######## i2s_capture ########
i2s_capture/zoom.png
Region (69, 13) to (99, 43) um. Cells in grey, sequential cells in the stronger grey; small squares are vias.
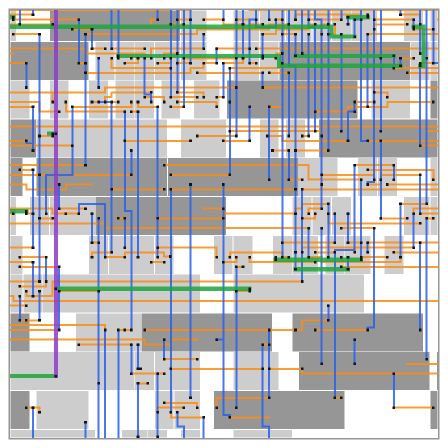

[src/rtl/i2s_pkg.sv]
// Shared types and constants for the I2S capture block.
// Holds the capture FSM states, channel tags and synchroniser depth.
package i2s_pkg;

  typedef enum logic [1:0] {
    IDLE,
    SHIFT,
    PAD
  } capture_state_t;

  typedef enum logic {
    CHAN_LEFT  = 1'b0,
    CHAN_RIGHT = 1'b1
  } i2s_chan_t;

  localparam int SYNC_DEPTH = 2;

endpackage

[src/rtl/i2s_capture_fifo.sv]
// Synchronous show-ahead FIFO: rd_data always shows the head entry.
// Ports: wr_en/wr_data in, rd_en pops head, full/empty status out.
module i2s_capture_fifo #(
  parameter int WIDTH = 25,
  parameter int DEPTH = 4
) (
  input  logic             clk,
  input  logic             reset,
  input  logic             wr_en,
  input  logic [WIDTH-1:0] wr_data,
  input  logic             rd_en,
  output logic [WIDTH-1:0] rd_data,
  output logic             full,
  output logic             empty
);

  localparam int AW = $clog2(DEPTH);

  logic [WIDTH-1:0] mem [DEPTH];
  logic [AW-1:0]    wr_ptr;
  logic [AW-1:0]    rd_ptr;
  logic [AW:0]      count;
  logic             do_rd;
  logic             do_wr;

  assign full    = (count == (AW+1)'(DEPTH));
  assign empty   = (count == '0);
  assign rd_data = mem[rd_ptr];

  // A pop frees the slot in the same cycle, so a full FIFO
  // still accepts a write when the head is being consumed.
  assign do_rd = rd_en & ~empty;
  assign do_wr = wr_en & (~full | do_rd);

  always_ff @(posedge clk or posedge reset) begin
    if (reset) begin
      for (int i = 0; i < DEPTH; i++) begin
        mem[i] <= '0;
      end
      wr_ptr <= '0;
      rd_ptr <= '0;
      count  <= '0;
    end else begin
      if (do_wr) begin
        mem[wr_ptr] <= wr_data;
        wr_ptr      <= wr_ptr + 1'b1;
      end
      if (do_rd) begin
        rd_ptr <= rd_ptr + 1'b1;
      end
      unique case ({do_wr, do_rd})
        2'b10:   count <= count + 1'b1;
        2'b01:   count <= count - 1'b1;
        default: count <= count;
      endcase
    end
  end

endmodule

[src/rtl/i2s_capture.sv]
// I2S receiver: oversamples bck/lrck/sdata, deserialises MSB-first words.
// Ports: I2S lines in, valid/ready word stream out, sticky error flags.
module i2s_capture
  import i2s_pkg::*;
#(
  parameter int SAMPLE_WIDTH = 24,
  parameter int FIFO_DEPTH   = 4
) (
  input  logic                    clk,
  input  logic                    reset,
  input  logic                    enable,
  input  logic                    clear_flags,
  input  logic                    bck,
  input  logic                    lrck,
  input  logic                    sdata,
  output logic                    out_valid,
  input  logic                    out_ready,
  output logic [SAMPLE_WIDTH-1:0] out_data,
  output logic                    out_chan,
  output logic                    overflow,
  output logic                    frame_err
);

  localparam int CW = $clog2(SAMPLE_WIDTH + 1);
  localparam int SW = SAMPLE_WIDTH;

  logic [SYNC_DEPTH-1:0] bck_sync;
  logic [SYNC_DEPTH-1:0] lrck_sync;
  logic [SYNC_DEPTH-1:0] sdata_sync;
  logic                  bck_q;
  logic                  bck_s;
  logic                  lrck_s;
  logic                  sdata_s;
  logic                  rise;
  logic                  trans;
  logic                  lrck_prev;
  logic                  primed;

  capture_state_t state, state_n;
  logic [CW-1:0]  count, count_n;
  logic [SW-1:0]  shreg, shreg_n;
  i2s_chan_t      chan, chan_n;
  logic           done;
  logic           ferr_evt;
  logic           word_done;
  logic           ovf_evt;
  logic           pop;
  logic           fifo_full;
  logic           fifo_empty;
  logic [SW:0]    fifo_rd;

  assign bck_s   = bck_sync[SYNC_DEPTH-1];
  assign lrck_s  = lrck_sync[SYNC_DEPTH-1];
  assign sdata_s = sdata_sync[SYNC_DEPTH-1];
  assign rise    = bck_s & ~bck_q;

  // The first rise after reset only learns the current lrck level,
  // so a slot already in progress at reset is never mistaken for a
  // fresh word boundary.
  assign trans = rise & primed & (lrck_s != lrck_prev);

  always_ff @(posedge clk or posedge reset) begin
    if (reset) begin
      bck_sync   <= '0;
      lrck_sync  <= '0;
      sdata_sync <= '0;
      bck_q      <= 1'b0;
      lrck_prev  <= 1'b0;
      primed     <= 1'b0;
    end else begin
      bck_sync   <= {bck_sync[SYNC_DEPTH-2:0], bck};
      lrck_sync  <= {lrck_sync[SYNC_DEPTH-2:0], lrck};
      sdata_sync <= {sdata_sync[SYNC_DEPTH-2:0], sdata};
      bck_q      <= bck_s;
      if (rise) begin
        lrck_prev <= lrck_s;
        primed    <= 1'b1;
      end
    end
  end

  always_ff @(posedge clk or posedge reset) begin
    if (reset) begin
      state     <= IDLE;
      count     <= '0;
      shreg     <= '0;
      chan      <= CHAN_LEFT;
      word_done <= 1'b0;
    end else begin
      state     <= state_n;
      count     <= count_n;
      shreg     <= shreg_n;
      chan      <= chan_n;
      word_done <= done;
    end
  end

  always_comb begin
    state_n  = state;
    count_n  = count;
    shreg_n  = shreg;
    chan_n   = chan;
    done     = 1'b0;
    ferr_evt = 1'b0;
    unique case (state)
      IDLE: begin
        if (trans && enable) begin
          state_n = SHIFT;
          count_n = '0;
          shreg_n = '0;
          chan_n  = i2s_chan_t'(lrck_s);
        end
      end
      SHIFT: begin
        if (trans) begin
          ferr_evt = 1'b1;
          count_n  = '0;
          shreg_n  = '0;
          chan_n   = i2s_chan_t'(lrck_s);
          state_n  = enable ? SHIFT : IDLE;
        end else if (rise) begin
          shreg_n = {shreg[SW-2:0], sdata_s};
          count_n = count + 1'b1;
          if (count == CW'(SW - 1)) begin
            done    = 1'b1;
            state_n = PAD;
          end
        end
      end
      PAD: begin
        if (trans) begin
          count_n = '0;
          shreg_n = '0;
          chan_n  = i2s_chan_t'(lrck_s);
          state_n = enable ? SHIFT : IDLE;
        end
      end
      default: state_n = IDLE;
    endcase
  end

  assign pop     = out_valid & out_ready;
  assign ovf_evt = word_done & fifo_full & ~pop;

  i2s_capture_fifo #(
    .WIDTH (SW + 1),
    .DEPTH (FIFO_DEPTH)
  ) u_fifo (
    .clk     (clk),
    .reset   (reset),
    .wr_en   (word_done),
    .wr_data ({chan, shreg}),
    .rd_en   (out_ready),
    .rd_data (fifo_rd),
    .full    (fifo_full),
    .empty   (fifo_empty)
  );

  assign out_valid = ~fifo_empty;
  assign out_data  = fifo_rd[SW-1:0];
  assign out_chan  = fifo_rd[SW];

  always_ff @(posedge clk or posedge reset) begin
    if (reset) begin
      overflow  <= 1'b0;
      frame_err <= 1'b0;
    end else begin
      overflow  <= ovf_evt | (overflow & ~clear_flags);
      frame_err <= ferr_evt | (frame_err & ~clear_flags);
    end
  end

endmodule
[config.mk]
export PLATFORM = sky130hd
export DESIGN_NAME = i2s_capture
export DESIGN_NICKNAME = d
export VERILOG_FILES = /design/src/rtl/i2s_pkg.sv /design/src/rtl/i2s_capture_fifo.sv /design/src/rtl/i2s_capture.sv
export SDC_FILE = /design/constraint.sdc
export NUM_CORES = 1
export LEC_CHECK = 0
export ABC_AREA = 1
export CORE_UTILIZATION = 59
export CTS_CLUSTER_SIZE = 40
export DETAILED_ROUTE_END_ITERATION = 8
export HOLD_SLACK_MARGIN = 0.06
export MAX_ROUTING_LAYER = met4
export PLACE_DENSITY_LB_ADDON = 0.15
export SLEW_MARGIN = 20
export SYNTH_ARGS = -nofsm -noshare
export SYNTH_HDL_FRONTEND = slang
export SYNTH_SLANG_ARGS = --single-unit
[constraint.sdc]
create_clock -name clk -period 6.41 [get_ports clk]
set_input_delay 0.641 -clock clk [delete_from_list [all_inputs] [get_ports clk]]
set_output_delay 0.641 -clock clk [all_outputs]
set_load 0.05 [all_outputs]
######## serial_add_arbiter ########
### config.mk
export PLATFORM = sky130hd
export DESIGN_NAME = serial_add_arbiter
export DESIGN_NICKNAME = d
export VERILOG_FILES = /design/src/rtl/serial_add_arbiter.sv
export SDC_FILE = /design/constraint.sdc
export NUM_CORES = 1
export LEC_CHECK = 0
export ABC_CLOCK_PERIOD_IN_PS = 3700
export CAP_MARGIN = 20
export CELL_PAD_IN_SITES_DETAIL_PLACEMENT = 0
export CELL_PAD_IN_SITES_GLOBAL_PLACEMENT = 1
export CORE_MARGIN = 2
export CORE_UTILIZATION = 35
export DETAILED_ROUTE_END_ITERATION = 7
export PLACE_DENSITY_LB_ADDON = 0.1
export SYNTH_ARGS = -nofsm -noshare
export SYNTH_HDL_FRONTEND = slang
export SYNTH_SLANG_ARGS = --single-unit
### constraint.sdc
create_clock -name clk -period 3.7 [get_ports clk]
set_input_delay 0.74 -clock clk [delete_from_list [all_inputs] [get_ports clk]]
set_output_delay 0.74 -clock clk [all_outputs]
set_load 0.01 [all_outputs]
### src/rtl/serial_add_arbiter.sv
// serial_add_arbiter: two clients share one bit-serial full adder under round-robin arbitration.
// Optional: define SERIAL_ADD_OVF_EN to add the signed-overflow output o_ovf.
module serial_add_arbiter #(
    parameter int WIDTH = 8
) (
    input  logic             clk,
    input  logic             rst_n,
    input  logic             i_req0,
    input  logic             i_req1,
    input  logic [WIDTH-1:0] i_a0,
    input  logic [WIDTH-1:0] i_b0,
    input  logic [WIDTH-1:0] i_a1,
    input  logic [WIDTH-1:0] i_b1,
    input  logic             i_cin0,
    input  logic             i_cin1,
    output logic             o_gnt0,
    output logic             o_gnt1,
    output logic             o_busy,
    output logic             o_owner,
    output logic [WIDTH-1:0] o_sum,
    output logic             o_cout,
    output logic             o_done,
    output logic             o_done_id
`ifdef SERIAL_ADD_OVF_EN
    ,
    output logic             o_ovf
`endif
);
    localparam int CW = (WIDTH > 2) ? $clog2(WIDTH) : 1;
    localparam logic [0:0] S_IDLE = 1'b0;
    localparam logic [0:0] S_RUN  = 1'b1;

    logic [0:0]       r_state;
    logic [CW-1:0]    r_cnt;
    logic [WIDTH-1:0] r_a;
    logic [WIDTH-1:0] r_b;
    logic [WIDTH-1:0] r_s;
    logic             r_carry;
    logic             r_owner;
    logic             r_last_owner;
    logic             r_gnt0;
    logic             r_gnt1;
    logic             r_done;
    logic             r_done_id;
    logic [WIDTH-1:0] r_sum;
    logic             r_cout;
    logic             w_accept;
    logic             w_pick1;
    logic             w_last;
    logic             w_s;
    logic             w_co;

    // Client 1 wins when alone, or on a tie when client 0 was served last.
    assign w_accept = (r_state == S_IDLE) && (i_req0 || i_req1);
    assign w_pick1  = i_req1 && (!i_req0 || !r_last_owner);
    assign w_last   = r_cnt == CW'(WIDTH - 1);
    assign w_s      = r_a[0] ^ r_b[0] ^ r_carry;
    assign w_co     = (r_a[0] & r_b[0]) | (r_a[0] & r_carry) | (r_b[0] & r_carry);

    // Sequencing: grant in IDLE, count WIDTH bits in RUN, then pulse done and rotate priority.
    always_ff @(posedge clk or negedge rst_n) begin
        if (!rst_n) begin
            r_state      <= S_IDLE;
            r_cnt        <= '0;
            r_owner      <= 1'b0;
            r_last_owner <= 1'b1;
            r_gnt0       <= 1'b0;
            r_gnt1       <= 1'b0;
            r_done       <= 1'b0;
            r_done_id    <= 1'b0;
        end else begin
            r_gnt0 <= 1'b0;
            r_gnt1 <= 1'b0;
            r_done <= 1'b0;
            if (w_accept) begin
                r_state <= S_RUN;
                r_cnt   <= '0;
                r_owner <= w_pick1;
                r_gnt0  <= !w_pick1;
                r_gnt1  <= w_pick1;
            end else if (r_state == S_RUN) begin
                r_cnt <= r_cnt + 1'b1;
                if (w_last) begin
                    r_state      <= S_IDLE;
                    r_done       <= 1'b1;
                    r_done_id    <= r_owner;
                    r_last_owner <= r_owner;
                end
            end
        end
    end

    // Datapath: load the winner's operands, then add one bit per cycle LSB first.
    always_ff @(posedge clk or negedge rst_n) begin
        if (!rst_n) begin
            r_a     <= '0;
            r_b     <= '0;
            r_s     <= '0;
            r_carry <= 1'b0;
            r_sum   <= '0;
            r_cout  <= 1'b0;
        end else if (w_accept) begin
            r_a     <= w_pick1 ? i_a1 : i_a0;
            r_b     <= w_pick1 ? i_b1 : i_b0;
            r_carry <= w_pick1 ? i_cin1 : i_cin0;
        end else if (r_state == S_RUN) begin
            r_a     <= r_a >> 1;
            r_b     <= r_b >> 1;
            r_s     <= {w_s, r_s[WIDTH-1:1]};
            r_carry <= w_co;
            if (w_last) begin
                r_sum  <= {w_s, r_s[WIDTH-1:1]};
                r_cout <= w_co;
            end
        end
    end

`ifdef SERIAL_ADD_OVF_EN
    logic r_ovf;

    // Signed overflow: carry entering the MSB differs from the carry leaving it.
    always_ff @(posedge clk or negedge rst_n) begin
        if (!rst_n)
            r_ovf <= 1'b0;
        else if (r_state == S_RUN && w_last)
            r_ovf <= r_carry ^ w_co;
    end

    assign o_ovf = r_ovf;
`endif

    assign o_gnt0    = r_gnt0;
    assign o_gnt1    = r_gnt1;
    assign o_busy    = r_state == S_RUN;
    assign o_owner   = r_owner;
    assign o_sum     = r_sum;
    assign o_cout    = r_cout;
    assign o_done    = r_done;
    assign o_done_id = r_done_id;
endmodule
######## cache_cmd_sequencer ########
--- src/rtl/cache_cmd_sequencer.sv ---
`default_nettype none
// ============================================================================
// Module   : cache_cmd_sequencer
// Purpose  : Buffers trace commands in a FIFO, drops illegal opcodes and issues
//            them one at a time to the LLC cache model, with a done watchdog.
//            Optional per-class issue statistics: define CACHE_CMD_STATS_EN.
// Revision : 1.0 - initial release
// ============================================================================
module cache_cmd_sequencer #(
    parameter int DEPTH   = 8,
    parameter int PTR_W   = $clog2(DEPTH),
    parameter int TIMEOUT = 64,
    parameter int CNT_W   = 16
) (
    input  logic             clk,
    input  logic             rst,
    input  logic             cmd_valid,
    output logic             cmd_ready,
    input  logic [3:0]       cmd_n,
    input  logic [31:0]      cmd_addr,
    output logic             cache_valid,
    output logic [3:0]       cache_n,
    output logic [31:0]      cache_addr,
    input  logic             cache_done,
    output logic             busy,
    output logic             timeout_err,
    output logic [CNT_W-1:0] issued_cnt,
    output logic [CNT_W-1:0] dropped_cnt
`ifdef CACHE_CMD_STATS_EN
    ,
    output logic [CNT_W-1:0] rd_cnt,
    output logic [CNT_W-1:0] wr_cnt,
    output logic [CNT_W-1:0] snoop_cnt
`endif
);

    localparam int WD_W = (TIMEOUT > 2) ? $clog2(TIMEOUT) : 1;

    typedef enum logic [1:0] {
        S_IDLE  = 2'd0,
        S_ISSUE = 2'd1,
        S_WAIT  = 2'd2
    } state_t;

    state_t            r_state;
    state_t            w_next;
    logic [PTR_W:0]    r_wr_ptr;
    logic [PTR_W:0]    r_rd_ptr;
    logic [35:0]       r_mem [DEPTH];
    logic [3:0]        r_cache_n;
    logic [31:0]       r_cache_addr;
    logic [WD_W-1:0]   r_wdog;
    logic              r_timeout_err;
    logic [CNT_W-1:0]  r_issued;
    logic [CNT_W-1:0]  r_dropped;

    logic w_full, w_empty, w_legal, w_accept, w_push, w_drop;
    logic w_pop, w_issue, w_timeout, w_wdog_last;

    assign w_empty  = (r_wr_ptr == r_rd_ptr);
    assign w_full   = (r_wr_ptr[PTR_W] != r_rd_ptr[PTR_W]) &&
                      (r_wr_ptr[PTR_W-1:0] == r_rd_ptr[PTR_W-1:0]);
    assign w_legal  = (cmd_n <= 4'd6) || (cmd_n == 4'd8) || (cmd_n == 4'd9);
    assign w_accept = cmd_valid && !w_full;
    assign w_push   = w_accept && w_legal;
    assign w_drop   = w_accept && !w_legal;

    // Post-increment watchdog value would reach TIMEOUT-1 on this cycle.
    assign w_wdog_last = (r_wdog == WD_W'(TIMEOUT - 2));

    always_ff @(posedge clk or posedge rst) begin
        if (rst) r_state <= S_IDLE;
        else     r_state <= w_next;
    end

    always_comb begin
        w_next    = r_state;
        w_pop     = 1'b0;
        w_issue   = 1'b0;
        w_timeout = 1'b0;
        case (r_state)
            S_IDLE: begin
                if (!w_empty) begin
                    w_pop  = 1'b1;
                    w_next = S_ISSUE;
                end
            end
            S_ISSUE: begin
                w_issue = 1'b1;
                w_next  = S_WAIT;
            end
            S_WAIT: begin
                if (cache_done) begin
                    w_next = S_IDLE;
                end else if (w_wdog_last) begin
                    w_timeout = 1'b1;
                    w_next    = S_IDLE;
                end
            end
            default: w_next = S_IDLE;
        endcase
    end

    always_ff @(posedge clk) begin
        if (w_push) r_mem[r_wr_ptr[PTR_W-1:0]] <= {cmd_n, cmd_addr};
    end

    always_ff @(posedge clk or posedge rst) begin
        if (rst) begin
            r_wr_ptr      <= '0;
            r_rd_ptr      <= '0;
            r_cache_n     <= '0;
            r_cache_addr  <= '0;
            r_wdog        <= '0;
            r_timeout_err <= 1'b0;
            r_issued      <= '0;
            r_dropped     <= '0;
        end else begin
            if (w_push) r_wr_ptr <= r_wr_ptr + 1'b1;
            if (w_pop) begin
                r_rd_ptr                  <= r_rd_ptr + 1'b1;
                {r_cache_n, r_cache_addr} <= r_mem[r_rd_ptr[PTR_W-1:0]];
            end
            if (w_issue)                           r_wdog <= '0;
            else if (r_state == S_WAIT && !cache_done) r_wdog <= r_wdog + 1'b1;
            if (w_timeout) r_timeout_err <= 1'b1;
            if (w_issue && r_issued != '1)  r_issued  <= r_issued + CNT_W'(1);
            if (w_drop && r_dropped != '1)  r_dropped <= r_dropped + CNT_W'(1);
        end
    end

`ifdef CACHE_CMD_STATS_EN
    logic [CNT_W-1:0] r_rd_cnt, r_wr_cnt, r_snoop_cnt;
    logic w_is_rd, w_is_wr, w_is_snoop;

    assign w_is_rd    = (r_cache_n == 4'd0) || (r_cache_n == 4'd2);
    assign w_is_wr    = (r_cache_n == 4'd1);
    assign w_is_snoop = (r_cache_n >= 4'd3) && (r_cache_n <= 4'd6);

    always_ff @(posedge clk or posedge rst) begin
        if (rst) begin
            r_rd_cnt    <= '0;
            r_wr_cnt    <= '0;
            r_snoop_cnt <= '0;
        end else if (w_issue) begin
            if (w_is_rd && r_rd_cnt != '1)       r_rd_cnt    <= r_rd_cnt + CNT_W'(1);
            if (w_is_wr && r_wr_cnt != '1)       r_wr_cnt    <= r_wr_cnt + CNT_W'(1);
            if (w_is_snoop && r_snoop_cnt != '1) r_snoop_cnt <= r_snoop_cnt + CNT_W'(1);
        end
    end

    assign rd_cnt    = r_rd_cnt;
    assign wr_cnt    = r_wr_cnt;
    assign snoop_cnt = r_snoop_cnt;
`endif

    assign cmd_ready   = !w_full;
    assign cache_valid = (r_state == S_ISSUE);
    assign cache_n     = r_cache_n;
    assign cache_addr  = r_cache_addr;
    assign busy        = !w_empty || (r_state != S_IDLE);
    assign timeout_err = r_timeout_err;
    assign issued_cnt  = r_issued;
    assign dropped_cnt = r_dropped;

endmodule
`default_nettype wire

--- config.mk ---
export PLATFORM = sky130hd
export DESIGN_NAME = cache_cmd_sequencer
export DESIGN_NICKNAME = d
export VERILOG_FILES = /design/src/rtl/cache_cmd_sequencer.sv
export SDC_FILE = /design/constraint.sdc
export NUM_CORES = 1
export LEC_CHECK = 0
export CAP_MARGIN = 20
export CORE_ASPECT_RATIO = 1.1
export CORE_MARGIN = 2
export CORE_UTILIZATION = 40
export CTS_BUF_LIST = sky130_fd_sc_hd__clkbuf_16
export CTS_CLUSTER_DIAMETER = 30
export CTS_CLUSTER_SIZE = 20
export DETAILED_ROUTE_END_ITERATION = 8
export GPL_ROUTABILITY_DRIVEN = 0
export PLACE_DENSITY = 0.65
export SETUP_SLACK_MARGIN = 0.5
export SKIP_LAST_GASP = 1
export SLEW_MARGIN = 15
export SYNTH_ARGS = -nofsm -noshare
export SYNTH_HDL_FRONTEND = slang
export SYNTH_SLANG_ARGS = --single-unit
--- constraint.sdc ---
create_clock -name clk -period 7.4 [get_ports clk]
set_input_delay 1.85 -clock clk [delete_from_list [all_inputs] [get_ports clk]]
set_output_delay 1.85 -clock clk [all_outputs]
set_load 0.01 [all_outputs]
######## demux1to8_seq ########
File: config.mk
export PLATFORM = sky130hd
export DESIGN_NAME = demux1to8_seq
export DESIGN_NICKNAME = d
export VERILOG_FILES = /design/src/rtl/demux1to8_seq.sv
export SDC_FILE = /design/constraint.sdc
export NUM_CORES = 1
export LEC_CHECK = 0
export ABC_CLOCK_PERIOD_IN_PS = 2900
export CAP_MARGIN = 20
export CORE_UTILIZATION = 50
export DETAILED_ROUTE_END_ITERATION = 16
export GPL_ROUTABILITY_DRIVEN = 0
export PLACE_DENSITY = 0.89
export SYNTH_ARGS = -nofsm -noshare
export SYNTH_HDL_FRONTEND = slang
export SYNTH_SLANG_ARGS = --single-unit
File: constraint.sdc
create_clock -name clk -period 2.9 [get_ports clk]
set_clock_uncertainty 0.05 [all_clocks]
set_input_delay 0.58 -clock clk [delete_from_list [all_inputs] [get_ports clk]]
set_output_delay 0.58 -clock clk [all_outputs]
set_load 0.01 [all_outputs]
File: src/rtl/demux1to8_seq.sv
// Sequential 1-to-8 demultiplexer: routes a single data bit into one of eight
// registered lanes, either addressed directly by S or filled in order by a scan frame.
module demux1to8_seq (
   input  logic       clk,
   input  logic       rst,
   input  logic       din,
   input  logic       valid,
   input  logic [2:0] S,
   input  logic       mode,
   input  logic       start,
   output logic [7:0] Y,
   output logic [7:0] wr,
   output logic [2:0] ptr,
   output logic       busy,
   output logic       done
);

   localparam logic [1:0] IDLE = 2'd0;
   localparam logic [1:0] SCAN = 2'd1;
   localparam logic [1:0] DONE = 2'd2;

   logic [1:0] state;
   logic [2:0] lane;
   logic [7:0] lane_onehot;

   // The lane being written is S in direct mode and the pointer while scanning.
   always_comb begin
      lane        = (state == SCAN) ? ptr : S;
      lane_onehot = 8'h01 << lane;
   end

   always_ff @(posedge clk or posedge rst) begin
      if (rst) begin
         state <= IDLE;
         Y     <= 8'h00;
         wr    <= 8'h00;
         ptr   <= 3'd0;
      end else begin
         wr <= 8'h00;
         case (state)
            IDLE: begin
               if (!mode) begin
                  if (valid) begin
                     Y[lane] <= din;
                     wr      <= lane_onehot;
                  end
               end else if (start) begin
                  // A new frame clears every lane; a coincident valid is dropped.
                  state <= SCAN;
                  ptr   <= 3'd0;
                  Y     <= 8'h00;
               end
            end
            SCAN: begin
               if (valid) begin
                  Y[lane] <= din;
                  wr      <= lane_onehot;
                  ptr     <= ptr + 3'd1;
                  if (ptr == 3'd7) begin
                     state <= DONE;
                  end
               end
            end
            DONE: begin
               state <= IDLE;
            end
            default: begin
               state <= IDLE;
            end
         endcase
      end
   end

   assign busy = (state == SCAN) || (state == DONE);
   assign done = (state == DONE);

endmodule

demux1to8_seq/zoom.png
Region (18, 0) to (48, 30) um. Cells in grey, sequential cells in the stronger grey; small squares are vias.
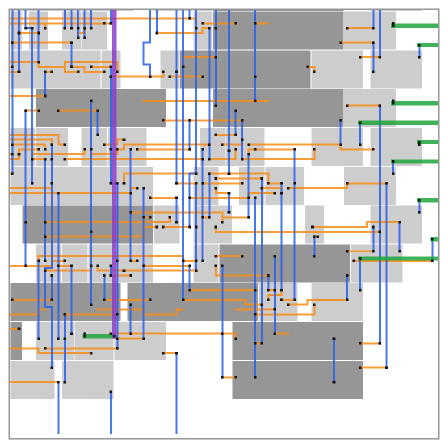
colour	layer
green	met3
orange	met1
purple	met4
blue	met2
netlist names of flops here include	`Y` (8), `wr` (2)
cells with their middle in the window	52
most frequent	clkdlybuf4s50_1 (13), dfrtp_1 (10), o211ai_1 (8)
sequential cells in the window	10

==> impl_metrics.ini, demux1to8_seq <==
; implementation run metrics
[yosys]
synthTopCellsByCount = dfrtp_1 (21), nor2_1 (11), nand2_1 (8), o211ai_1 (8)
synthFlopType = dfrtp_1
logic_family = AND-OR/OR-AND gates

[final_layout]
top_regs = Y (8), wr (8), ptr (3)
logic_area_um2 = 499
clock_buffers = 3

[worst_setup_path]
cp-endpoint = busy
cp_max_fo = 3
r2r-end = Y[4]
start_kind = flip-flop

[outcome]
outcome = finished clean

[hold_path]
hold_path_class = reg -> reg

[clock_tree]
path_clk_slew_ns = 0.10
cts_buffers = 3

[final_timing]
finalSetupViolations = 0
slew_violations = 0
post-route-min-period_ns = 2.21
finalHoldViolCount = 0
tightest_slew_ns = 0.754
relSlewSlack_pct = 49.7

[route]
top_layer = met4

[run]
tool_warnings = 28

[placement]
dpl.cell_count = 154

[global_routing]
gr-usage-met1_pct = 25.8
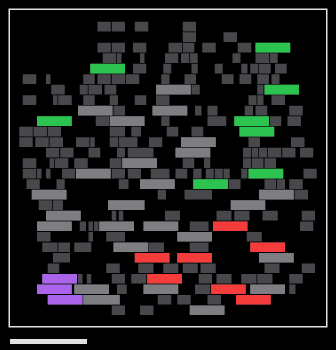
serial_add_arbiter/registers.png
Scale bar: 20 um. Other sequential cells in the stronger grey, the rest of the logic in the fainter grey.
colour	name in the netlist	sequential cells
purple	`r_cnt`	3
green	`r_a`	8
red	`r_s`	7
not coloured	25
Sequential Area: 1080 um^2
sequential portion of the cell area: 39.2%
seq pwr: 0.802 mW
final core occ: 46.7%

==> impl_metrics.ini, serial_add_arbiter <==
; implementation run metrics
[final_timing]
finalSetupViolations = 0
fin_crit_sh_pct = 62.5
finalClockSkew_ns = 0.00626

[clock_tree]
cts_tree = done

[worst_setup_path]
startpoint = i_req1
cp.depth = 4
r2r_cells = 3

[power]
p_clk_mw = 0.322
p_int_mw = 1.31

[yosys]
synth_nets = 218
mux_area_share_pct = 9.03

[global_routing]
grt.met3_usage_pct = 4.29

[placement]
post-place-ws_ns = 1.13

[final_layout]
syn_to_final_growth_pct = 29.7

[outcome]
outcome = finished clean
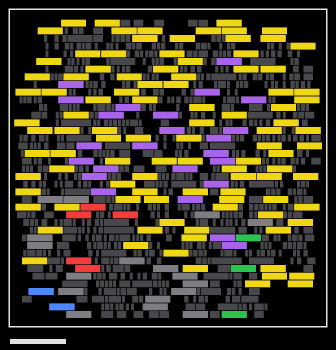
i2s_capture/registers.png
Scale bar: 20 um. Other sequential cells in the stronger grey, the rest of the logic in the fainter grey.
colour	name in the netlist	sequential cells
yellow	`u_fifo.mem`	100
green	`u_fifo.count`	3
red	`count`	5
purple	`shreg`	24
blue	`bck_sync`	2
not coloured	17
seq pwr: 1.06 mW
Sequential Area: 3780 um^2
final core occ: 68.9%
sequential portion of the cell area: 47.2%

About i2s_capture/zoom.png:
colour	layer
orange	met1
blue	met2
green	met3
purple	met4
most frequent	nand2_1 (27), o21ai_0 (14), dfrtp_1 (12)
sequential cells in the window	12
cells with their middle in the window	71
netlist names of flops here include	`u_fifo.mem` (6), `shreg` (2), `u_fifo.count` (2)

==> impl_metrics.ini, i2s_capture <==
; implementation run metrics
[outcome]
outcome = finished, violations left
violations = design-rule violations

[yosys]
ys_warn_count = 0
ys_sh_aoi_pct = 16.8
xor_share_pct = 0.717
top_cell_area_share_pct = 52.8

[final_timing]
rsz0062_at_grt = no

[global_routing]
grt_pass1_wl_um = 27500

[route]
drc_errors = 5

[final_layout]
clk_share_pct = 7.73
drive_gt1_share_pct = 9.57

[floorplanning]
fp_util_pct = 61.6
core.rowCount = 39

[clock_tree]
cts_buffer_depth = 2

[worst_setup_path]
path_class = reg -> out
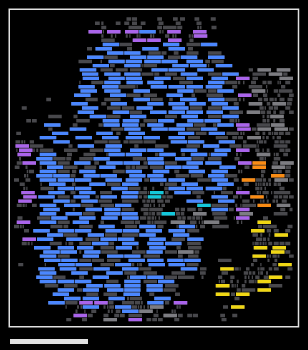
cache_cmd_sequencer/registers.png
Scale bar: 50 um. Other sequential cells in the stronger grey, the rest of the logic in the fainter grey.
colour	name in the netlist	sequential cells
blue	`r_mem`	288
orange	`r_wdog`	6
cyan	`r_wr_ptr`	4
purple	`cache_addr`	32
yellow	`dropped_cnt`	16
not coloured	27
final core occ: 53.2%
Sequential Area: 10800 um^2
seq pwr: 2.84 mW

==> impl_metrics.ini, cache_cmd_sequencer <==
; implementation run metrics
[outcome]
outcome = finished clean

[worst_setup_path]
cp_max_fo = 39

[clock_tree]
clkSinkCount = 373
post_cts_buffers = 0
cts_tree = done

[yosys]
synthTopCellsByCount = edfxtp_1 (288), dfrtp_1 (85), mux4_2 (72), nand2_1 (60), o21ai_0 (43)
most_common_cell = edfxtp_1

[global_routing]
overflow = 0
top_usage_layer = met2
grt_pass1_wl_um = 44900
gr-usage-met1_pct = 21.6

[floorplanning]
core.rowCount = 72

[power]
p_comb_share_pct = 21.5
p_leak_nw = 6.72

[route]
drtIter0Drc = 424
routedWlPerCell_um = 19.2

[final_layout]
largest_reg_flops = 288

[hold_path]
hold_path_class = reg -> reg

==> screenshots <==
Clock wiring as the flow saved it.
Plate I
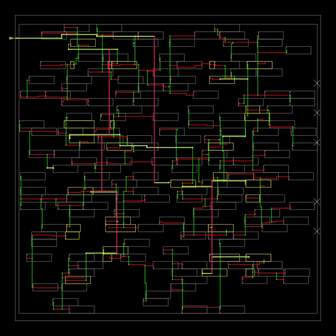
Plate II
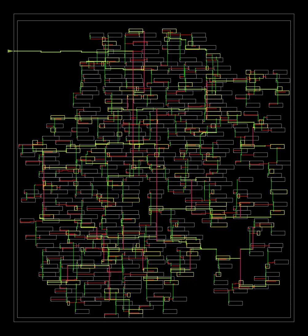
Plate III
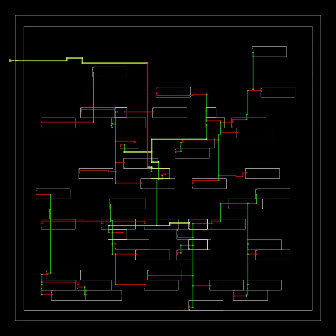
Plate IV
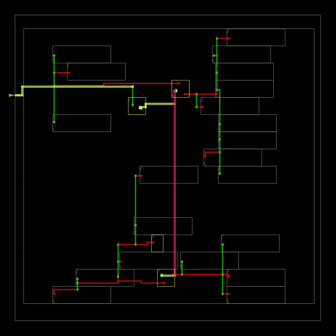
Plate IV is demux1to8_seq.
Plate I is i2s_capture.
Plate III is serial_add_arbiter.
Plate II is cache_cmd_sequencer.


######## pipe_ctrl ########
## config.mk

```make
export PLATFORM = sky130hd
export DESIGN_NAME = pipe_ctrl
export DESIGN_NICKNAME = d
export VERILOG_FILES = /design/src/rtl/pipe_ctrl.sv
export SDC_FILE = /design/constraint.sdc
export NUM_CORES = 1
export LEC_CHECK = 0
export CAP_MARGIN = 0
export CORE_ASPECT_RATIO = 2
export CORE_MARGIN = 10
export CORE_UTILIZATION = 29
export CTS_CLUSTER_DIAMETER = 120
export DETAILED_ROUTE_END_ITERATION = 10
export PLACE_DENSITY = 0.6
export SYNTH_ARGS = -nofsm -noshare
export SYNTH_HDL_FRONTEND = slang
export SYNTH_SLANG_ARGS = --single-unit
```

## constraint.sdc

```tcl
create_clock -name clk -period 4.7 [get_ports clk]
set_input_delay 0.705 -clock clk [delete_from_list [all_inputs] [get_ports clk]]
set_output_delay 0.705 -clock clk [all_outputs]
set_load 0.005 [all_outputs]
```

## src/rtl/pipe_ctrl.sv

```systemverilog
// pipe_ctrl: central pipeline controller for the 5-stage core.
//   Turns per-stage stall requests and exception/ERET requests into per-register
//   stall/flush vectors (bit 0=PC, 1=IF/ID, 2=ID/EX, 3=EX/MEM, 4=MEM/WB) and
//   sequences exception redirects: the redirect is held until the fetch unit is
//   idle, then a one-cycle registered PC redirect is issued.
// Ports:
//   clk, rst (async, active-high)
//   if_req/id_req/ex_req/mem_req : per-stage stall requests
//   if_busy                      : fetch bus transaction in flight (no redirect allowed)
//   exc_req, exc_target          : exception/ERET commit and its target address
//   stall, flush                 : combinational hold / clear vectors (flush dominates)
//   redir_valid, redir_pc        : registered one-cycle redirect strobe and target
//   busy                         : redirect sequence in progress
//   stall_cycles                 : stall-cycle counter
// Optional feature macro: PIPE_CTRL_PERF_CNT_EN enables the stall-cycle counter;
//   when undefined stall_cycles is tied to 0.
module pipe_ctrl #(
  parameter int ADDR_W = 32,
  parameter int CNT_W  = 32
) (
  input  logic              clk,
  input  logic              rst,
  input  logic              if_req,
  input  logic              id_req,
  input  logic              ex_req,
  input  logic              mem_req,
  input  logic              if_busy,
  input  logic              exc_req,
  input  logic [ADDR_W-1:0] exc_target,
  output logic [4:0]        stall,
  output logic [4:0]        flush,
  output logic              redir_valid,
  output logic [ADDR_W-1:0] redir_pc,
  output logic              busy,
  output logic [CNT_W-1:0]  stall_cycles
);

  localparam logic [1:0] RUN   = 2'd0;
  localparam logic [1:0] PEND  = 2'd1;
  localparam logic [1:0] REDIR = 2'd2;

  // Every stage register behind the PC is cleared during an exception; the PC
  // itself is only ever redirected, never cleared.
  localparam logic [4:0] FLUSH_EXC = 5'b11110;

  logic [1:0]        state;
  logic [1:0]        next_state;
  logic [ADDR_W-1:0] target_q;

  // Next-state logic
  always_comb begin
    next_state = state;
    case (state)
      RUN:     if (exc_req) next_state = if_busy ? PEND : REDIR;
      PEND:    if (!if_busy) next_state = REDIR;
      REDIR:   next_state = RUN;
      default: next_state = RUN;
    endcase
  end

  // Stall / flush decode. In RUN the highest-index request wins: everything
  // upstream of it (inclusive) holds and the register just downstream gets a bubble.
  always_comb begin
    stall = 5'b00000;
    flush = 5'b00000;
    case (state)
      RUN: begin
        if (exc_req) begin
          stall = 5'b00001;
          flush = FLUSH_EXC;
        end else if (mem_req) begin
          stall = 5'b01111;
          flush = 5'b10000;
        end else if (ex_req) begin
          stall = 5'b00111;
          flush = 5'b01000;
        end else if (id_req) begin
          stall = 5'b00011;
          flush = 5'b00100;
        end else if (if_req) begin
          stall = 5'b00001;
          flush = 5'b00010;
        end
      end
      PEND: begin
        stall = 5'b00001;
        flush = FLUSH_EXC;
      end
      REDIR: begin
        stall = 5'b00000;
        flush = FLUSH_EXC;
      end
      default: begin
        stall = 5'b00000;
        flush = 5'b00000;
      end
    endcase
  end

  assign busy = (state != RUN);

  // State, latched target and registered redirect. redir_valid is asserted for
  // exactly the cycle spent in REDIR because it is registered off next_state.
  // When entering REDIR straight from RUN the target comes from the input,
  // since target_q is being written on the same edge.
  always_ff @(posedge clk or posedge rst) begin
    if (rst) begin
      state       <= RUN;
      target_q    <= '0;
      redir_valid <= 1'b0;
      redir_pc    <= '0;
    end else begin
      state       <= next_state;
      redir_valid <= (next_state == REDIR);
      if (state == RUN && exc_req)
        target_q <= exc_target;
      if (next_state == REDIR)
        redir_pc <= (state == RUN) ? exc_target : target_q;
    end
  end

`ifdef PIPE_CTRL_PERF_CNT_EN
  logic [CNT_W-1:0] cnt_q;
  logic             cnt_inc;

  assign cnt_inc = (state == RUN) && !exc_req && (if_req || id_req || ex_req || mem_req);

  always_ff @(posedge clk or posedge rst) begin
    if (rst)
      cnt_q <= '0;
    else if (cnt_inc)
      cnt_q <= cnt_q + 1'b1;
  end

  assign stall_cycles = cnt_q;
`else
  assign stall_cycles = {CNT_W{1'b0}};
`endif

endmodule

```

######## seq_gen ########
===== src/rtl/seq_gen.sv =====
// Framed serial transmitter: each accepted word goes out as SYNC pattern, then data MSB-first,
// then GAP idle cycles, one registered bit per CLK.
module seq_gen #(
  parameter int                W      = 8,
  parameter int                SYNC_W = 4,
  parameter logic [SYNC_W-1:0] SYNC   = 4'b1011,
  parameter int                GAP    = 2,
  parameter int                CNT_W  = 16
) (
  input  logic             CLK,
  input  logic             RST,
  input  logic [W-1:0]     DIN,
  input  logic             LOAD,
  output logic             READY,
  output logic             D_OUT,
  output logic             D_VLD,
  output logic             BUSY,
  output logic             FRAME_DONE,
  output logic [CNT_W-1:0] FRAME_CNT
);

  localparam int FW   = SYNC_W + W;
  localparam int MAXC = (W > SYNC_W) ? ((W > GAP) ? W : GAP) : ((SYNC_W > GAP) ? SYNC_W : GAP);
  localparam int CW   = $clog2(MAXC + 1);

  localparam logic [1:0] ST_IDLE = 2'd0;
  localparam logic [1:0] ST_SYNC = 2'd1;
  localparam logic [1:0] ST_DATA = 2'd2;
  localparam logic [1:0] ST_GAP  = 2'd3;

  logic [1:0]       state, state_n;
  logic [CW-1:0]    cnt, cnt_n;
  logic [FW-1:0]    sh, sh_n;
  logic             dout_n, dvld_n, fdone_n, ready_n, start, accept;
  logic [CNT_W-1:0] fcnt_n;

  assign accept = LOAD && READY;

  // Sync pattern and data share one shift register; cnt counts cycles left in the current phase.
  always_comb begin
    state_n = state;
    cnt_n   = cnt;
    sh_n    = sh;
    dout_n  = 1'b0;
    dvld_n  = 1'b0;
    fdone_n = 1'b0;
    ready_n = 1'b0;
    fcnt_n  = FRAME_CNT;
    start   = 1'b0;
    case (state)
      ST_IDLE: begin
        ready_n = 1'b1;
        start   = accept;
      end
      ST_SYNC: begin
        dout_n = sh[FW-1];
        dvld_n = 1'b1;
        sh_n   = sh << 1;
        if (cnt == '0) begin
          state_n = ST_DATA;
          cnt_n   = CW'(W - 1);
          fdone_n = (W == 1);
          ready_n = (W == 1) && (GAP == 0);
        end else begin
          cnt_n = cnt - 1'b1;
        end
      end
      ST_DATA: begin
        if (cnt == '0) begin
          fcnt_n = FRAME_CNT + 1'b1;
          if (GAP > 0) begin
            state_n = ST_GAP;
            cnt_n   = CW'(GAP - 1);
            ready_n = (GAP == 1);
          end else begin
            state_n = ST_IDLE;
            ready_n = 1'b1;
            start   = accept;
          end
        end else begin
          dout_n = sh[FW-1];
          dvld_n = 1'b1;
          sh_n   = sh << 1;
          cnt_n  = cnt - 1'b1;
          if (cnt == CW'(1)) begin
            fdone_n = 1'b1;
            ready_n = (GAP == 0);
          end
        end
      end
      default: begin
        if (cnt == '0) begin
          state_n = ST_IDLE;
          ready_n = 1'b1;
          start   = accept;
        end else begin
          cnt_n   = cnt - 1'b1;
          ready_n = (cnt == CW'(1));
        end
      end
    endcase
    // A new frame can start from IDLE or directly off the final READY cycle of the previous one.
    if (start) begin
      state_n = ST_SYNC;
      cnt_n   = CW'(SYNC_W - 1);
      sh_n    = {SYNC, DIN} << 1;
      dout_n  = SYNC[SYNC_W-1];
      dvld_n  = 1'b1;
      fdone_n = 1'b0;
      ready_n = 1'b0;
    end
  end

  always_ff @(posedge CLK or negedge RST) begin
    if (!RST) begin
      state      <= ST_IDLE;
      cnt        <= '0;
      sh         <= '0;
      D_OUT      <= 1'b0;
      D_VLD      <= 1'b0;
      FRAME_DONE <= 1'b0;
      READY      <= 1'b1;
      BUSY       <= 1'b0;
      FRAME_CNT  <= '0;
    end else begin
      state      <= state_n;
      cnt        <= cnt_n;
      sh         <= sh_n;
      D_OUT      <= dout_n;
      D_VLD      <= dvld_n;
      FRAME_DONE <= fdone_n;
      READY      <= ready_n;
      BUSY       <= (state_n != ST_IDLE);
      FRAME_CNT  <= fcnt_n;
    end
  end

endmodule

===== config.mk =====
export PLATFORM = sky130hd
export DESIGN_NAME = seq_gen
export DESIGN_NICKNAME = d
export VERILOG_FILES = /design/src/rtl/seq_gen.sv
export SDC_FILE = /design/constraint.sdc
export NUM_CORES = 1
export LEC_CHECK = 0
export CORE_ASPECT_RATIO = 0.5
export CORE_MARGIN = 2
export CORE_UTILIZATION = 57
export CTS_CLUSTER_SIZE = 25
export DETAILED_ROUTE_END_ITERATION = 16
export HOLD_SLACK_MARGIN = 0.06
export PLACE_DENSITY = 0.84
export SLEW_MARGIN = 20
export SYNTH_ARGS = -nofsm -noshare
export SYNTH_HDL_FRONTEND = slang
export SYNTH_SLANG_ARGS = --single-unit

===== constraint.sdc =====
create_clock -name CLK -period 4.3 [get_ports CLK]
set_input_delay 0.86 -clock CLK [delete_from_list [all_inputs] [get_ports CLK]]
set_output_delay 0.86 -clock CLK [all_outputs]
set_load 0.01 [all_outputs]

######## rr_route_arbiter ########
File: src/rtl/rr_route_arbiter.sv
// rr_route_arbiter: round-robin router between four first-word
// fall-through ingress FIFOs and four egress FIFOs.
//
// Ports
//   clk          single clock, all state on posedge
//   reset        synchronous, active-low
//   empty        empty flag of ingress FIFO i
//   fifo_out     head word of ingress FIFO i at [DW*i +: DW]
//   almost_full  almost-full flag of egress FIFO j
//   pop          one-hot pop strobe to the granted ingress FIFO
//   push         one-hot push strobe to egress FIFO j (registered)
//   data_out     word accompanying push
//   state        00 IDLE, 01 ACTIVE, 10 BLOCKED
//   push_cnt     per-egress push counters at [CW*j +: CW]
module rr_route_arbiter #(
    parameter int DW = 12,
    parameter int CW = 8
) (
    input  logic            clk,
    input  logic            reset,
    input  logic [3:0]      empty,
    input  logic [4*DW-1:0] fifo_out,
    input  logic [3:0]      almost_full,
    output logic [3:0]      pop,
    output logic [3:0]      push,
    output logic [DW-1:0]   data_out,
    output logic [1:0]      state,
    output logic [4*CW-1:0] push_cnt
);

    localparam logic [1:0] IDLE    = 2'b00;
    localparam logic [1:0] ACTIVE  = 2'b01;
    localparam logic [1:0] BLOCKED = 2'b10;

    logic [1:0]    ptr_q;
    logic [1:0]    ptr_d;
    logic [1:0]    state_q;
    logic [1:0]    state_d;
    logic [3:0]    push_q;
    logic [3:0]    push_d;
    logic [DW-1:0] data_q;
    logic [DW-1:0] data_d;
    logic [CW-1:0] cnt_q [4];
    logic [CW-1:0] cnt_d [4];

    logic [DW-1:0] word [4];
    logic [1:0]    dest [4];
    logic [3:0]    elig;
    logic          gnt_vld;
    logic [1:0]    gnt_idx;
    logic          gnt;

    // Split heads into words and destinations; an input is eligible
    // only when it holds a word whose target egress has room.
    always_comb begin
        for (int i = 0; i < 4; i++) begin
            word[i] = fifo_out[DW*i +: DW];
            dest[i] = word[i][DW-1:DW-2];
            elig[i] = !empty[i] && !almost_full[dest[i]];
        end
    end

    // Rotating priority search starting at ptr_q. Walking the offsets
    // from the far end back to zero leaves the nearest eligible input
    // as the final assignment.
    always_comb begin
        gnt_vld = 1'b0;
        gnt_idx = ptr_q;
        for (int k = 3; k >= 0; k--) begin
            if (elig[ptr_q + 2'(k)]) begin
                gnt_vld = 1'b1;
                gnt_idx = ptr_q + 2'(k);
            end
        end
    end

    // Suppress the grant while reset is held so no ingress word is
    // consumed by a transfer that reset is about to discard.
    assign gnt = gnt_vld && reset;

    // Stage-2 and pointer next-state.
    always_comb begin
        push_d = 4'b0000;
        data_d = data_q;
        ptr_d  = ptr_q;
        if (gnt) begin
            push_d = 4'b0001 << dest[gnt_idx];
            data_d = word[gnt_idx];
            ptr_d  = gnt_idx + 2'd1;
        end
    end

    always_comb begin
        for (int j = 0; j < 4; j++) begin
            cnt_d[j] = cnt_q[j] + CW'(push_q[j]);
        end
    end

    // Status FSM: next-state decode from the current inputs.
    always_comb begin
        state_d = BLOCKED;
        if (&empty) begin
            state_d = IDLE;
        end else if (|elig) begin
            state_d = ACTIVE;
        end
    end

    // Status FSM: state register.
    always_ff @(posedge clk) begin
        if (!reset) begin
            state_q <= IDLE;
        end else begin
            state_q <= state_d;
        end
    end

    // Status FSM: outputs.
    always_comb begin
        state = state_q;
    end

    always_ff @(posedge clk) begin
        if (!reset) begin
            ptr_q  <= 2'd0;
            push_q <= 4'b0000;
            data_q <= '0;
            for (int j = 0; j < 4; j++) begin
                cnt_q[j] <= '0;
            end
        end else begin
            ptr_q  <= ptr_d;
            push_q <= push_d;
            data_q <= data_d;
            for (int j = 0; j < 4; j++) begin
                cnt_q[j] <= cnt_d[j];
            end
        end
    end

    always_comb begin
        pop = 4'b0000;
        if (gnt) begin
            pop = 4'b0001 << gnt_idx;
        end
    end

    assign push     = push_q;
    assign data_out = data_q;

    always_comb begin
        for (int j = 0; j < 4; j++) begin
            push_cnt[CW*j +: CW] = cnt_q[j];
        end
    end

endmodule

File: config.mk
export PLATFORM = sky130hd
export DESIGN_NAME = rr_route_arbiter
export DESIGN_NICKNAME = d
export VERILOG_FILES = /design/src/rtl/rr_route_arbiter.sv
export SDC_FILE = /design/constraint.sdc
export NUM_CORES = 1
export LEC_CHECK = 0
export CAP_MARGIN = 20
export CELL_PAD_IN_SITES_DETAIL_PLACEMENT = 1
export CELL_PAD_IN_SITES_GLOBAL_PLACEMENT = 1
export CORE_MARGIN = 1
export CORE_UTILIZATION = 34
export CTS_BUF_LIST = sky130_fd_sc_hd__clkbuf_8
export DETAILED_ROUTE_END_ITERATION = 8
export PLACE_DENSITY_LB_ADDON = 0.2
export REMOVE_ABC_BUFFERS = 1
export SYNTH_ARGS = -nofsm -noshare
export SYNTH_HDL_FRONTEND = slang
export SYNTH_SLANG_ARGS = --single-unit
File: constraint.sdc
create_clock -name clk -period 8.6 [get_ports clk]
set_input_delay 1.72 -clock clk [delete_from_list [all_inputs] [get_ports clk]]
set_output_delay 1.72 -clock clk [all_outputs]
set_load 0.01 [all_outputs]
######## uart_rx_deframer ########
--- src/rtl/uart_rx_deframer.sv ---
// rtl/uart_rx_deframer.sv - UART 8N1 receive deframer with valid/ready holding register
// Optional: define UART_RX_MAJORITY_EN for 2-of-3 majority sampling at every sample point.
module uart_rx_deframer #(
    parameter int CLKS_PER_BIT = 32,
    parameter int SYNC_STAGES  = 2
) (
    input  logic       clk,
    input  logic       rstN,
    input  logic       rx,
    output logic [7:0] rx_data,
    output logic       rx_valid,
    input  logic       rx_ready,
    output logic       frame_err,
    output logic       overrun,
    output logic       busy
);

    localparam int H  = CLKS_PER_BIT / 2;
    localparam int CW = $clog2(CLKS_PER_BIT);

    localparam logic [1:0] ST_IDLE  = 2'd0;
    localparam logic [1:0] ST_START = 2'd1;
    localparam logic [1:0] ST_DATA  = 2'd2;
    localparam logic [1:0] ST_STOP  = 2'd3;

    localparam logic [CW-1:0] CNT_LAST = CW'(CLKS_PER_BIT - 1);
`ifdef UART_RX_MAJORITY_EN
    // Decision lands one clock after the nominal mid-bit so all three votes are in.
    localparam logic [CW-1:0] CNT_MID = CW'(H);
`else
    localparam logic [CW-1:0] CNT_MID = CW'(H - 1);
`endif

    logic [SYNC_STAGES-1:0] sync_q;
    logic                   rxs;
    logic                   rxs_prev;
    logic                   sample;
    logic [1:0]             state;
    logic [CW-1:0]          cnt;
    logic [2:0]             bit_idx;
    logic [7:0]             shreg;

    assign rxs  = sync_q[SYNC_STAGES-1];
    assign busy = (state != ST_IDLE);

`ifdef UART_RX_MAJORITY_EN
    logic rxs_prev2;

    always_ff @(posedge clk or negedge rstN) begin
        if (!rstN) begin
            rxs_prev2 <= 1'b1;
        end else begin
            rxs_prev2 <= rxs_prev;
        end
    end

    always_comb begin
        sample = (rxs & rxs_prev) | (rxs & rxs_prev2) | (rxs_prev & rxs_prev2);
    end
`else
    always_comb begin
        sample = rxs;
    end
`endif

    always_ff @(posedge clk or negedge rstN) begin
        if (!rstN) begin
            sync_q   <= '1;
            rxs_prev <= 1'b1;
        end else begin
            sync_q   <= {sync_q[SYNC_STAGES-2:0], rx};
            rxs_prev <= rxs;
        end
    end

    always_ff @(posedge clk or negedge rstN) begin
        if (!rstN) begin
            state     <= ST_IDLE;
            cnt       <= '0;
            bit_idx   <= 3'd0;
            shreg     <= 8'h00;
            rx_data   <= 8'h00;
            rx_valid  <= 1'b0;
            frame_err <= 1'b0;
            overrun   <= 1'b0;
        end else begin
            frame_err <= 1'b0;
            overrun   <= 1'b0;
            if (rx_valid && rx_ready) begin
                rx_valid <= 1'b0;
            end
            case (state)
                ST_IDLE: begin
                    cnt <= '0;
                    if (rxs_prev && !rxs) begin
                        state <= ST_START;
                    end
                end
                ST_START: begin
                    if (cnt == CNT_MID) begin
                        cnt     <= '0;
                        bit_idx <= 3'd0;
                        state   <= sample ? ST_IDLE : ST_DATA;
                    end else begin
                        cnt <= cnt + 1'b1;
                    end
                end
                ST_DATA: begin
                    if (cnt == CNT_LAST) begin
                        cnt            <= '0;
                        shreg[bit_idx] <= sample;
                        bit_idx        <= bit_idx + 3'd1;
                        if (bit_idx == 3'd7) begin
                            state <= ST_STOP;
                        end
                    end else begin
                        cnt <= cnt + 1'b1;
                    end
                end
                ST_STOP: begin
                    if (cnt == CNT_LAST) begin
                        // Returning to IDLE at mid-stop leaves half a bit to catch a back-to-back start.
                        cnt   <= '0;
                        state <= ST_IDLE;
                        if (!sample) begin
                            frame_err <= 1'b1;
                        end else if (!rx_valid || rx_ready) begin
                            rx_data  <= shreg;
                            rx_valid <= 1'b1;
                        end else begin
                            overrun <= 1'b1;
                        end
                    end else begin
                        cnt <= cnt + 1'b1;
                    end
                end
                default: begin
                    state <= ST_IDLE;
                end
            endcase
        end
    end

endmodule
--- config.mk ---
export PLATFORM = sky130hd
export DESIGN_NAME = uart_rx_deframer
export DESIGN_NICKNAME = d
export VERILOG_FILES = /design/src/rtl/uart_rx_deframer.sv
export SDC_FILE = /design/constraint.sdc
export NUM_CORES = 1
export LEC_CHECK = 0
export CORE_ASPECT_RATIO = 0.5
export CORE_MARGIN = 1.5
export CORE_UTILIZATION = 52
export CTS_BUF_LIST = sky130_fd_sc_hd__clkbuf_4
export CTS_CLUSTER_SIZE = 28
export DETAILED_ROUTE_END_ITERATION = 7
export GPL_TIMING_DRIVEN = 1
export PLACE_DENSITY = 0.78
export SYNTH_ARGS = -nofsm -noshare
export SYNTH_HDL_FRONTEND = slang
export SYNTH_SLANG_ARGS = --single-unit
--- constraint.sdc ---
create_clock -name clk -period 1.8 [get_ports clk]
set_input_delay 0.54 -clock clk [delete_from_list [all_inputs] [get_ports clk]]
set_output_delay 0.54 -clock clk [all_outputs]
set_load 0.05 [all_outputs]
######## clock_switch_ctrl ########
--- config.mk ---
export PLATFORM = sky130hd
export DESIGN_NAME = clock_switch_ctrl
export DESIGN_NICKNAME = d
export VERILOG_FILES = /design/src/rtl/clock_switch_pkg.sv /design/src/rtl/clock_switch_ctrl_down_counter.sv /design/src/rtl/clock_switch_ctrl.sv
export SDC_FILE = /design/constraint.sdc
export NUM_CORES = 1
export LEC_CHECK = 0
export CAP_MARGIN = 20
export CORE_MARGIN = 10
export CORE_UTILIZATION = 30
export DETAILED_ROUTE_END_ITERATION = 10
export HOLD_SLACK_MARGIN = 0.08
export PLACE_DENSITY = 0.55
export SLEW_MARGIN = 20
export SYNTH_ARGS = -nofsm -noshare
export SYNTH_HDL_FRONTEND = slang
export SYNTH_SLANG_ARGS = --single-unit
--- constraint.sdc ---
create_clock -name clk -period 2.5 [get_ports clk]
set_input_delay 0.5 -clock clk [delete_from_list [all_inputs] [get_ports clk]]
set_output_delay 0.5 -clock clk [all_outputs]
set_load 0.005 [all_outputs]
--- src/rtl/clock_switch_pkg.sv ---
// clock_switch_pkg: state encoding and helpers shared by the clock switch sequencer
package clock_switch_pkg;

   localparam int MAX_CLOCKS = 32;

   typedef logic [2:0] cs_state_t;

   localparam cs_state_t ST_IDLE           = 3'd0;
   localparam cs_state_t ST_DRAIN          = 3'd1;
   localparam cs_state_t ST_WAIT_OK        = 3'd2;
   localparam cs_state_t ST_SEL_SETTLE     = 3'd3;
   localparam cs_state_t ST_RESTORE_SETTLE = 3'd4;
   localparam cs_state_t ST_DONE           = 3'd5;

   function automatic logic [MAX_CLOCKS-1:0] onehot(input int unsigned idx);
      return MAX_CLOCKS'(1) << idx;
   endfunction

   function automatic int max3(input int a, input int b, input int c);
      int m;
      m = (a > b) ? a : b;
      return (m > c) ? m : c;
   endfunction

endpackage

--- src/rtl/clock_switch_ctrl_down_counter.sv ---
// cs_down_counter: loadable down-counter that holds at zero, shared by all timed states
module cs_down_counter #(
   parameter int W = 4
) (
   input  logic         clk,
   input  logic         rst,
   input  logic         load,
   input  logic [W-1:0] load_val,
   output logic [W-1:0] value,
   output logic         zero
);

   assign zero = (value == '0);

   // load wins; otherwise count down and stop at zero
   always_ff @(posedge clk) begin
      if (rst) value <= '0;
      else if (load) value <= load_val;
      else if (!zero) value <= value - 1'b1;
   end

endmodule

--- src/rtl/clock_switch_ctrl.sv ---
// clock_switch_ctrl: safe deselect/drain/confirm/select sequencer for the glitch-free clock mux
module clock_switch_ctrl
   import clock_switch_pkg::*;
#(
   parameter int NUM_CLOCKS     = 2,
   parameter int IDX_W          = 1,
   parameter int RESET_IDX      = 0,
   parameter int DRAIN_CYCLES   = 8,
   parameter int SETTLE_CYCLES  = 4,
   parameter int TIMEOUT_CYCLES = 64
) (
   input  logic                  clk,
   input  logic                  rst,
   input  logic                  req_valid,
   input  logic [IDX_W-1:0]      req_idx,
   output logic                  req_ready,
   input  logic [NUM_CLOCKS-1:0] clk_ok,
   output logic [NUM_CLOCKS-1:0] clk_select,
   output logic [IDX_W-1:0]      cur_idx,
   output logic                  busy,
   output logic                  done,
   output logic                  err
);

   localparam int CNT_W = $clog2(max3(DRAIN_CYCLES, SETTLE_CYCLES, TIMEOUT_CYCLES) + 1);
   localparam logic [CNT_W-1:0] DRAIN_LD   = CNT_W'(DRAIN_CYCLES - 1);
   localparam logic [CNT_W-1:0] SETTLE_LD  = CNT_W'(SETTLE_CYCLES - 1);
   localparam logic [CNT_W-1:0] TIMEOUT_LD = CNT_W'(TIMEOUT_CYCLES - 1);

   cs_state_t             state, nxt;
   logic [IDX_W-1:0]      tgt, prv, cur_nxt;
   logic [NUM_CLOCKS-1:0] sel_nxt;
   logic                  err_nxt, cnt_load, cnt_zero, req_bad;
   logic [CNT_W-1:0]      cnt_val, cnt_q;

   assign req_bad = 32'(req_idx) >= NUM_CLOCKS;

   cs_down_counter #(.W(CNT_W)) u_cnt (
      .clk      (clk),
      .rst      (rst),
      .load     (cnt_load),
      .load_val (cnt_val),
      .value    (cnt_q),
      .zero     (cnt_zero)
   );

   // next state, next select/index and counter reloads on each state entry
   always_comb begin
      nxt      = state;
      sel_nxt  = clk_select;
      cur_nxt  = cur_idx;
      err_nxt  = 1'b0;
      cnt_load = 1'b0;
      cnt_val  = '0;
      case (state)
         ST_IDLE: if (req_valid) begin
            if (req_bad) begin
               nxt     = ST_DONE;
               err_nxt = 1'b1;
            end else if (req_idx == cur_idx) begin
               nxt = ST_DONE;
            end else begin
               nxt      = ST_DRAIN;
               sel_nxt  = '0;
               cnt_load = 1'b1;
               cnt_val  = DRAIN_LD;
            end
         end
         ST_DRAIN: if (cnt_zero) begin
            nxt      = ST_WAIT_OK;
            cnt_load = 1'b1;
            cnt_val  = TIMEOUT_LD;
         end
         ST_WAIT_OK: if (clk_ok[tgt]) begin
            nxt      = ST_SEL_SETTLE;
            sel_nxt  = NUM_CLOCKS'(onehot(32'(tgt)));
            cnt_load = 1'b1;
            cnt_val  = SETTLE_LD;
         end else if (cnt_zero) begin
            nxt      = ST_RESTORE_SETTLE;
            sel_nxt  = NUM_CLOCKS'(onehot(32'(prv)));
            cnt_load = 1'b1;
            cnt_val  = SETTLE_LD;
         end
         ST_SEL_SETTLE: if (cnt_zero) begin
            nxt     = ST_DONE;
            cur_nxt = tgt;
         end
         ST_RESTORE_SETTLE: if (cnt_zero) begin
            nxt     = ST_DONE;
            err_nxt = 1'b1;
         end
         default: nxt = ST_IDLE;
      endcase
   end

   // register state and every output; request fields are captured on acceptance
   always_ff @(posedge clk) begin
      if (rst) begin
         state      <= ST_IDLE;
         clk_select <= NUM_CLOCKS'(onehot(RESET_IDX));
         cur_idx    <= IDX_W'(RESET_IDX);
         tgt        <= '0;
         prv        <= '0;
         req_ready  <= 1'b1;
         busy       <= 1'b0;
         done       <= 1'b0;
         err        <= 1'b0;
      end else begin
         state      <= nxt;
         clk_select <= sel_nxt;
         cur_idx    <= cur_nxt;
         req_ready  <= (nxt == ST_IDLE);
         busy       <= (nxt != ST_IDLE);
         done       <= (nxt == ST_DONE);
         err        <= err_nxt;
         if (state == ST_IDLE && req_valid) begin
            tgt <= req_idx;
            prv <= cur_idx;
         end
      end
   end

endmodule

pipe_ctrl/zoom.png
Region (58, 29) to (88, 59) um. Cells in grey, sequential cells in the stronger grey; small squares are vias.
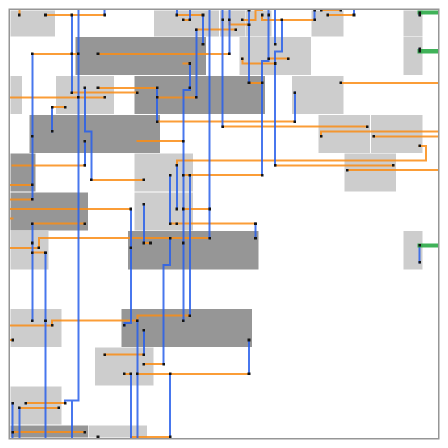
colour	layer
blue	met2
orange	met1
green	met3
netlist names of flops here include	`target_q` (3), `state` (2)
cells with their middle in the window	26
most frequent	mux2_2 (6), dfrtp_1 (6), clkdlybuf4s50_1 (4)
sequential cells in the window	6

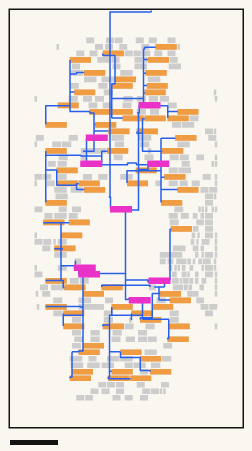
pipe_ctrl/clock_map.png
Scale bar: 20 um.
[magenta] cells driving clock nets | count: 9
[blue] clock wires | length: 962 um
[orange] flip-flops | count: 67
routed clock nets	10
clk latency of the worst-skew pair: 0.32 ns
Clock Skew: 0.00481 ns
power share of the clock group: 21.2%

==> impl_metrics.ini, pipe_ctrl <==
; implementation run metrics
[power]
p_leak_nw = 2.04
p_comb_mw = 1.61

[final_layout]
drive_gt1_share_pct = 35.9
final_util_pct = 39.3
nonClockInverterCount = 7
final_area_um2 = 4600

[global_routing]
overflow = 0
grt_pass1_wl_um = 13000

[clock_tree]
clkSinkCount = 67
cts_buffers = 9
cts_tree = done

[placement]
gp_congestion = 0.807
dp_hpwl_um = 5910

[worst_setup_path]
regToRegSetupSlack_ns = 1.79
start_kind = flip-flop

[yosys]
synth-edff-count = 0
ys_sh_simple_pct = 2.28
yosys-stat-area_um2 = 3460
ys_cells = 252

[floorplanning]
coreArea_um2 = 11700
die-width_um = 97.3

[route]
drtIter0Drc = 48
drc_errors = 0

[final_timing]
post-route-min-period_ns = 3.41

[outcome]
outcome = finished clean
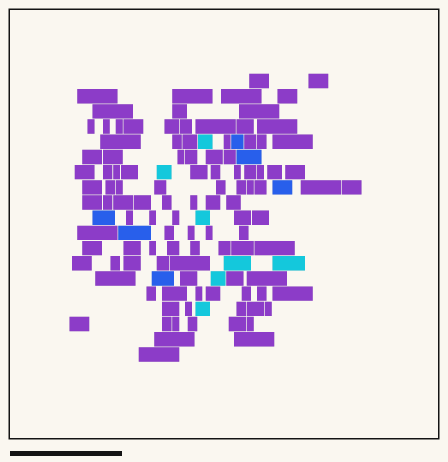
clock_switch_ctrl/drive_strength.png
Scale bar: 20 um.
colour	size	cells	share	most used
purple	drive 1 or less	108	89%	dfxtp_1
blue	drive 2	6	5.0%	mux2_2
cyan	drive 3 to 4	7	5.8%	clkbuf_4
number of non-clock buffers: 14
Finished Cell Area: 1160 um^2

==> impl_metrics.ini, clock_switch_ctrl <==
; implementation run metrics
[outcome]
outcome = finished clean

[final_layout]
logic_area_um2 = 548
largest_reg_flops = 7
drive_gt1_share_pct = 10.7
antenna_cells = 0
logic_gate_count = 80

[floorplanning]
fp_util_pct = 31.5
die-width_um = 76.6

[yosys]
ys_sh_aoi_pct = 23.0
synth-edff-count = 0
synthFlopType = dfxtp_1
ys_sh_simple_pct = 21.7

[hold_path]
hp-start = clk_select[1]

[final_timing]
setup_tns_ns = 0
relSlewSlack_pct = 67.2

[route]
top_layer = met4
met2_length_um = 910

[power]
p_clk_mw = 0.155
power.density_nw_per_um2 = 1010

[clock_tree]
cts_root_buf = clkbuf_4
cts_resized = 0

[worst_setup_path]
reg2reg_from = u_cnt.value[0]
critPathTopFamily = simple AND/OR/NAND/NOR gates
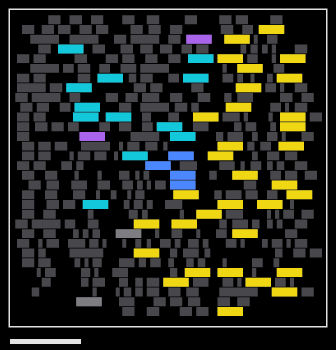
rr_route_arbiter/registers.png
Scale bar: 20 um. Other sequential cells in the stronger grey, the rest of the logic in the fainter grey.
colour	name in the netlist	sequential cells
purple	`state`	2
yellow	`cnt_q`	32
cyan	`data_out`	12
blue	`push`	4
final core occ: 53.0%
Sequential Area: 1040 um^2
sequential portion of the cell area: 27.1%
seq pwr: 0.272 mW

==> impl_metrics.ini, rr_route_arbiter <==
; implementation run metrics
[outcome]
outcome = finished clean

[final_layout]
seq_cells = 52

[placement]
dp_hpwl_um = 5300

[yosys]
synthFlopType = dfxtp_1
netlist_area_um2 = 2540
avgSynthCellArea_um2 = 10.4

[global_routing]
grt_antenna_before_repair = 0
top_usage_layer = met2

[power]
p_comb_share_pct = 30.5
switchingPower_mw = 0.181

[route]
drtAntennaViolNets = 0

[clock_tree]
cts_tree = done
path_clk_slew_ns = 0.09

[floorplanning]
io_pins = 112

[worst_setup_path]
r2r_cells = 7

[hold_path]
hp-start = data_out[8]
hold_path_class = reg -> reg
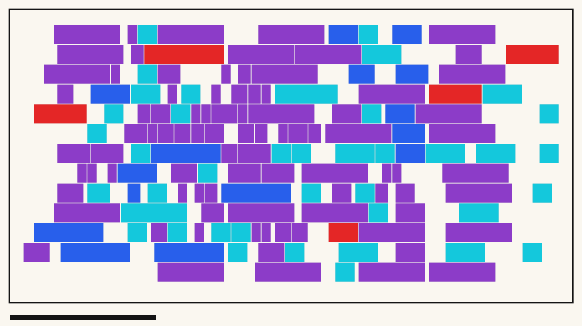
uart_rx_deframer/drive_strength.png
Scale bar: 20 um.
colour	size	cells	share	most used
blue	drive 2	15	10%	mux2_2
purple	drive 1 or less	88	59%	dfrtp_1
cyan	drive 3 to 4	40	27%	buf_4
red	drive 6 and up	5	3.4%	buf_12
Finished Cell Area: 1870 um^2
Area Overhead vs Synth: 30.6%
PnR worst setup slack: -0.0110 ns
number of non-clock buffers: 29

==> impl_metrics.ini, uart_rx_deframer <==
; implementation run metrics
[outcome]
outcome = finished, violations left
violations = negative setup slack

[final_timing]
timing.final.ws_setup_ns = -0.0110
fin_crit_sh_pct = 101
relSlewSlack_pct = 75.0
finalSetupViolations = 3

[worst_setup_path]
arrival_ns = 2.03
crit_path_frequent_cell = ha_2
reg2reg_from = cnt[1]
cp-endpoint = shreg[2]

[clock_tree]
cts_tree = done
cts_root_buf = clkbuf_4
cts_buffers = 5

[yosys]
yosys-stat-area_um2 = 1430
mux_area_share_pct = 13.9
avgSynthCellArea_um2 = 12.1
synth_nets = 129

[route]
top_layer = met4
routedWlPerCell_um = 13.7
met2_length_um = 1160

[final_layout]
nonClkBufAreaFrac_pct = 14.3
logic_gate_count = 75
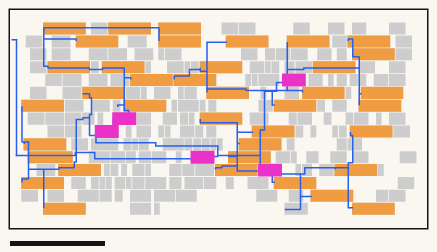
seq_gen/clock_map.png
Scale bar: 20 um.
[blue] clock wires | length: 467 um
[orange] flip-flops | count: 38
[magenta] cells driving clock nets | count: 5
routed clock nets	6
Clock Skew: 0.00722 ns
power share of the clock group: 17.3%

==> impl_metrics.ini, seq_gen <==
; implementation run metrics
[outcome]
outcome = finished clean

[floorplanning]
dieArea_um2 = 4060
coreArea_um2 = 3420
fp_util_pct = 59.1

[global_routing]
grt.met3_usage_pct = 6.81

[route]
drc_errors = 0

[power]
switchingPower_mw = 0.557

[final_layout]
seq_cells = 38
final_cell_mix = dfrtp_1 (37), clkdlybuf4s50_1 (31), nand2_1 (14)
top_regs = FRAME_CNT (16), sh (11), cnt (4)

[final_timing]
tightest_slew_ns = 0.620
relSlewSlack_pct = 58.4
timing.hold.ws_ns = 0.465

[clock_tree]
cts_resized = 0

[yosys]
top_cell_area_share_pct = 45.8
synth-edff-count = 0
yosys-stat-area_um2 = 2020
ys_cells = 184

[placement]
post-place-ws_ns = 1.69

[worst_setup_path]
r2r-end = sh[6]
cp-endpoint = sh[6]
critPathTopFamily = multiplexers

######## grant_onehot_4to16 ########
grant_onehot_4to16/drive_strength.png
Scale bar: 10 um.
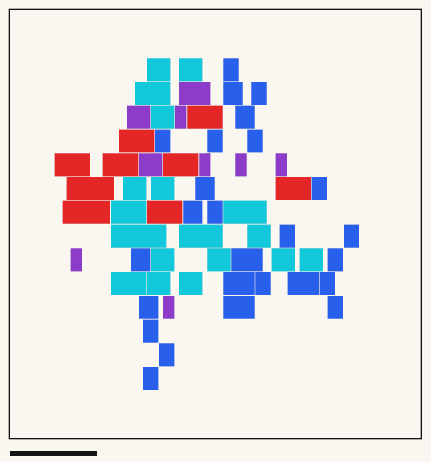

## config.mk

```make
export PLATFORM = sky130hd
export DESIGN_NAME = grant_onehot_4to16
export DESIGN_NICKNAME = d
export VERILOG_FILES = /design/src/rtl/rr_arb_pkg.sv /design/src/rtl/rr_arb_4to16_onehot.sv
export SDC_FILE = /design/constraint.sdc
export NUM_CORES = 1
export LEC_CHECK = 0
export ABC_AREA = 0
export CAP_MARGIN = 20
export CORE_AREA = 5 5 42 44
export DETAILED_ROUTE_END_ITERATION = 8
export DIE_AREA = 0 0 47 49
export GPL_ROUTABILITY_DRIVEN = 0
export GPL_TIMING_DRIVEN = 1
export PLACE_DENSITY = 0.41
export RECOVER_POWER = 25
export SLEW_MARGIN = 0
export SYNTH_ARGS = -nofsm -noshare
export SYNTH_HDL_FRONTEND = slang
export SYNTH_SLANG_ARGS = --single-unit
```

## constraint.sdc

```tcl
create_clock -name vclk -period 1.4
set_clock_uncertainty 0.15 [all_clocks]
set_input_delay 0.28 -clock vclk [all_inputs]
set_output_delay 0.28 -clock vclk [all_outputs]
set_load 0.005 [all_outputs]
```

## src/rtl/rr_arb_pkg.sv

```systemverilog
// rr_arb_pkg: shared constants and rotate-priority pick for the 16-way round-robin arbiter
package rr_arb_pkg;
  localparam int N_REQ = 16;
  localparam int IDX_W = 4;
  localparam logic ST_IDLE = 1'b0;
  localparam logic ST_GRANT = 1'b1;
  localparam int TMO_DEF = 255;
  // Descending scan so the lowest offset from p overwrites last and wins.
  function automatic logic [IDX_W-1:0] rr_pick(input logic [N_REQ-1:0] r, input logic [IDX_W-1:0] p);
    logic [IDX_W-1:0] k;
    rr_pick = p;
    for (int i = N_REQ - 1; i >= 0; i--) begin
      k = p + IDX_W'(i);
      if (r[k]) rr_pick = k;
    end
  endfunction
endpackage

```

## src/rtl/rr_arb_4to16_onehot.sv

```systemverilog
// grant_onehot_4to16: combinational 4-bit index + enable to 16-bit one-hot
// Ports: idx (binary index), en (zero output when low), onehot (decoded select)
module grant_onehot_4to16 import rr_arb_pkg::*; (
  input  logic [IDX_W-1:0] idx,
  input  logic             en,
  output logic [N_REQ-1:0] onehot
);
  assign onehot = en ? {{(N_REQ-1){1'b0}}, 1'b1} << idx : '0;
endmodule

```

######## tamagotchi_energy_core ########
--- config.mk ---
export PLATFORM = sky130hd
export DESIGN_NAME = tamagotchi_energy_core
export DESIGN_NICKNAME = d
export VERILOG_FILES = /design/src/rtl/tamagotchi_energy_core.sv
export SDC_FILE = /design/constraint.sdc
export NUM_CORES = 1
export LEC_CHECK = 0
export ABC_AREA = 1
export CAP_MARGIN = 10
export CORE_AREA = 2 2 89 91
export CTS_BUF_LIST = sky130_fd_sc_hd__clkbuf_8
export CTS_CLUSTER_DIAMETER = 30
export DETAILED_ROUTE_END_ITERATION = 12
export DIE_AREA = 0 0 91 93
export HOLD_SLACK_MARGIN = 0.12
export MAX_ROUTING_LAYER = met4
export PLACE_DENSITY = 0.95
export SYNTH_ARGS = -nofsm -noshare
export SYNTH_HDL_FRONTEND = slang
export SYNTH_SLANG_ARGS = --single-unit
--- constraint.sdc ---
create_clock -name clk -period 4.8 [get_ports clk]
set_input_delay 0.48 -clock clk [delete_from_list [all_inputs] [get_ports clk]]
set_output_delay 0.48 -clock clk [all_outputs]
set_load 0.01 [all_outputs]
--- src/rtl/tamagotchi_energy_core.sv ---
// Energy-need engine for the pet. It debounces the orientation sensor, keeps a saturating
// energy level driven by a base tick, tracks the pet's condition and scans a 4-digit display.
//
//   state     | meaning
//   AWAKE     | face up, level above TIRED_LVL
//   TIRED     | face up, level in 1..TIRED_LVL
//   EXHAUSTED | face up, level at 0
//   SLEEP     | face down (debounced), level recovering
module tamagotchi_energy_core #(
  parameter int TICK_DIV      = 50_000_000,
  parameter int DECAY_TICKS   = 10,
  parameter int RECOVER_TICKS = 5,
  parameter int LEVEL_MAX     = 5,
  parameter int TIRED_LVL     = 2,
  parameter int DEB_CYCLES    = 1_000_000,
  parameter int SCAN_DIV      = 50_000
) (
  input  logic       clk,
  input  logic       rst_n,
  input  logic       ledsign,
  output logic [3:0] display_out,
  output logic [6:0] seg_display,
  output logic       clk_out
);

  localparam int TW      = $clog2(TICK_DIV);
  localparam int DW      = $clog2(DEB_CYCLES + 1);
  localparam int SUB_MAX = (DECAY_TICKS > RECOVER_TICKS) ? DECAY_TICKS : RECOVER_TICKS;
  localparam int SW      = $clog2(SUB_MAX + 1);
  localparam int CW      = $clog2(SCAN_DIV + 1);

  localparam logic [TW-1:0] TICK_LAST = TW'(TICK_DIV - 1);
  localparam logic [DW-1:0] DEB_LAST  = DW'(DEB_CYCLES);
  localparam logic [SW-1:0] DEC_LAST  = SW'(DECAY_TICKS - 1);
  localparam logic [SW-1:0] REC_LAST  = SW'(RECOVER_TICKS - 1);
  localparam logic [CW-1:0] SCAN_LAST = CW'(SCAN_DIV - 1);
  localparam logic [3:0]    LVL_MAX   = 4'(LEVEL_MAX);
  localparam logic [3:0]    LVL_TIRED = 4'(TIRED_LVL);

  typedef enum logic [1:0] {ST_AWAKE, ST_TIRED, ST_EXHAUSTED, ST_SLEEP} state_t;

  function automatic logic [6:0] level_seg(input logic [3:0] lvl);
    case (lvl)
      4'd0:    level_seg = 7'h40;
      4'd1:    level_seg = 7'h79;
      4'd2:    level_seg = 7'h24;
      4'd3:    level_seg = 7'h30;
      4'd4:    level_seg = 7'h19;
      4'd5:    level_seg = 7'h12;
      4'd6:    level_seg = 7'h02;
      4'd7:    level_seg = 7'h78;
      4'd8:    level_seg = 7'h00;
      4'd9:    level_seg = 7'h10;
      default: level_seg = 7'h7F;
    endcase
  endfunction

  function automatic logic [6:0] state_seg(input state_t st);
    case (st)
      ST_AWAKE:     state_seg = 7'h08;
      ST_TIRED:     state_seg = 7'h07;
      ST_EXHAUSTED: state_seg = 7'h06;
      default:      state_seg = 7'h47;
    endcase
  endfunction

  logic          sync1_q, sync2_q;
  logic          sleep_req_q;
  logic [DW-1:0] deb_cnt_q;
  logic [TW-1:0] tick_cnt_q;
  logic          clk_out_q;
  logic [SW-1:0] sub_q, sub_d;
  logic [3:0]    level_q, level_d;
  state_t        state_q, state_d;
  logic [CW-1:0] scan_cnt_q;
  logic [1:0]    digit_q, digit_d;
  logic [3:0]    an_q, an_d;
  logic [6:0]    seg_q, seg_d;
  logic          tick, sleep_edge;
  logic [SW-1:0] period_last;

  always_comb begin
    tick        = (tick_cnt_q == TICK_LAST);
    sleep_edge  = (state_q == ST_SLEEP) != sleep_req_q;
    period_last = (state_q == ST_SLEEP) ? REC_LAST : DEC_LAST;
    sub_d       = sub_q;
    level_d     = level_q;
    // entering or leaving SLEEP restarts the tick count and suppresses that cycle's step
    if (sleep_edge) begin
      sub_d = '0;
    end else if (tick) begin
      if (sub_q == period_last) begin
        sub_d = '0;
        if (state_q == ST_SLEEP) begin
          if (level_q != LVL_MAX) level_d = level_q + 4'd1;
        end else if (level_q != 4'd0) begin
          level_d = level_q - 4'd1;
        end
      end else begin
        sub_d = sub_q + SW'(1);
      end
    end

    if (sleep_req_q)              state_d = ST_SLEEP;
    else if (level_q == 4'd0)     state_d = ST_EXHAUSTED;
    else if (level_q <= LVL_TIRED) state_d = ST_TIRED;
    else                          state_d = ST_AWAKE;

    digit_d = digit_q + 2'd1;
    case (digit_d)
      2'd0:    begin an_d = 4'b1110; seg_d = level_seg(level_q); end
      2'd1:    begin an_d = 4'b1101; seg_d = 7'h7F; end
      2'd2:    begin an_d = 4'b1011; seg_d = 7'h7F; end
      default: begin an_d = 4'b0111; seg_d = state_seg(state_q); end
    endcase
  end

  always_ff @(posedge clk or negedge rst_n) begin
    if (!rst_n) begin
      sync1_q     <= 1'b1;
      sync2_q     <= 1'b1;
      sleep_req_q <= 1'b0;
      deb_cnt_q   <= '0;
      tick_cnt_q  <= '0;
      clk_out_q   <= 1'b0;
      sub_q       <= '0;
      level_q     <= LVL_MAX;
      state_q     <= ST_AWAKE;
      scan_cnt_q  <= '0;
      digit_q     <= 2'd0;
      an_q        <= 4'b1110;
      seg_q       <= level_seg(LVL_MAX);
    end else begin
      sync1_q <= ledsign;
      sync2_q <= sync1_q;
      // sync2 equal to sleep_req means the raw level disagrees with the accepted one
      if (sync2_q == sleep_req_q) begin
        if (deb_cnt_q == DEB_LAST) begin
          sleep_req_q <= ~sleep_req_q;
          deb_cnt_q   <= '0;
        end else begin
          deb_cnt_q <= deb_cnt_q + DW'(1);
        end
      end else begin
        deb_cnt_q <= '0;
      end

      if (tick) begin
        tick_cnt_q <= '0;
        clk_out_q  <= ~clk_out_q;
      end else begin
        tick_cnt_q <= tick_cnt_q + TW'(1);
      end

      sub_q   <= sub_d;
      level_q <= level_d;
      state_q <= state_d;

      if (scan_cnt_q == SCAN_LAST) begin
        scan_cnt_q <= '0;
        digit_q    <= digit_d;
        an_q       <= an_d;
        seg_q      <= seg_d;
      end else begin
        scan_cnt_q <= scan_cnt_q + CW'(1);
      end
    end
  end

  assign display_out = an_q;
  assign seg_display = seg_q;
  assign clk_out     = clk_out_q;

endmodule

######## wavegen_seq_flat ########
## config.mk

```make
export PLATFORM = sky130hd
export DESIGN_NAME = wavegen_seq_flat
export DESIGN_NICKNAME = d
export VERILOG_FILES = /design/src/rtl/wavegen_seq_if.sv /design/src/rtl/wavegen_seq.sv /design/src/flat_wrapper.sv
export SDC_FILE = /design/constraint.sdc
export NUM_CORES = 1
export LEC_CHECK = 0
export CAP_MARGIN = 20
export CORE_MARGIN = 2
export CORE_UTILIZATION = 59
export CTS_BUF_LIST = sky130_fd_sc_hd__clkbuf_16
export CTS_CLUSTER_SIZE = 12
export DETAILED_ROUTE_END_ITERATION = 7
export PLACE_DENSITY = 0.8
export SLEW_MARGIN = 20
export SYNTH_ARGS = -nofsm -noshare
export SYNTH_HDL_FRONTEND = slang
export SYNTH_SLANG_ARGS = --single-unit
```

## constraint.sdc

```tcl
create_clock -name clock -period 3.41 [get_ports clock]
set_input_delay 0.5115 -clock clock [delete_from_list [all_inputs] [get_ports clock]]
set_output_delay 0.5115 -clock clock [all_outputs]
set_load 0.01 [all_outputs]
```

## src/rtl/wavegen_seq_if.sv

```systemverilog
// Control, table-write and waveform signals of the wavegen_seq sequencer.
// The master drives playback control and table writes; the slave (the sequencer)
// drives the waveform and status outputs.
interface wavegen_seq_if #(
   parameter int NCH  = 1,
   parameter int NPH  = 4,
   parameter int CNTW = 8
);
   localparam int AW = (NPH > 1) ? $clog2(NPH) : 1;

   logic            start;
   logic            stop;
   logic            repeat_en;
   logic            cfg_we;
   logic [AW-1:0]   cfg_addr;
   logic [CNTW-1:0] cfg_dur;
   logic [NCH-1:0]  cfg_lvl;
   logic [NCH-1:0]  wave_out;
   logic            busy;
   logic            done;
   logic [AW-1:0]   phase;

   modport master (
      output start, stop, repeat_en, cfg_we, cfg_addr, cfg_dur, cfg_lvl,
      input  wave_out, busy, done, phase
   );

   modport slave (
      input  start, stop, repeat_en, cfg_we, cfg_addr, cfg_dur, cfg_lvl,
      output wave_out, busy, done, phase
   );
endinterface

```

## src/rtl/wavegen_seq.sv

```systemverilog
// Programmable multi-channel waveform sequencer. Plays a table of NPH phases,
// each phase being (duration in clocks, level per channel); the level of a phase
// is driven on wave_out when that phase's duration has elapsed. One-shot or
// repeating playback, stop at any time, table writable only while idle.
module wavegen_seq #(
   parameter int NCH  = 1,
   parameter int NPH  = 4,
   parameter int CNTW = 8
) (
   input  logic          clock,
   input  logic          reset_n,
   wavegen_seq_if.slave  bus
);
   localparam int AW = (NPH > 1) ? $clog2(NPH) : 1;
   localparam logic [AW-1:0] LAST = AW'(NPH - 1);

   typedef enum logic {IDLE, RUN} state_t;

   // Default program restored by reset: dur={12,5,3,10,1,1,...}.
   function automatic logic [CNTW-1:0] def_dur(input int idx);
      case (idx)
         0:       return CNTW'(12);
         1:       return CNTW'(5);
         2:       return CNTW'(3);
         3:       return CNTW'(10);
         default: return CNTW'(1);
      endcase
   endfunction

   // Default levels {0,1,0,1,0,0,...}, identical on every channel.
   function automatic logic [NCH-1:0] def_lvl(input int idx);
      return (idx == 1 || idx == 3) ? {NCH{1'b1}} : '0;
   endfunction

   // Counter load value for a duration: a duration of 0 plays as 1 clock.
   function automatic logic [CNTW-1:0] load_of(input logic [CNTW-1:0] d);
      return (d == '0) ? '0 : d - CNTW'(1);
   endfunction

   state_t          state_q;
   logic [CNTW-1:0] cnt_q;
   logic [AW-1:0]   phase_q;
   logic            rpt_q;
   logic            busy_q;
   logic            done_q;
   logic [NCH-1:0]  wave_q;

   logic [CNTW-1:0] dur_q [NPH];
   logic [NCH-1:0]  lvl_q [NPH];

   logic [AW-1:0]   nxt_idx_d;
   logic [CNTW-1:0] first_load_d;
   logic [CNTW-1:0] next_load_d;

   // Table entries: one register set per phase, written only while idle. An
   // out-of-range address matches no entry, so such writes vanish.
   generate
      for (genvar gi = 0; gi < NPH; gi++) begin : g_tab
         // Reset to the default program; accept an idle write addressed here.
         always_ff @(posedge clock or negedge reset_n) begin
            if (!reset_n) begin
               dur_q[gi] <= def_dur(gi);
               lvl_q[gi] <= def_lvl(gi);
            end else if (bus.cfg_we && state_q == IDLE && bus.cfg_addr == AW'(gi)) begin
               dur_q[gi] <= bus.cfg_dur;
               lvl_q[gi] <= bus.cfg_lvl;
            end
         end
      end
   endgenerate

   // Counter loads: a write to phase 0 in the start cycle is forwarded so the
   // first phase already uses the new duration.
   always_comb begin
      nxt_idx_d    = (phase_q == LAST) ? '0 : phase_q + AW'(1);
      first_load_d = (bus.cfg_we && bus.cfg_addr == '0) ? load_of(bus.cfg_dur)
                                                         : load_of(dur_q[0]);
      next_load_d  = load_of(dur_q[nxt_idx_d]);
   end

   // Playback FSM with registered outputs; stop overrides everything else.
   always_ff @(posedge clock or negedge reset_n) begin
      if (!reset_n) begin
         state_q <= IDLE;
         cnt_q   <= '0;
         phase_q <= '0;
         rpt_q   <= 1'b0;
         busy_q  <= 1'b0;
         done_q  <= 1'b0;
         wave_q  <= '0;
      end else begin
         done_q <= 1'b0;
         if (bus.stop) begin
            state_q <= IDLE;
            busy_q  <= 1'b0;
            phase_q <= '0;
            cnt_q   <= '0;
         end else begin
            case (state_q)
               IDLE: begin
                  if (bus.start) begin
                     state_q <= RUN;
                     phase_q <= '0;
                     cnt_q   <= first_load_d;
                     busy_q  <= 1'b1;
                     rpt_q   <= bus.repeat_en;
                  end
               end
               RUN: begin
                  if (cnt_q != '0) begin
                     cnt_q <= cnt_q - CNTW'(1);
                  end else begin
                     wave_q <= lvl_q[phase_q];
                     if (phase_q != LAST || rpt_q) begin
                        phase_q <= nxt_idx_d;
                        cnt_q   <= next_load_d;
                     end else begin
                        state_q <= IDLE;
                        busy_q  <= 1'b0;
                        done_q  <= 1'b1;
                        phase_q <= '0;
                     end
                  end
               end
               default: state_q <= IDLE;
            endcase
         end
      end
   end

   assign bus.wave_out = wave_q;
   assign bus.busy     = busy_q;
   assign bus.done     = done_q;
   assign bus.phase    = phase_q;
endmodule

```

## src/flat_wrapper.sv

```systemverilog
// flat-port wrapper written by rule: the top's interface ports become plain ports
module wavegen_seq_flat 
#(
   parameter int NCH  = 1,
   parameter int NPH  = 4,
   parameter int CNTW = 8
)
  (clock, reset_n, bus_start, bus_stop, bus_repeat_en, bus_cfg_we, bus_cfg_addr, bus_cfg_dur, bus_cfg_lvl, bus_wave_out, bus_busy, bus_done, bus_phase);
  wavegen_seq_if #(.NCH(NCH), .NPH(NPH), .CNTW(CNTW)) bus_i ();
  input  logic clock;
  input  logic reset_n;
  input wire logic [$bits(bus_i.start)-1:0] bus_start;
  input wire logic [$bits(bus_i.stop)-1:0] bus_stop;
  input wire logic [$bits(bus_i.repeat_en)-1:0] bus_repeat_en;
  input wire logic [$bits(bus_i.cfg_we)-1:0] bus_cfg_we;
  input wire logic [$bits(bus_i.cfg_addr)-1:0] bus_cfg_addr;
  input wire logic [$bits(bus_i.cfg_dur)-1:0] bus_cfg_dur;
  input wire logic [$bits(bus_i.cfg_lvl)-1:0] bus_cfg_lvl;
  output wire logic [$bits(bus_i.wave_out)-1:0] bus_wave_out;
  output wire logic [$bits(bus_i.busy)-1:0] bus_busy;
  output wire logic [$bits(bus_i.done)-1:0] bus_done;
  output wire logic [$bits(bus_i.phase)-1:0] bus_phase;
  assign bus_i.start = bus_start;
  assign bus_i.stop = bus_stop;
  assign bus_i.repeat_en = bus_repeat_en;
  assign bus_i.cfg_we = bus_cfg_we;
  assign bus_i.cfg_addr = bus_cfg_addr;
  assign bus_i.cfg_dur = bus_cfg_dur;
  assign bus_i.cfg_lvl = bus_cfg_lvl;
  assign bus_wave_out = bus_i.wave_out;
  assign bus_busy = bus_i.busy;
  assign bus_done = bus_i.done;
  assign bus_phase = bus_i.phase;
  wavegen_seq #(.NCH(NCH), .NPH(NPH), .CNTW(CNTW)) u_core (.clock(clock), .reset_n(reset_n), .bus(bus_i));
endmodule
```

######## sample_window_stats ########
## src/rtl/energy_pkg.sv

```systemverilog
// Shared constants for the windowed sample statistics block.
package energy_pkg;

  localparam int unsigned DATA_W_DEF   = 8;
  localparam int unsigned WIN_LOG2_DEF = 4;

  // FSM encodings; ST_STALL is a view of ST_LAST and is never stored.
  localparam logic [1:0] ST_FILL  = 2'd0;
  localparam logic [1:0] ST_LAST  = 2'd1;
  localparam logic [1:0] ST_STALL = 2'd2;

  localparam logic [DATA_W_DEF-1:0] MIN_INIT = '1;
  localparam logic [DATA_W_DEF-1:0] MAX_INIT = '0;

endpackage

```

## src/rtl/minmax_tracker.sv

```systemverilog
// Running minimum/maximum of accepted samples; clear reloads the empty-window values.
module minmax_tracker #(
  parameter int unsigned W = energy_pkg::DATA_W_DEF
) (
  input  logic         clk,
  input  logic         rst_n,
  input  logic         clear,
  input  logic         enable,
  input  logic [W-1:0] sample,
  output logic [W-1:0] min_c,
  output logic [W-1:0] max_c
);

  localparam logic [W-1:0] MIN_EMPTY = {W{1'b1}};
  localparam logic [W-1:0] MAX_EMPTY = {W{1'b0}};

  logic [W-1:0] min_q;
  logic [W-1:0] max_q;

  // Extremes including the sample accepted this cycle.
  always_comb begin
    min_c = min_q;
    max_c = max_q;
    if (enable) begin
      if (sample < min_q) min_c = sample;
      if (sample > max_q) max_c = sample;
    end
  end

  always_ff @(posedge clk) begin
    if (!rst_n) begin
      min_q <= MIN_EMPTY;
      max_q <= MAX_EMPTY;
    end else if (clear) begin
      min_q <= MIN_EMPTY;
      max_q <= MAX_EMPTY;
    end else begin
      min_q <= min_c;
      max_q <= max_c;
    end
  end

endmodule

```

## src/rtl/sample_window_stats.sv

```systemverilog
// Average/min/max over windows of 2^WIN_LOG2 samples, published on a valid/ready port.
module sample_window_stats
  import energy_pkg::*;
#(
  parameter int unsigned DATA_W   = DATA_W_DEF,
  parameter int unsigned WIN_LOG2 = WIN_LOG2_DEF
) (
  input  logic              clk,
  input  logic              rst_n,
  input  logic              in_valid,
  input  logic [DATA_W-1:0] in_data,
  output logic              in_ready,
  output logic              out_valid,
  input  logic              out_ready,
  output logic [DATA_W-1:0] out_avg,
  output logic [DATA_W-1:0] out_min,
  output logic [DATA_W-1:0] out_max,
  output logic [7:0]        win_count
);

  localparam int unsigned ACC_W = DATA_W + WIN_LOG2;
  localparam logic [WIN_LOG2-1:0] PRE_LAST = WIN_LOG2'((1 << WIN_LOG2) - 2);

  logic [1:0]          state;
  logic [1:0]          state_nxt;
  logic [1:0]          dbg_state_c;
  logic [ACC_W-1:0]    acc;
  logic [ACC_W-1:0]    sum_c;
  logic [WIN_LOG2-1:0] count;
  logic                accept_c;
  logic                complete_c;
  logic [DATA_W-1:0]   run_min_c;
  logic [DATA_W-1:0]   run_max_c;

  // LAST reads as STALL while a finished result is still unconsumed.
  always_comb begin
    dbg_state_c = state;
    if (state == ST_LAST && out_valid && !out_ready) dbg_state_c = ST_STALL;
  end

  assign in_ready   = (dbg_state_c != ST_STALL);
  assign accept_c   = in_valid && in_ready;
  assign complete_c = accept_c && (state == ST_LAST);
  assign sum_c      = acc + ACC_W'(in_data);

  always_ff @(posedge clk) begin
    if (!rst_n) state <= ST_FILL;
    else        state <= state_nxt;
  end

  always_comb begin
    state_nxt = state;
    case (state)
      ST_FILL: if (accept_c && count == PRE_LAST) state_nxt = ST_LAST;
      ST_LAST: if (accept_c)                      state_nxt = ST_FILL;
      default:                                    state_nxt = ST_FILL;
    endcase
  end

  minmax_tracker #(.W(DATA_W)) u_minmax (
    .clk    (clk),
    .rst_n  (rst_n),
    .clear  (complete_c),
    .enable (accept_c),
    .sample (in_data),
    .min_c  (run_min_c),
    .max_c  (run_max_c)
  );

  // Accumulator and sample counter restart on the completing edge, no gap cycle.
  always_ff @(posedge clk) begin
    if (!rst_n) begin
      acc   <= '0;
      count <= '0;
    end else if (complete_c) begin
      acc   <= '0;
      count <= '0;
    end else if (accept_c) begin
      acc   <= sum_c;
      count <= count + WIN_LOG2'(1);
    end
  end

  // A completion on the same edge as a consume keeps out_valid high with new data.
  always_ff @(posedge clk) begin
    if (!rst_n) begin
      out_valid <= 1'b0;
      out_avg   <= '0;
      out_min   <= '0;
      out_max   <= '0;
      win_count <= '0;
    end else if (complete_c) begin
      out_valid <= 1'b1;
      out_avg   <= DATA_W'(sum_c >> WIN_LOG2);
      out_min   <= run_min_c;
      out_max   <= run_max_c;
      win_count <= win_count + 8'd1;
    end else if (out_valid && out_ready) begin
      out_valid <= 1'b0;
    end
  end

endmodule

```

## config.mk

```make
export PLATFORM = sky130hd
export DESIGN_NAME = sample_window_stats
export DESIGN_NICKNAME = d
export VERILOG_FILES = /design/src/rtl/energy_pkg.sv /design/src/rtl/minmax_tracker.sv /design/src/rtl/sample_window_stats.sv
export SDC_FILE = /design/constraint.sdc
export NUM_CORES = 1
export LEC_CHECK = 0
export ABC_AREA = 1
export CORE_UTILIZATION = 52
export CTS_BUF_LIST = sky130_fd_sc_hd__clkbuf_4 sky130_fd_sc_hd__clkbuf_8
export DETAILED_ROUTE_END_ITERATION = 6
export PLACE_DENSITY = 0.9
export SLEW_MARGIN = 20
export SYNTH_ARGS = -nofsm -noshare
export SYNTH_HDL_FRONTEND = slang
export SYNTH_HIERARCHICAL = 1
export SYNTH_SLANG_ARGS = --single-unit
```

## constraint.sdc

```tcl
create_clock -name clk -period 2.09 [get_ports clk]
set_input_delay 0.418 -clock clk [delete_from_list [all_inputs] [get_ports clk]]
set_output_delay 0.418 -clock clk [all_outputs]
set_load 0.05 [all_outputs]
```

wavegen_seq_flat/clock_map.png
Scale bar: 20 um.
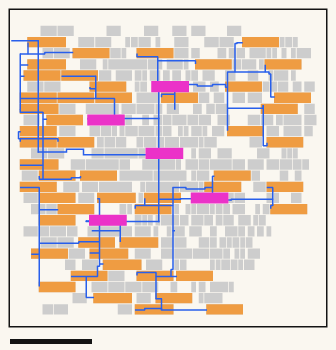
[orange] flip-flops | count: 51
[blue] clock wires | length: 600 um
[magenta] cells driving clock nets | count: 5
routed clock nets	6
clk latency of the worst-skew pair: 0.29 ns
P_clk: 0.582 mW

==> impl_metrics.ini, wavegen_seq_flat <==
; implementation run metrics
[power]
p_leak_nw = 1.45
switchingPower_mw = 0.711

[yosys]
netlist_area_um2 = 3160
synth_cells = 300
synth-edff-count = 0
ys_types = 53

[final_timing]
timing.hold.ws_ns = 0.242
relSlewSlack_pct = 52.0
finalHoldViolCount = 0
max_freq_mhz = 331

[final_layout]
drive_gt1_share_pct = 23.1
final_area_um2 = 3640
seq_cells = 51
clock_buffers = 5

[placement]
placed_area_um2 = 3470
port_buffers = 21

[global_routing]
grt_pass1_vias = 2438
top_usage_layer = met2

[worst_setup_path]
worst-path-buf-inv = 2
cp.depth = 10

[floorplanning]
dieArea_um2 = 5960
fp_util_pct = 61.5

[run]
tool_warnings = 30

[outcome]
outcome = finished clean
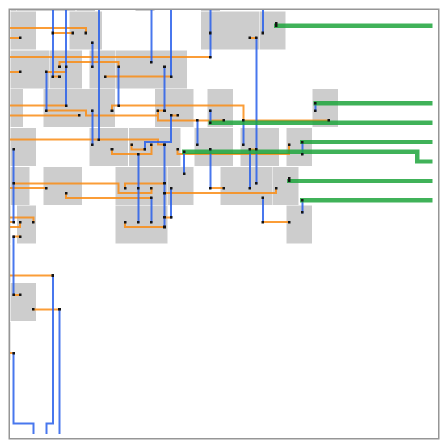
grant_onehot_4to16/zoom.png
Region (17, 0) to (47, 30) um. Cells in grey, sequential cells in the stronger grey; small squares are vias.
colour	layer
orange	met1
blue	met2
green	met3
sequential cells in the window	0
most frequent	buf_2 (8), buf_4 (8), nor3_2 (4)
cells with their middle in the window	28

Notes on grant_onehot_4to16/drive_strength.png above:
colour	size	cells	share	most used
red	drive 6 and up	9	15%	buf_6
blue	drive 2	26	42%	buf_2
cyan	drive 3 to 4	18	29%	buf_4
purple	drive 1 or less	9	15%	nor2_1
number of non-clock buffers: 39
Finished Cell Area: 503 um^2
PnR worst setup slack: -0.160 ns

==> impl_metrics.ini, grant_onehot_4to16 <==
; implementation run metrics
[outcome]
outcome = finished, violations left
violations = negative setup slack

[power]
power.density_nw_per_um2 = 216
p_comb_mw = 0.108

[final_timing]
post-route-min-period_ns = 1.56
tightest_slew_ns = 0.184
finalSetupViolations = 8
timing.final.ws_setup_ns = -0.160
max_freq_mhz = 641

[worst_setup_path]
arrival_ns = 1.13

[yosys]
largest_area_cell = nor2_1
postSynthSeqShare_pct = 0
netlist_area_um2 = 120
logic_family = simple AND/OR/NAND/NOR gates

[floorplanning]
coreArea_um2 = 1400
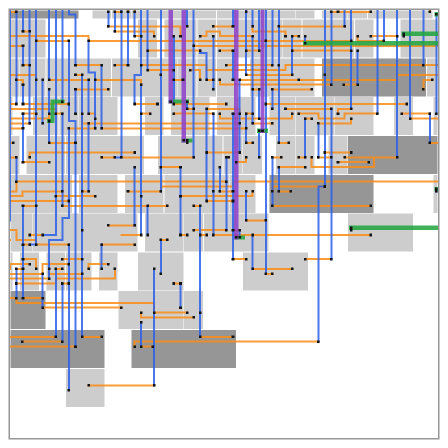
sample_window_stats/zoom.png
Region (49, 6) to (79, 36) um. Cells in grey, sequential cells in the stronger grey; small squares are vias.
colour	layer
green	met3
blue	met2
orange	met1
purple	met4
cells with their middle in the window	60
sequential cells in the window	5
netlist names of flops here include	`u_minmax/max_q` (3), `acc` (2)
most frequent	nand2_1 (12), ha_1 (9), buf_4 (9)

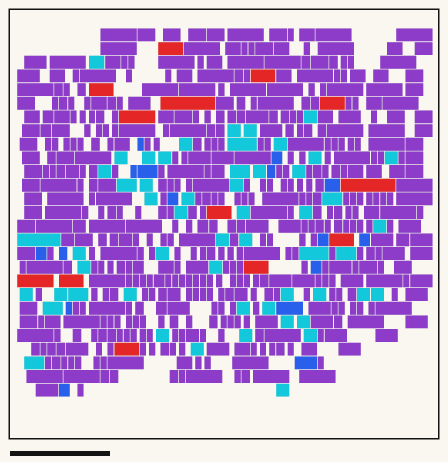
sample_window_stats/drive_strength.png
Scale bar: 20 um.
colour	size	cells	share
blue	drive 2	16	2.7%
cyan	drive 3 to 4	54	9.1%
red	drive 6 and up	13	2.2%
purple	drive 1 or less	510	86%
PnR worst setup slack: 0.0244 ns
Area Overhead vs Synth: 30.0%

==> impl_metrics.ini, sample_window_stats <==
; implementation run metrics
[clock_tree]
cts_buffers = 9
path_clk_slew_ns = 0.08

[final_layout]
final_util_pct = 71.6
buffers = 87
clk_share_pct = 4.65
logic_area_um2 = 1920
regArea_um2 = 1330
final_cell_mix = nand2_1 (137), inv_1 (81), dfxtp_1 (65)

[route]
met3_length_um = 559
wirelength_um = 9610
met2_length_um = 4650
drtAntennaViolNets = 0

[yosys]
ys_warn_count = 6
synth_cells = 498
ys_types = 34
synthTopCellsByCount = nand2_1 (136), inv_1 (81), dfxtp_1 (66), nand3_1 (43), nor2_1 (43)

[power]
ir_worst_vdd_mv = 0.557
p_leak_nw = 2.51

[floorplanning]
fp_util_pct = 55.1

[placement]
port_buffers = 45
placed_area_um2 = 4420

[worst_setup_path]
cp-endpoint = out_max[4]
r2r_cells = 10

[outcome]
outcome = finished clean

[global_routing]
gr-usage-met1_pct = 31.7
grt_antenna_before_repair = 0

[final_timing]
fin_crit_sh_pct = 98.8
max_freq_mhz = 484
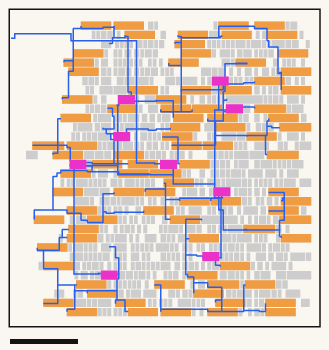
tamagotchi_energy_core/clock_map.png
Scale bar: 20 um.
[magenta] cells driving clock nets | count: 9
[blue] clock wires | length: 1080 um
[orange] flip-flops | count: 89
routed clock nets	10
flops lie	widely spread
Clock Skew: 0.00898 ns
clk latency of the worst-skew pair: 0.37 ns

==> impl_metrics.ini, tamagotchi_energy_core <==
; implementation run metrics
[outcome]
outcome = finished clean

[power]
p_int_mw = 1.06
power.density_nw_per_um2 = 247
power_leader = sequential cells

[global_routing]
use_met2_pct = 48.2

[final_layout]
layout_top_cell = nand2_1
final_util_pct = 73.7
comb_area_share_pct = 44.6
fillers = 503
instances_no_fill = 784
fin_nets = 699
logic_gate_count = 472
buffers = 14
syn_to_final_growth_pct = 9.18

[final_timing]
timing.hold.ws_ns = 0.286

[route]
met3_length_um = 708
met2_length_um = 5570
routedWlPerCell_um = 14.3

[worst_setup_path]
cp-endpoint = scan_cnt_q[14]
r2r_cells = 8
regToRegSetupSlack_ns = 2.68

[clock_tree]
path_clk_slew_ns = 0.09
cts_resized = 0
htree_levels = 3

[floorplanning]
fp_util_pct = 67.5

==> screenshots <==
Clock wiring as the flow saved it.
shot_01.png
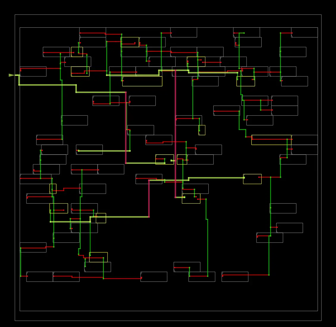
shot_02.png
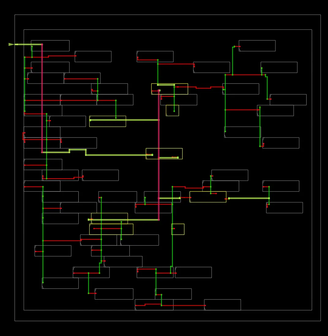
shot_03.png
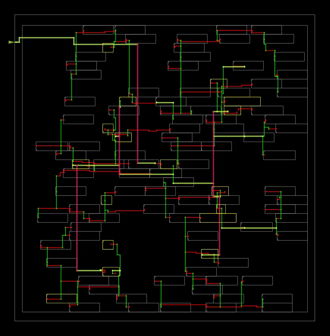
For sample_window_stats, see shot_01.png.
For wavegen_seq_flat, see shot_02.png.
For tamagotchi_energy_core, see shot_03.png.
The one with the most sequential cells is shot_03.png.
The one with the fewest sequential cells is shot_02.png.


######## regfile_mp ########
## config.mk

```make
export PLATFORM = sky130hd
export DESIGN_NAME = regfile_mp
export DESIGN_NICKNAME = d
export VERILOG_FILES = /design/src/rtl/regfile_pkg.sv /design/src/rtl/regfile_wr_arb.sv /design/src/rtl/regfile_mp.sv
export SDC_FILE = /design/constraint.sdc
export NUM_CORES = 1
export LEC_CHECK = 0
export CAP_MARGIN = 10
export CORE_MARGIN = 10
export CORE_UTILIZATION = 61
export CTS_CLUSTER_DIAMETER = 150
export DETAILED_ROUTE_END_ITERATION = 8
export PLACE_DENSITY_LB_ADDON = 0.25
export SLEW_MARGIN = 20
export SYNTH_ARGS = -nofsm -noshare
export SYNTH_HDL_FRONTEND = slang
export SYNTH_HIERARCHICAL = 1
export SYNTH_SLANG_ARGS = --single-unit
```

## constraint.sdc

```tcl
create_clock -name clk -period 3.55 [get_ports clk]
set_input_delay 0.8875 -clock clk [delete_from_list [all_inputs] [get_ports clk]]
set_output_delay 0.8875 -clock clk [all_outputs]
set_load 0.03 [all_outputs]
```

## src/rtl/regfile_pkg.sv

```systemverilog
// Shared defaults and helpers for the multi-port register file.
package regfile_pkg;

    localparam int DEF_DATA_W = 16;
    localparam int DEF_DEPTH  = 8;

    typedef logic [DEF_DATA_W-1:0] reg_word_t;

    // Address width for a register count; never narrower than one bit.
    function automatic int addr_width(input int depth);
        return (depth > 2) ? $clog2(depth) : 1;
    endfunction

endpackage

```

## src/rtl/regfile_wr_arb.sv

```systemverilog
// Priority select over the write ports for one target address: reports whether
// any enabled port hits it and which data wins.
module regfile_wr_arb
    import regfile_pkg::*;
#(
    parameter int DATA_W = DEF_DATA_W,
    parameter int AW     = 3,
    parameter int NUM_WR = 2
) (
    input  logic [NUM_WR-1:0]        wr_en,
    input  logic [NUM_WR*AW-1:0]     wr_addr,
    input  logic [NUM_WR*DATA_W-1:0] wr_data,
    input  logic [AW-1:0]            addr,
    output logic                     hit,
    output logic [DATA_W-1:0]        data
);

    // Ascending scan: a later (higher-index) port overrides earlier matches.
    always_comb begin
        hit  = 1'b0;
        data = '0;
        for (int unsigned i = 0; i < NUM_WR; i++) begin
            if (wr_en[i] && (wr_addr[i*AW +: AW] == addr)) begin
                hit  = 1'b1;
                data = wr_data[i*DATA_W +: DATA_W];
            end
        end
    end

endmodule

```

## src/rtl/regfile_mp.sv

```systemverilog
// Multi-port register file with write priority, optional write->read bypass
// and a per-register pending scoreboard for RAW hazard detection.
module regfile_mp
    import regfile_pkg::*;
#(
    parameter int DATA_W  = DEF_DATA_W,
    parameter int DEPTH   = DEF_DEPTH,
    parameter int NUM_RD  = 3,
    parameter int NUM_WR  = 2,
    parameter bit BYPASS  = 1'b1,
    parameter bit ZERO_R0 = 1'b0,
    localparam int AW     = addr_width(DEPTH)
) (
    input  logic                     clk,
    input  logic                     rst_n,
    input  logic [NUM_RD*AW-1:0]     rd_addr_in,
    output logic [NUM_RD*DATA_W-1:0] rd_data_out,
    output logic [NUM_RD-1:0]        rd_ready_out,
    input  logic [NUM_WR-1:0]        wr_en_in,
    input  logic [NUM_WR*AW-1:0]     wr_addr_in,
    input  logic [NUM_WR*DATA_W-1:0] wr_data_in,
    input  logic                     alloc_en_in,
    input  logic [AW-1:0]            alloc_addr_in,
    output logic [DEPTH-1:0]         pending_out
);

    // Registers that accept writes and allocations (r0 is hard-wired when ZERO_R0).
    localparam logic [DEPTH-1:0] LIVE = ZERO_R0 ? ~DEPTH'(1) : '1;

    logic [DATA_W-1:0] regs     [DEPTH];
    logic [DATA_W-1:0] wr_sel   [DEPTH];
    logic [DATA_W-1:0] byp_data [NUM_RD];
    logic [DEPTH-1:0]  wr_hit;
    logic [DEPTH-1:0]  set;
    logic [DEPTH-1:0]  clr;
    logic [DEPTH-1:0]  pending;
    logic [NUM_RD-1:0] byp_hit;

    for (genvar r = 0; r < DEPTH; r++) begin : g_wr
        regfile_wr_arb #(
            .DATA_W (DATA_W),
            .AW     (AW),
            .NUM_WR (NUM_WR)
        ) u_arb (
            .wr_en   (wr_en_in),
            .wr_addr (wr_addr_in),
            .wr_data (wr_data_in),
            .addr    (AW'(r)),
            .hit     (wr_hit[r]),
            .data    (wr_sel[r])
        );
    end

    for (genvar j = 0; j < NUM_RD; j++) begin : g_byp
        regfile_wr_arb #(
            .DATA_W (DATA_W),
            .AW     (AW),
            .NUM_WR (NUM_WR)
        ) u_byp (
            .wr_en   (wr_en_in),
            .wr_addr (wr_addr_in),
            .wr_data (wr_data_in),
            .addr    (rd_addr_in[j*AW +: AW]),
            .hit     (byp_hit[j]),
            .data    (byp_data[j])
        );
    end

    always_comb begin
        set = '0;
        for (int unsigned r = 0; r < DEPTH; r++) begin
            set[r] = LIVE[r] && alloc_en_in && (alloc_addr_in == AW'(r));
        end
        clr = wr_hit & LIVE;
    end

    always_ff @(posedge clk or negedge rst_n) begin
        if (!rst_n) begin
            pending <= '0;
            for (int unsigned r = 0; r < DEPTH; r++) begin
                regs[r] <= '0;
            end
        end else begin
            for (int unsigned r = 0; r < DEPTH; r++) begin
                if (wr_hit[r] && LIVE[r]) begin
                    regs[r] <= wr_sel[r];
                end
            end
            // A new allocation outranks the old producer's result landing the same edge.
            pending <= set | (pending & ~clr);
        end
    end

    // Outputs are forced idle while in reset so bypassed write data cannot leak out.
    always_comb begin
        rd_data_out  = '0;
        rd_ready_out = '1;
        for (int unsigned j = 0; j < NUM_RD; j++) begin
            if (rst_n && !(ZERO_R0 && (rd_addr_in[j*AW +: AW] == '0))) begin
                if (BYPASS && byp_hit[j]) begin
                    rd_data_out[j*DATA_W +: DATA_W] = byp_data[j];
                    rd_ready_out[j]                 = 1'b1;
                end else begin
                    rd_data_out[j*DATA_W +: DATA_W] = regs[rd_addr_in[j*AW +: AW]];
                    rd_ready_out[j]                 = !pending[rd_addr_in[j*AW +: AW]];
                end
            end
        end
    end

    assign pending_out = pending;

endmodule
```

######## spi_slave_rx_tx ########
**config.mk**
```make
export PLATFORM = sky130hd
export DESIGN_NAME = spi_slave_rx_tx
export DESIGN_NICKNAME = d
export VERILOG_FILES = /design/src/rtl/spi_slave_rx_tx.sv
export SDC_FILE = /design/constraint.sdc
export NUM_CORES = 1
export LEC_CHECK = 0
export ABC_CLOCK_PERIOD_IN_PS = 1760
export CAP_MARGIN = 30
export CORE_ASPECT_RATIO = 0.8
export CORE_MARGIN = 3
export CORE_UTILIZATION = 45
export DETAILED_ROUTE_END_ITERATION = 10
export GPL_TIMING_DRIVEN = 0
export PLACE_DENSITY_LB_ADDON = 0.15
export SYNTH_ARGS = -nofsm -noshare
export SYNTH_HDL_FRONTEND = slang
export SYNTH_SLANG_ARGS = --single-unit
```
**constraint.sdc**
```tcl
create_clock -name CLK -period 1.76 [get_ports CLK]
set_clock_uncertainty 0.15 [all_clocks]
set_input_delay 0.176 -clock CLK [delete_from_list [all_inputs] [get_ports CLK]]
set_output_delay 0.176 -clock CLK [all_outputs]
set_load 0.01 [all_outputs]
```
**src/rtl/spi_slave_rx_tx.sv**
```systemverilog
// -----------------------------------------------------------------------------
// spi_slave_rx_tx
// SPI mode-0 (CPOL=0, CPHA=0) responder. SCLK, CS_N and MOSI arrive
// asynchronously and are synchronised into the CLK domain. Frames are shifted
// MSB first. Received words are reported with a one-cycle strobe. Transmit words
// are written into a single-entry holding register through a valid/ready
// handshake.
//
// Ports
//   CLK          system clock, all logic on its rising edge
//   RST          synchronous active-high reset
//   SCLK         serial clock from the master, idles low
//   CS_N         chip select from the master, active low
//   MOSI         serial data from the master
//   MISO         serial data to the master (registered)
//   TX_DATA      word to send in the next frame
//   TX_VALID     TX_DATA valid
//   TX_READY     holding register empty
//   RX_DATA      last complete received word
//   RX_VALID     one-cycle strobe, RX_DATA just updated
//   TX_UNDERRUN  one-cycle strobe, a frame started with the holding register empty
//   BUSY         high while a frame is in progress
// -----------------------------------------------------------------------------
module spi_slave_rx_tx #(
    parameter int DATA_W = 8
) (
    input  logic              CLK,
    input  logic              RST,
    input  logic              SCLK,
    input  logic              CS_N,
    input  logic              MOSI,
    output logic              MISO,
    input  logic [DATA_W-1:0] TX_DATA,
    input  logic              TX_VALID,
    output logic              TX_READY,
    output logic [DATA_W-1:0] RX_DATA,
    output logic              RX_VALID,
    output logic              TX_UNDERRUN,
    output logic              BUSY
);

    localparam int                CNT_W    = $clog2(DATA_W);
    localparam logic [CNT_W-1:0] LAST_BIT = CNT_W'(DATA_W - 1);

    typedef enum logic {
        ST_IDLE,
        ST_ACTIVE
    } state_t;

    // Synchronisers. They are left out of reset so that a pin held steady
    // through reset does not look like an edge when reset is released.
    logic sclk_s1_q, sclk_s2_q, sclk_s3_q;
    logic cs_n_s1_q, cs_n_s2_q, cs_n_s3_q;
    logic mosi_s1_q, mosi_s2_q;

    always_ff @(posedge CLK) begin
        sclk_s1_q <= SCLK;
        sclk_s2_q <= sclk_s1_q;
        sclk_s3_q <= sclk_s2_q;
        cs_n_s1_q <= CS_N;
        cs_n_s2_q <= cs_n_s1_q;
        cs_n_s3_q <= cs_n_s2_q;
        mosi_s1_q <= MOSI;
        mosi_s2_q <= mosi_s1_q;
    end

    logic sclk_rise, sclk_fall, cs_rise, cs_fall;
    assign sclk_rise = sclk_s2_q & ~sclk_s3_q;
    assign sclk_fall = ~sclk_s2_q & sclk_s3_q;
    assign cs_rise   = cs_n_s2_q & ~cs_n_s3_q;
    assign cs_fall   = ~cs_n_s2_q & cs_n_s3_q;

    // rx_shift holds the bits collected so far (never more than DATA_W-1);
    // tx_shift holds the bits still to send after the one already on MISO.
    state_t            state_q, state_d;
    logic [CNT_W-1:0]  bit_cnt_q, bit_cnt_d;
    logic [DATA_W-2:0] rx_shift_q, rx_shift_d;
    logic [DATA_W-2:0] tx_shift_q, tx_shift_d;
    logic [DATA_W-1:0] hold_q, hold_d;
    logic              hold_full_q, hold_full_d;
    logic              frame_done_q, frame_done_d;
    logic              miso_q, miso_d;
    logic [DATA_W-1:0] rx_data_q, rx_data_d;
    logic              rx_valid_q, rx_valid_d;
    logic              underrun_q, underrun_d;

    logic              consume;
    logic [DATA_W-1:0] rx_next;
    logic [DATA_W-1:0] load_word;

    always_comb begin
        state_d      = state_q;
        bit_cnt_d    = bit_cnt_q;
        rx_shift_d   = rx_shift_q;
        tx_shift_d   = tx_shift_q;
        hold_d       = hold_q;
        hold_full_d  = hold_full_q;
        frame_done_d = frame_done_q;
        miso_d       = miso_q;
        rx_data_d    = rx_data_q;
        rx_valid_d   = 1'b0;
        underrun_d   = 1'b0;
        consume      = 1'b0;
        rx_next      = {rx_shift_q, mosi_s2_q};
        load_word    = hold_full_q ? hold_q : '0;

        if (cs_rise) begin
            // Deselect wins over everything: a partial word is dropped.
            state_d      = ST_IDLE;
            bit_cnt_d    = '0;
            rx_shift_d   = '0;
            tx_shift_d   = '0;
            frame_done_d = 1'b0;
            miso_d       = 1'b0;
        end else if (state_q == ST_IDLE) begin
            if (cs_fall) begin
                state_d      = ST_ACTIVE;
                consume      = 1'b1;
                bit_cnt_d    = '0;
                rx_shift_d   = '0;
                frame_done_d = 1'b0;
            end
        end else begin
            if (sclk_rise) begin
                rx_shift_d = rx_next[DATA_W-2:0];
                if (bit_cnt_q == LAST_BIT) begin
                    rx_data_d    = rx_next;
                    rx_valid_d   = 1'b1;
                    bit_cnt_d    = '0;
                    frame_done_d = 1'b1;
                end else begin
                    bit_cnt_d = bit_cnt_q + 1'b1;
                end
            end
            if (sclk_fall) begin
                if (frame_done_q) begin
                    // Back-to-back frame: the next word goes out on this fall.
                    consume      = 1'b1;
                    frame_done_d = 1'b0;
                end else begin
                    miso_d     = tx_shift_q[DATA_W-2];
                    tx_shift_d = tx_shift_q << 1;
                end
            end
        end

        // Consumption sees the holding register as it was before any write in
        // the same cycle, so a simultaneous write is kept for the next frame.
        if (consume) begin
            miso_d      = load_word[DATA_W-1];
            tx_shift_d  = load_word[DATA_W-2:0];
            underrun_d  = ~hold_full_q;
            hold_full_d = 1'b0;
        end
        if (TX_VALID && !hold_full_q) begin
            hold_d      = TX_DATA;
            hold_full_d = 1'b1;
        end
    end

    always_ff @(posedge CLK) begin
        if (RST) begin
            state_q      <= ST_IDLE;
            bit_cnt_q    <= '0;
            rx_shift_q   <= '0;
            tx_shift_q   <= '0;
            hold_q       <= '0;
            hold_full_q  <= 1'b0;
            frame_done_q <= 1'b0;
            miso_q       <= 1'b0;
            rx_data_q    <= '0;
            rx_valid_q   <= 1'b0;
            underrun_q   <= 1'b0;
        end else begin
            state_q      <= state_d;
            bit_cnt_q    <= bit_cnt_d;
            rx_shift_q   <= rx_shift_d;
            tx_shift_q   <= tx_shift_d;
            hold_q       <= hold_d;
            hold_full_q  <= hold_full_d;
            frame_done_q <= frame_done_d;
            miso_q       <= miso_d;
            rx_data_q    <= rx_data_d;
            rx_valid_q   <= rx_valid_d;
            underrun_q   <= underrun_d;
        end
    end

    assign MISO        = miso_q;
    assign TX_READY    = ~hold_full_q;
    assign RX_DATA     = rx_data_q;
    assign RX_VALID    = rx_valid_q;
    assign TX_UNDERRUN = underrun_q;
    assign BUSY        = (state_q == ST_ACTIVE);

endmodule

```
spi_slave_rx_tx/final_clocks.png
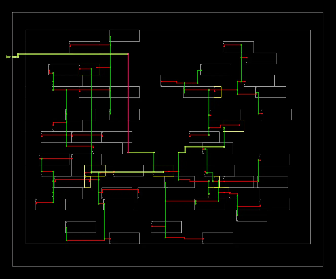
flop count: 47
P_clk: 0.604 mW
CTS buffer count: 5
clk latency of the worst-skew pair: 0.29 ns

==> impl_metrics.ini, spi_slave_rx_tx <==
; implementation run metrics
[clock_tree]
htree_levels = 2
cts_tree = done
path_clk_slew_ns = 0.08

[final_timing]
finalHoldViolCount = 0
post-route-min-period_ns = 1.63

[placement]
dp_hpwl_um = 2360
placed_area_um2 = 2040

[power]
p_comb_mw = 0.154
finalPower_mw = 1.86
power.share.sequential_pct = 59.4
switching_share_pct = 22.7

[global_routing]
overflow = 0
gr-usage-met1_pct = 21.8

[route]
drtPass1Iterations = 4
via_per_inst = 5.15

[outcome]
outcome = finished clean

[yosys]
synthFlopType = dfxtp_1
ys_cells = 175
largest_area_cell = dfxtp_1
logic_family = simple AND/OR/NAND/NOR gates
xor_share_pct = 0

[worst_setup_path]
max_stage_delay_ns = 0.58
slowest_stage = clkdlybuf4s50_1

[floorplanning]
fp_util_pct = 48.5
core.rowCount = 19

[final_layout]
nonClkBufAreaFrac_pct = 14.7

[hold_path]
hp-start = CS_N
min_to = cs_n_s1_q
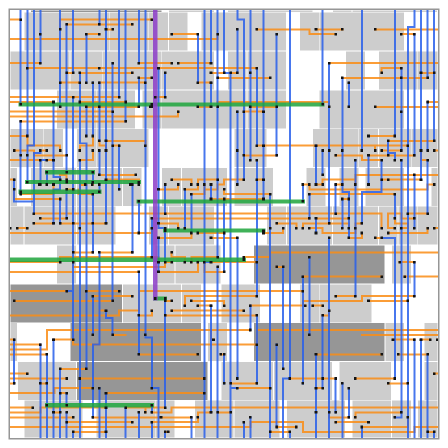
regfile_mp/zoom.png
Region (120, 30) to (150, 60) um. Cells in grey, sequential cells in the stronger grey; small squares are vias.
colour	layer
purple	met4
blue	met2
green	met3
orange	met1
netlist names of flops here include	`regs` (5)
sequential cells in the window	5
cells with their middle in the window	79
most frequent	nand2_1 (14), buf_4 (13), nand4b_1 (10)

==> impl_metrics.ini, regfile_mp <==
; implementation run metrics
[outcome]
outcome = finished clean

[yosys]
synth_flops = 136
most_common_cell = nand2_1
synth_cells = 1594
top_cell_area_share_pct = 22.0
synthFlopType = dfrtp_1
synthTopCellsByCount = nand2_1 (240), mux2_2 (196), inv_1 (184), mux2i_1 (179), nand4b_1 (176)
postSynthSeqShare_pct = 22.0
logic_family = multiplexers

[worst_setup_path]
cp_max_fo = 8
critPathTopFamily = buffers and inverters
startpoint = wr_data_in[1]
reg2reg_from = pending_out[5]
endpoint_kind = output port
r2r_cells = 2
r2r-end = pending_out[5]

[power]
switchingPower_mw = 2.37
p_clk_mw = 1.96
pwr-share-clk_pct = 30.8
power.share.sequential_pct = 31.9

[final_layout]
logic_gate_count = 1179
layout_top_cell = nand2_1
largest_class = combinational gates

[clock_tree]
post_cts_buffers = 0

[floorplanning]
coreArea_um2 = 25100
io_pins = 114

[run]
tool_warnings = 27

[global_routing]
grt_start_max_net_pins = 69

[route]
routedWlPerCell_um = 23.5

## Gallery

Clock distribution.
(a)
Scale bar: 50 um.
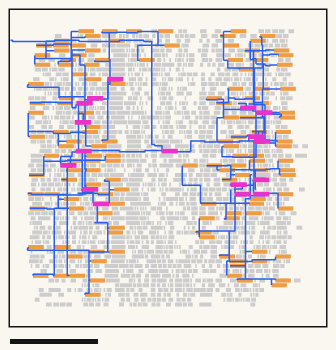
(b)
Scale bar: 20 um.
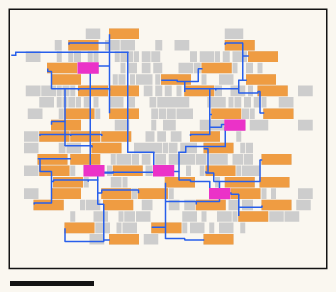
(b) is spi_slave_rx_tx.
(a) is regfile_mp.
The one with the largest die is (a).

Key to (b):
[orange] flip-flops | count: 47
[magenta] cells driving clock nets | count: 5
[blue] clock wires | length: 495 um
routed clock nets	6



==> screenshots <==
Clock distribution.
picture 1
Scale bar: 10 um.
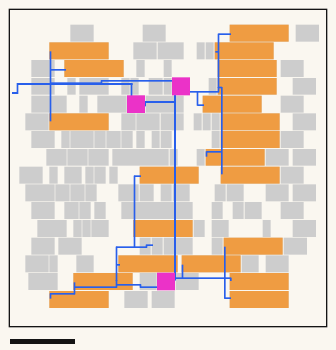
picture 2
Scale bar: 20 um.
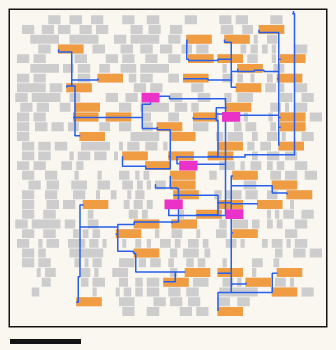
picture 3
Scale bar: 20 um.
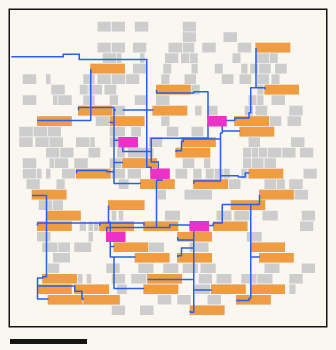
picture 4
Scale bar: 20 um.
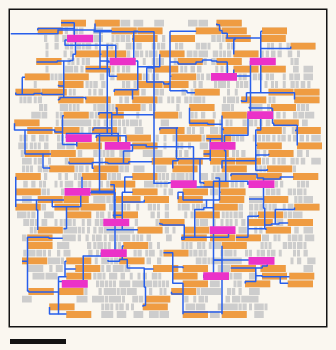
picture 5
Scale bar: 20 um.
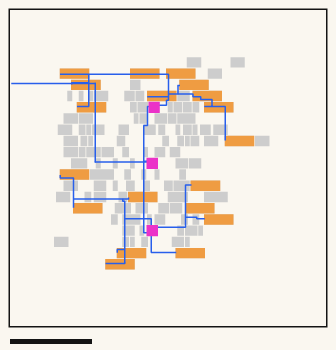
picture 6
Scale bar: 20 um.
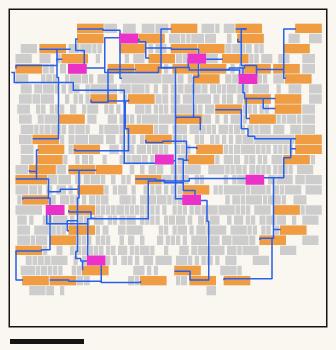
| from | picture |
|---|---|
| rr_route_arbiter | picture 2 |
| clock_switch_ctrl | picture 5 |
| i2s_capture | picture 4 |
| serial_add_arbiter | picture 3 |
| demux1to8_seq | picture 1 |
| sample_window_stats | picture 6 |
The one with the most sequential cells is picture 4.
The one with the largest die is picture 4.

Key to picture 6:
[magenta] cells driving clock nets | count: 9
[orange] flip-flops | count: 66
[blue] clock wires | length: 918 um
flops lie	widely spread


## Gallery

Zoomed window.
panel A
Region (51, 0) to (81, 30) um. Cells in grey, sequential cells in the stronger grey; small squares are vias.
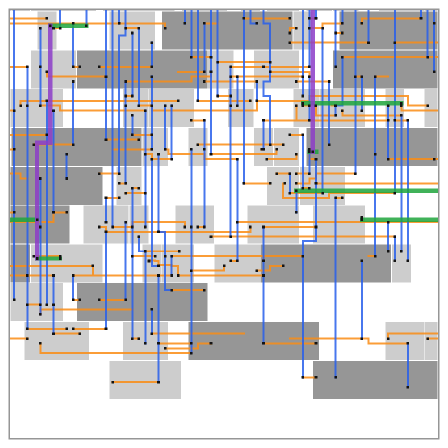
panel B
Region (51, 7) to (81, 37) um. Cells in grey, sequential cells in the stronger grey; small squares are vias.
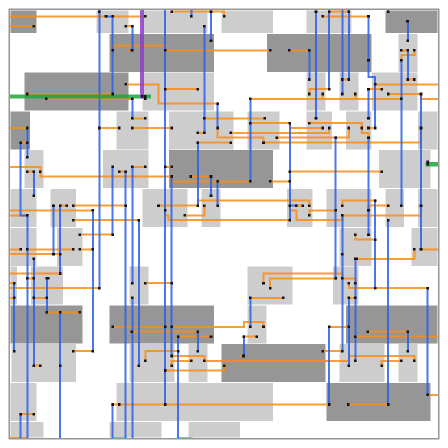
panel C
Region (41, 0) to (71, 30) um. Cells in grey, sequential cells in the stronger grey; small squares are vias.
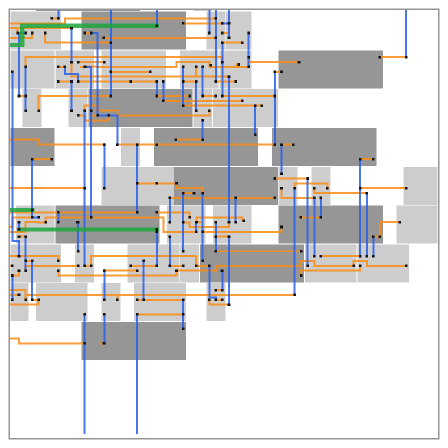
panel D
Region (46, 5) to (76, 35) um. Cells in grey, sequential cells in the stronger grey; small squares are vias.
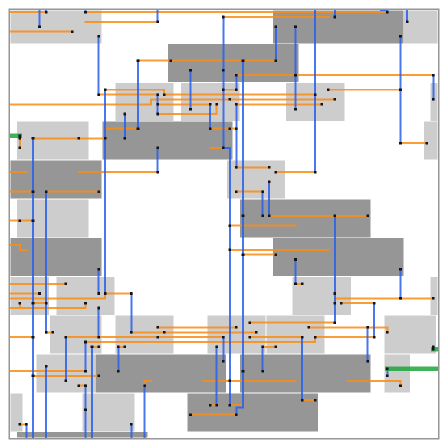
panel E
Region (43, 4) to (73, 34) um. Cells in grey, sequential cells in the stronger grey; small squares are vias.
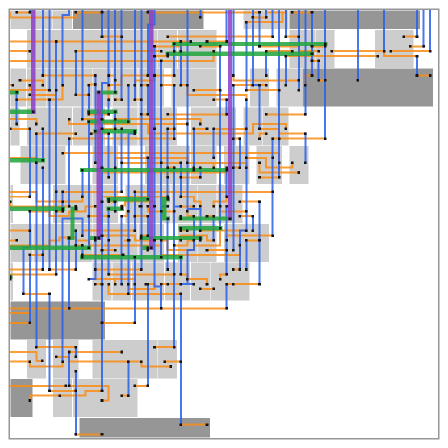
panel F
Region (42, 4) to (72, 34) um. Cells in grey, sequential cells in the stronger grey; small squares are vias.
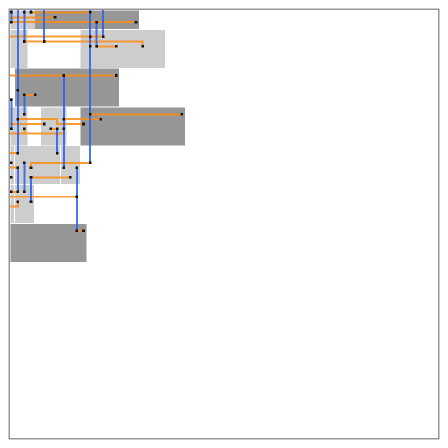
Panel C is spi_slave_rx_tx.
Panel D is serial_add_arbiter.
Panel E is wavegen_seq_flat.
Panel A is seq_gen.
Panel B is rr_route_arbiter.
Panel F is clock_switch_ctrl.

Power is estimated from default activity; no workload was simulated.
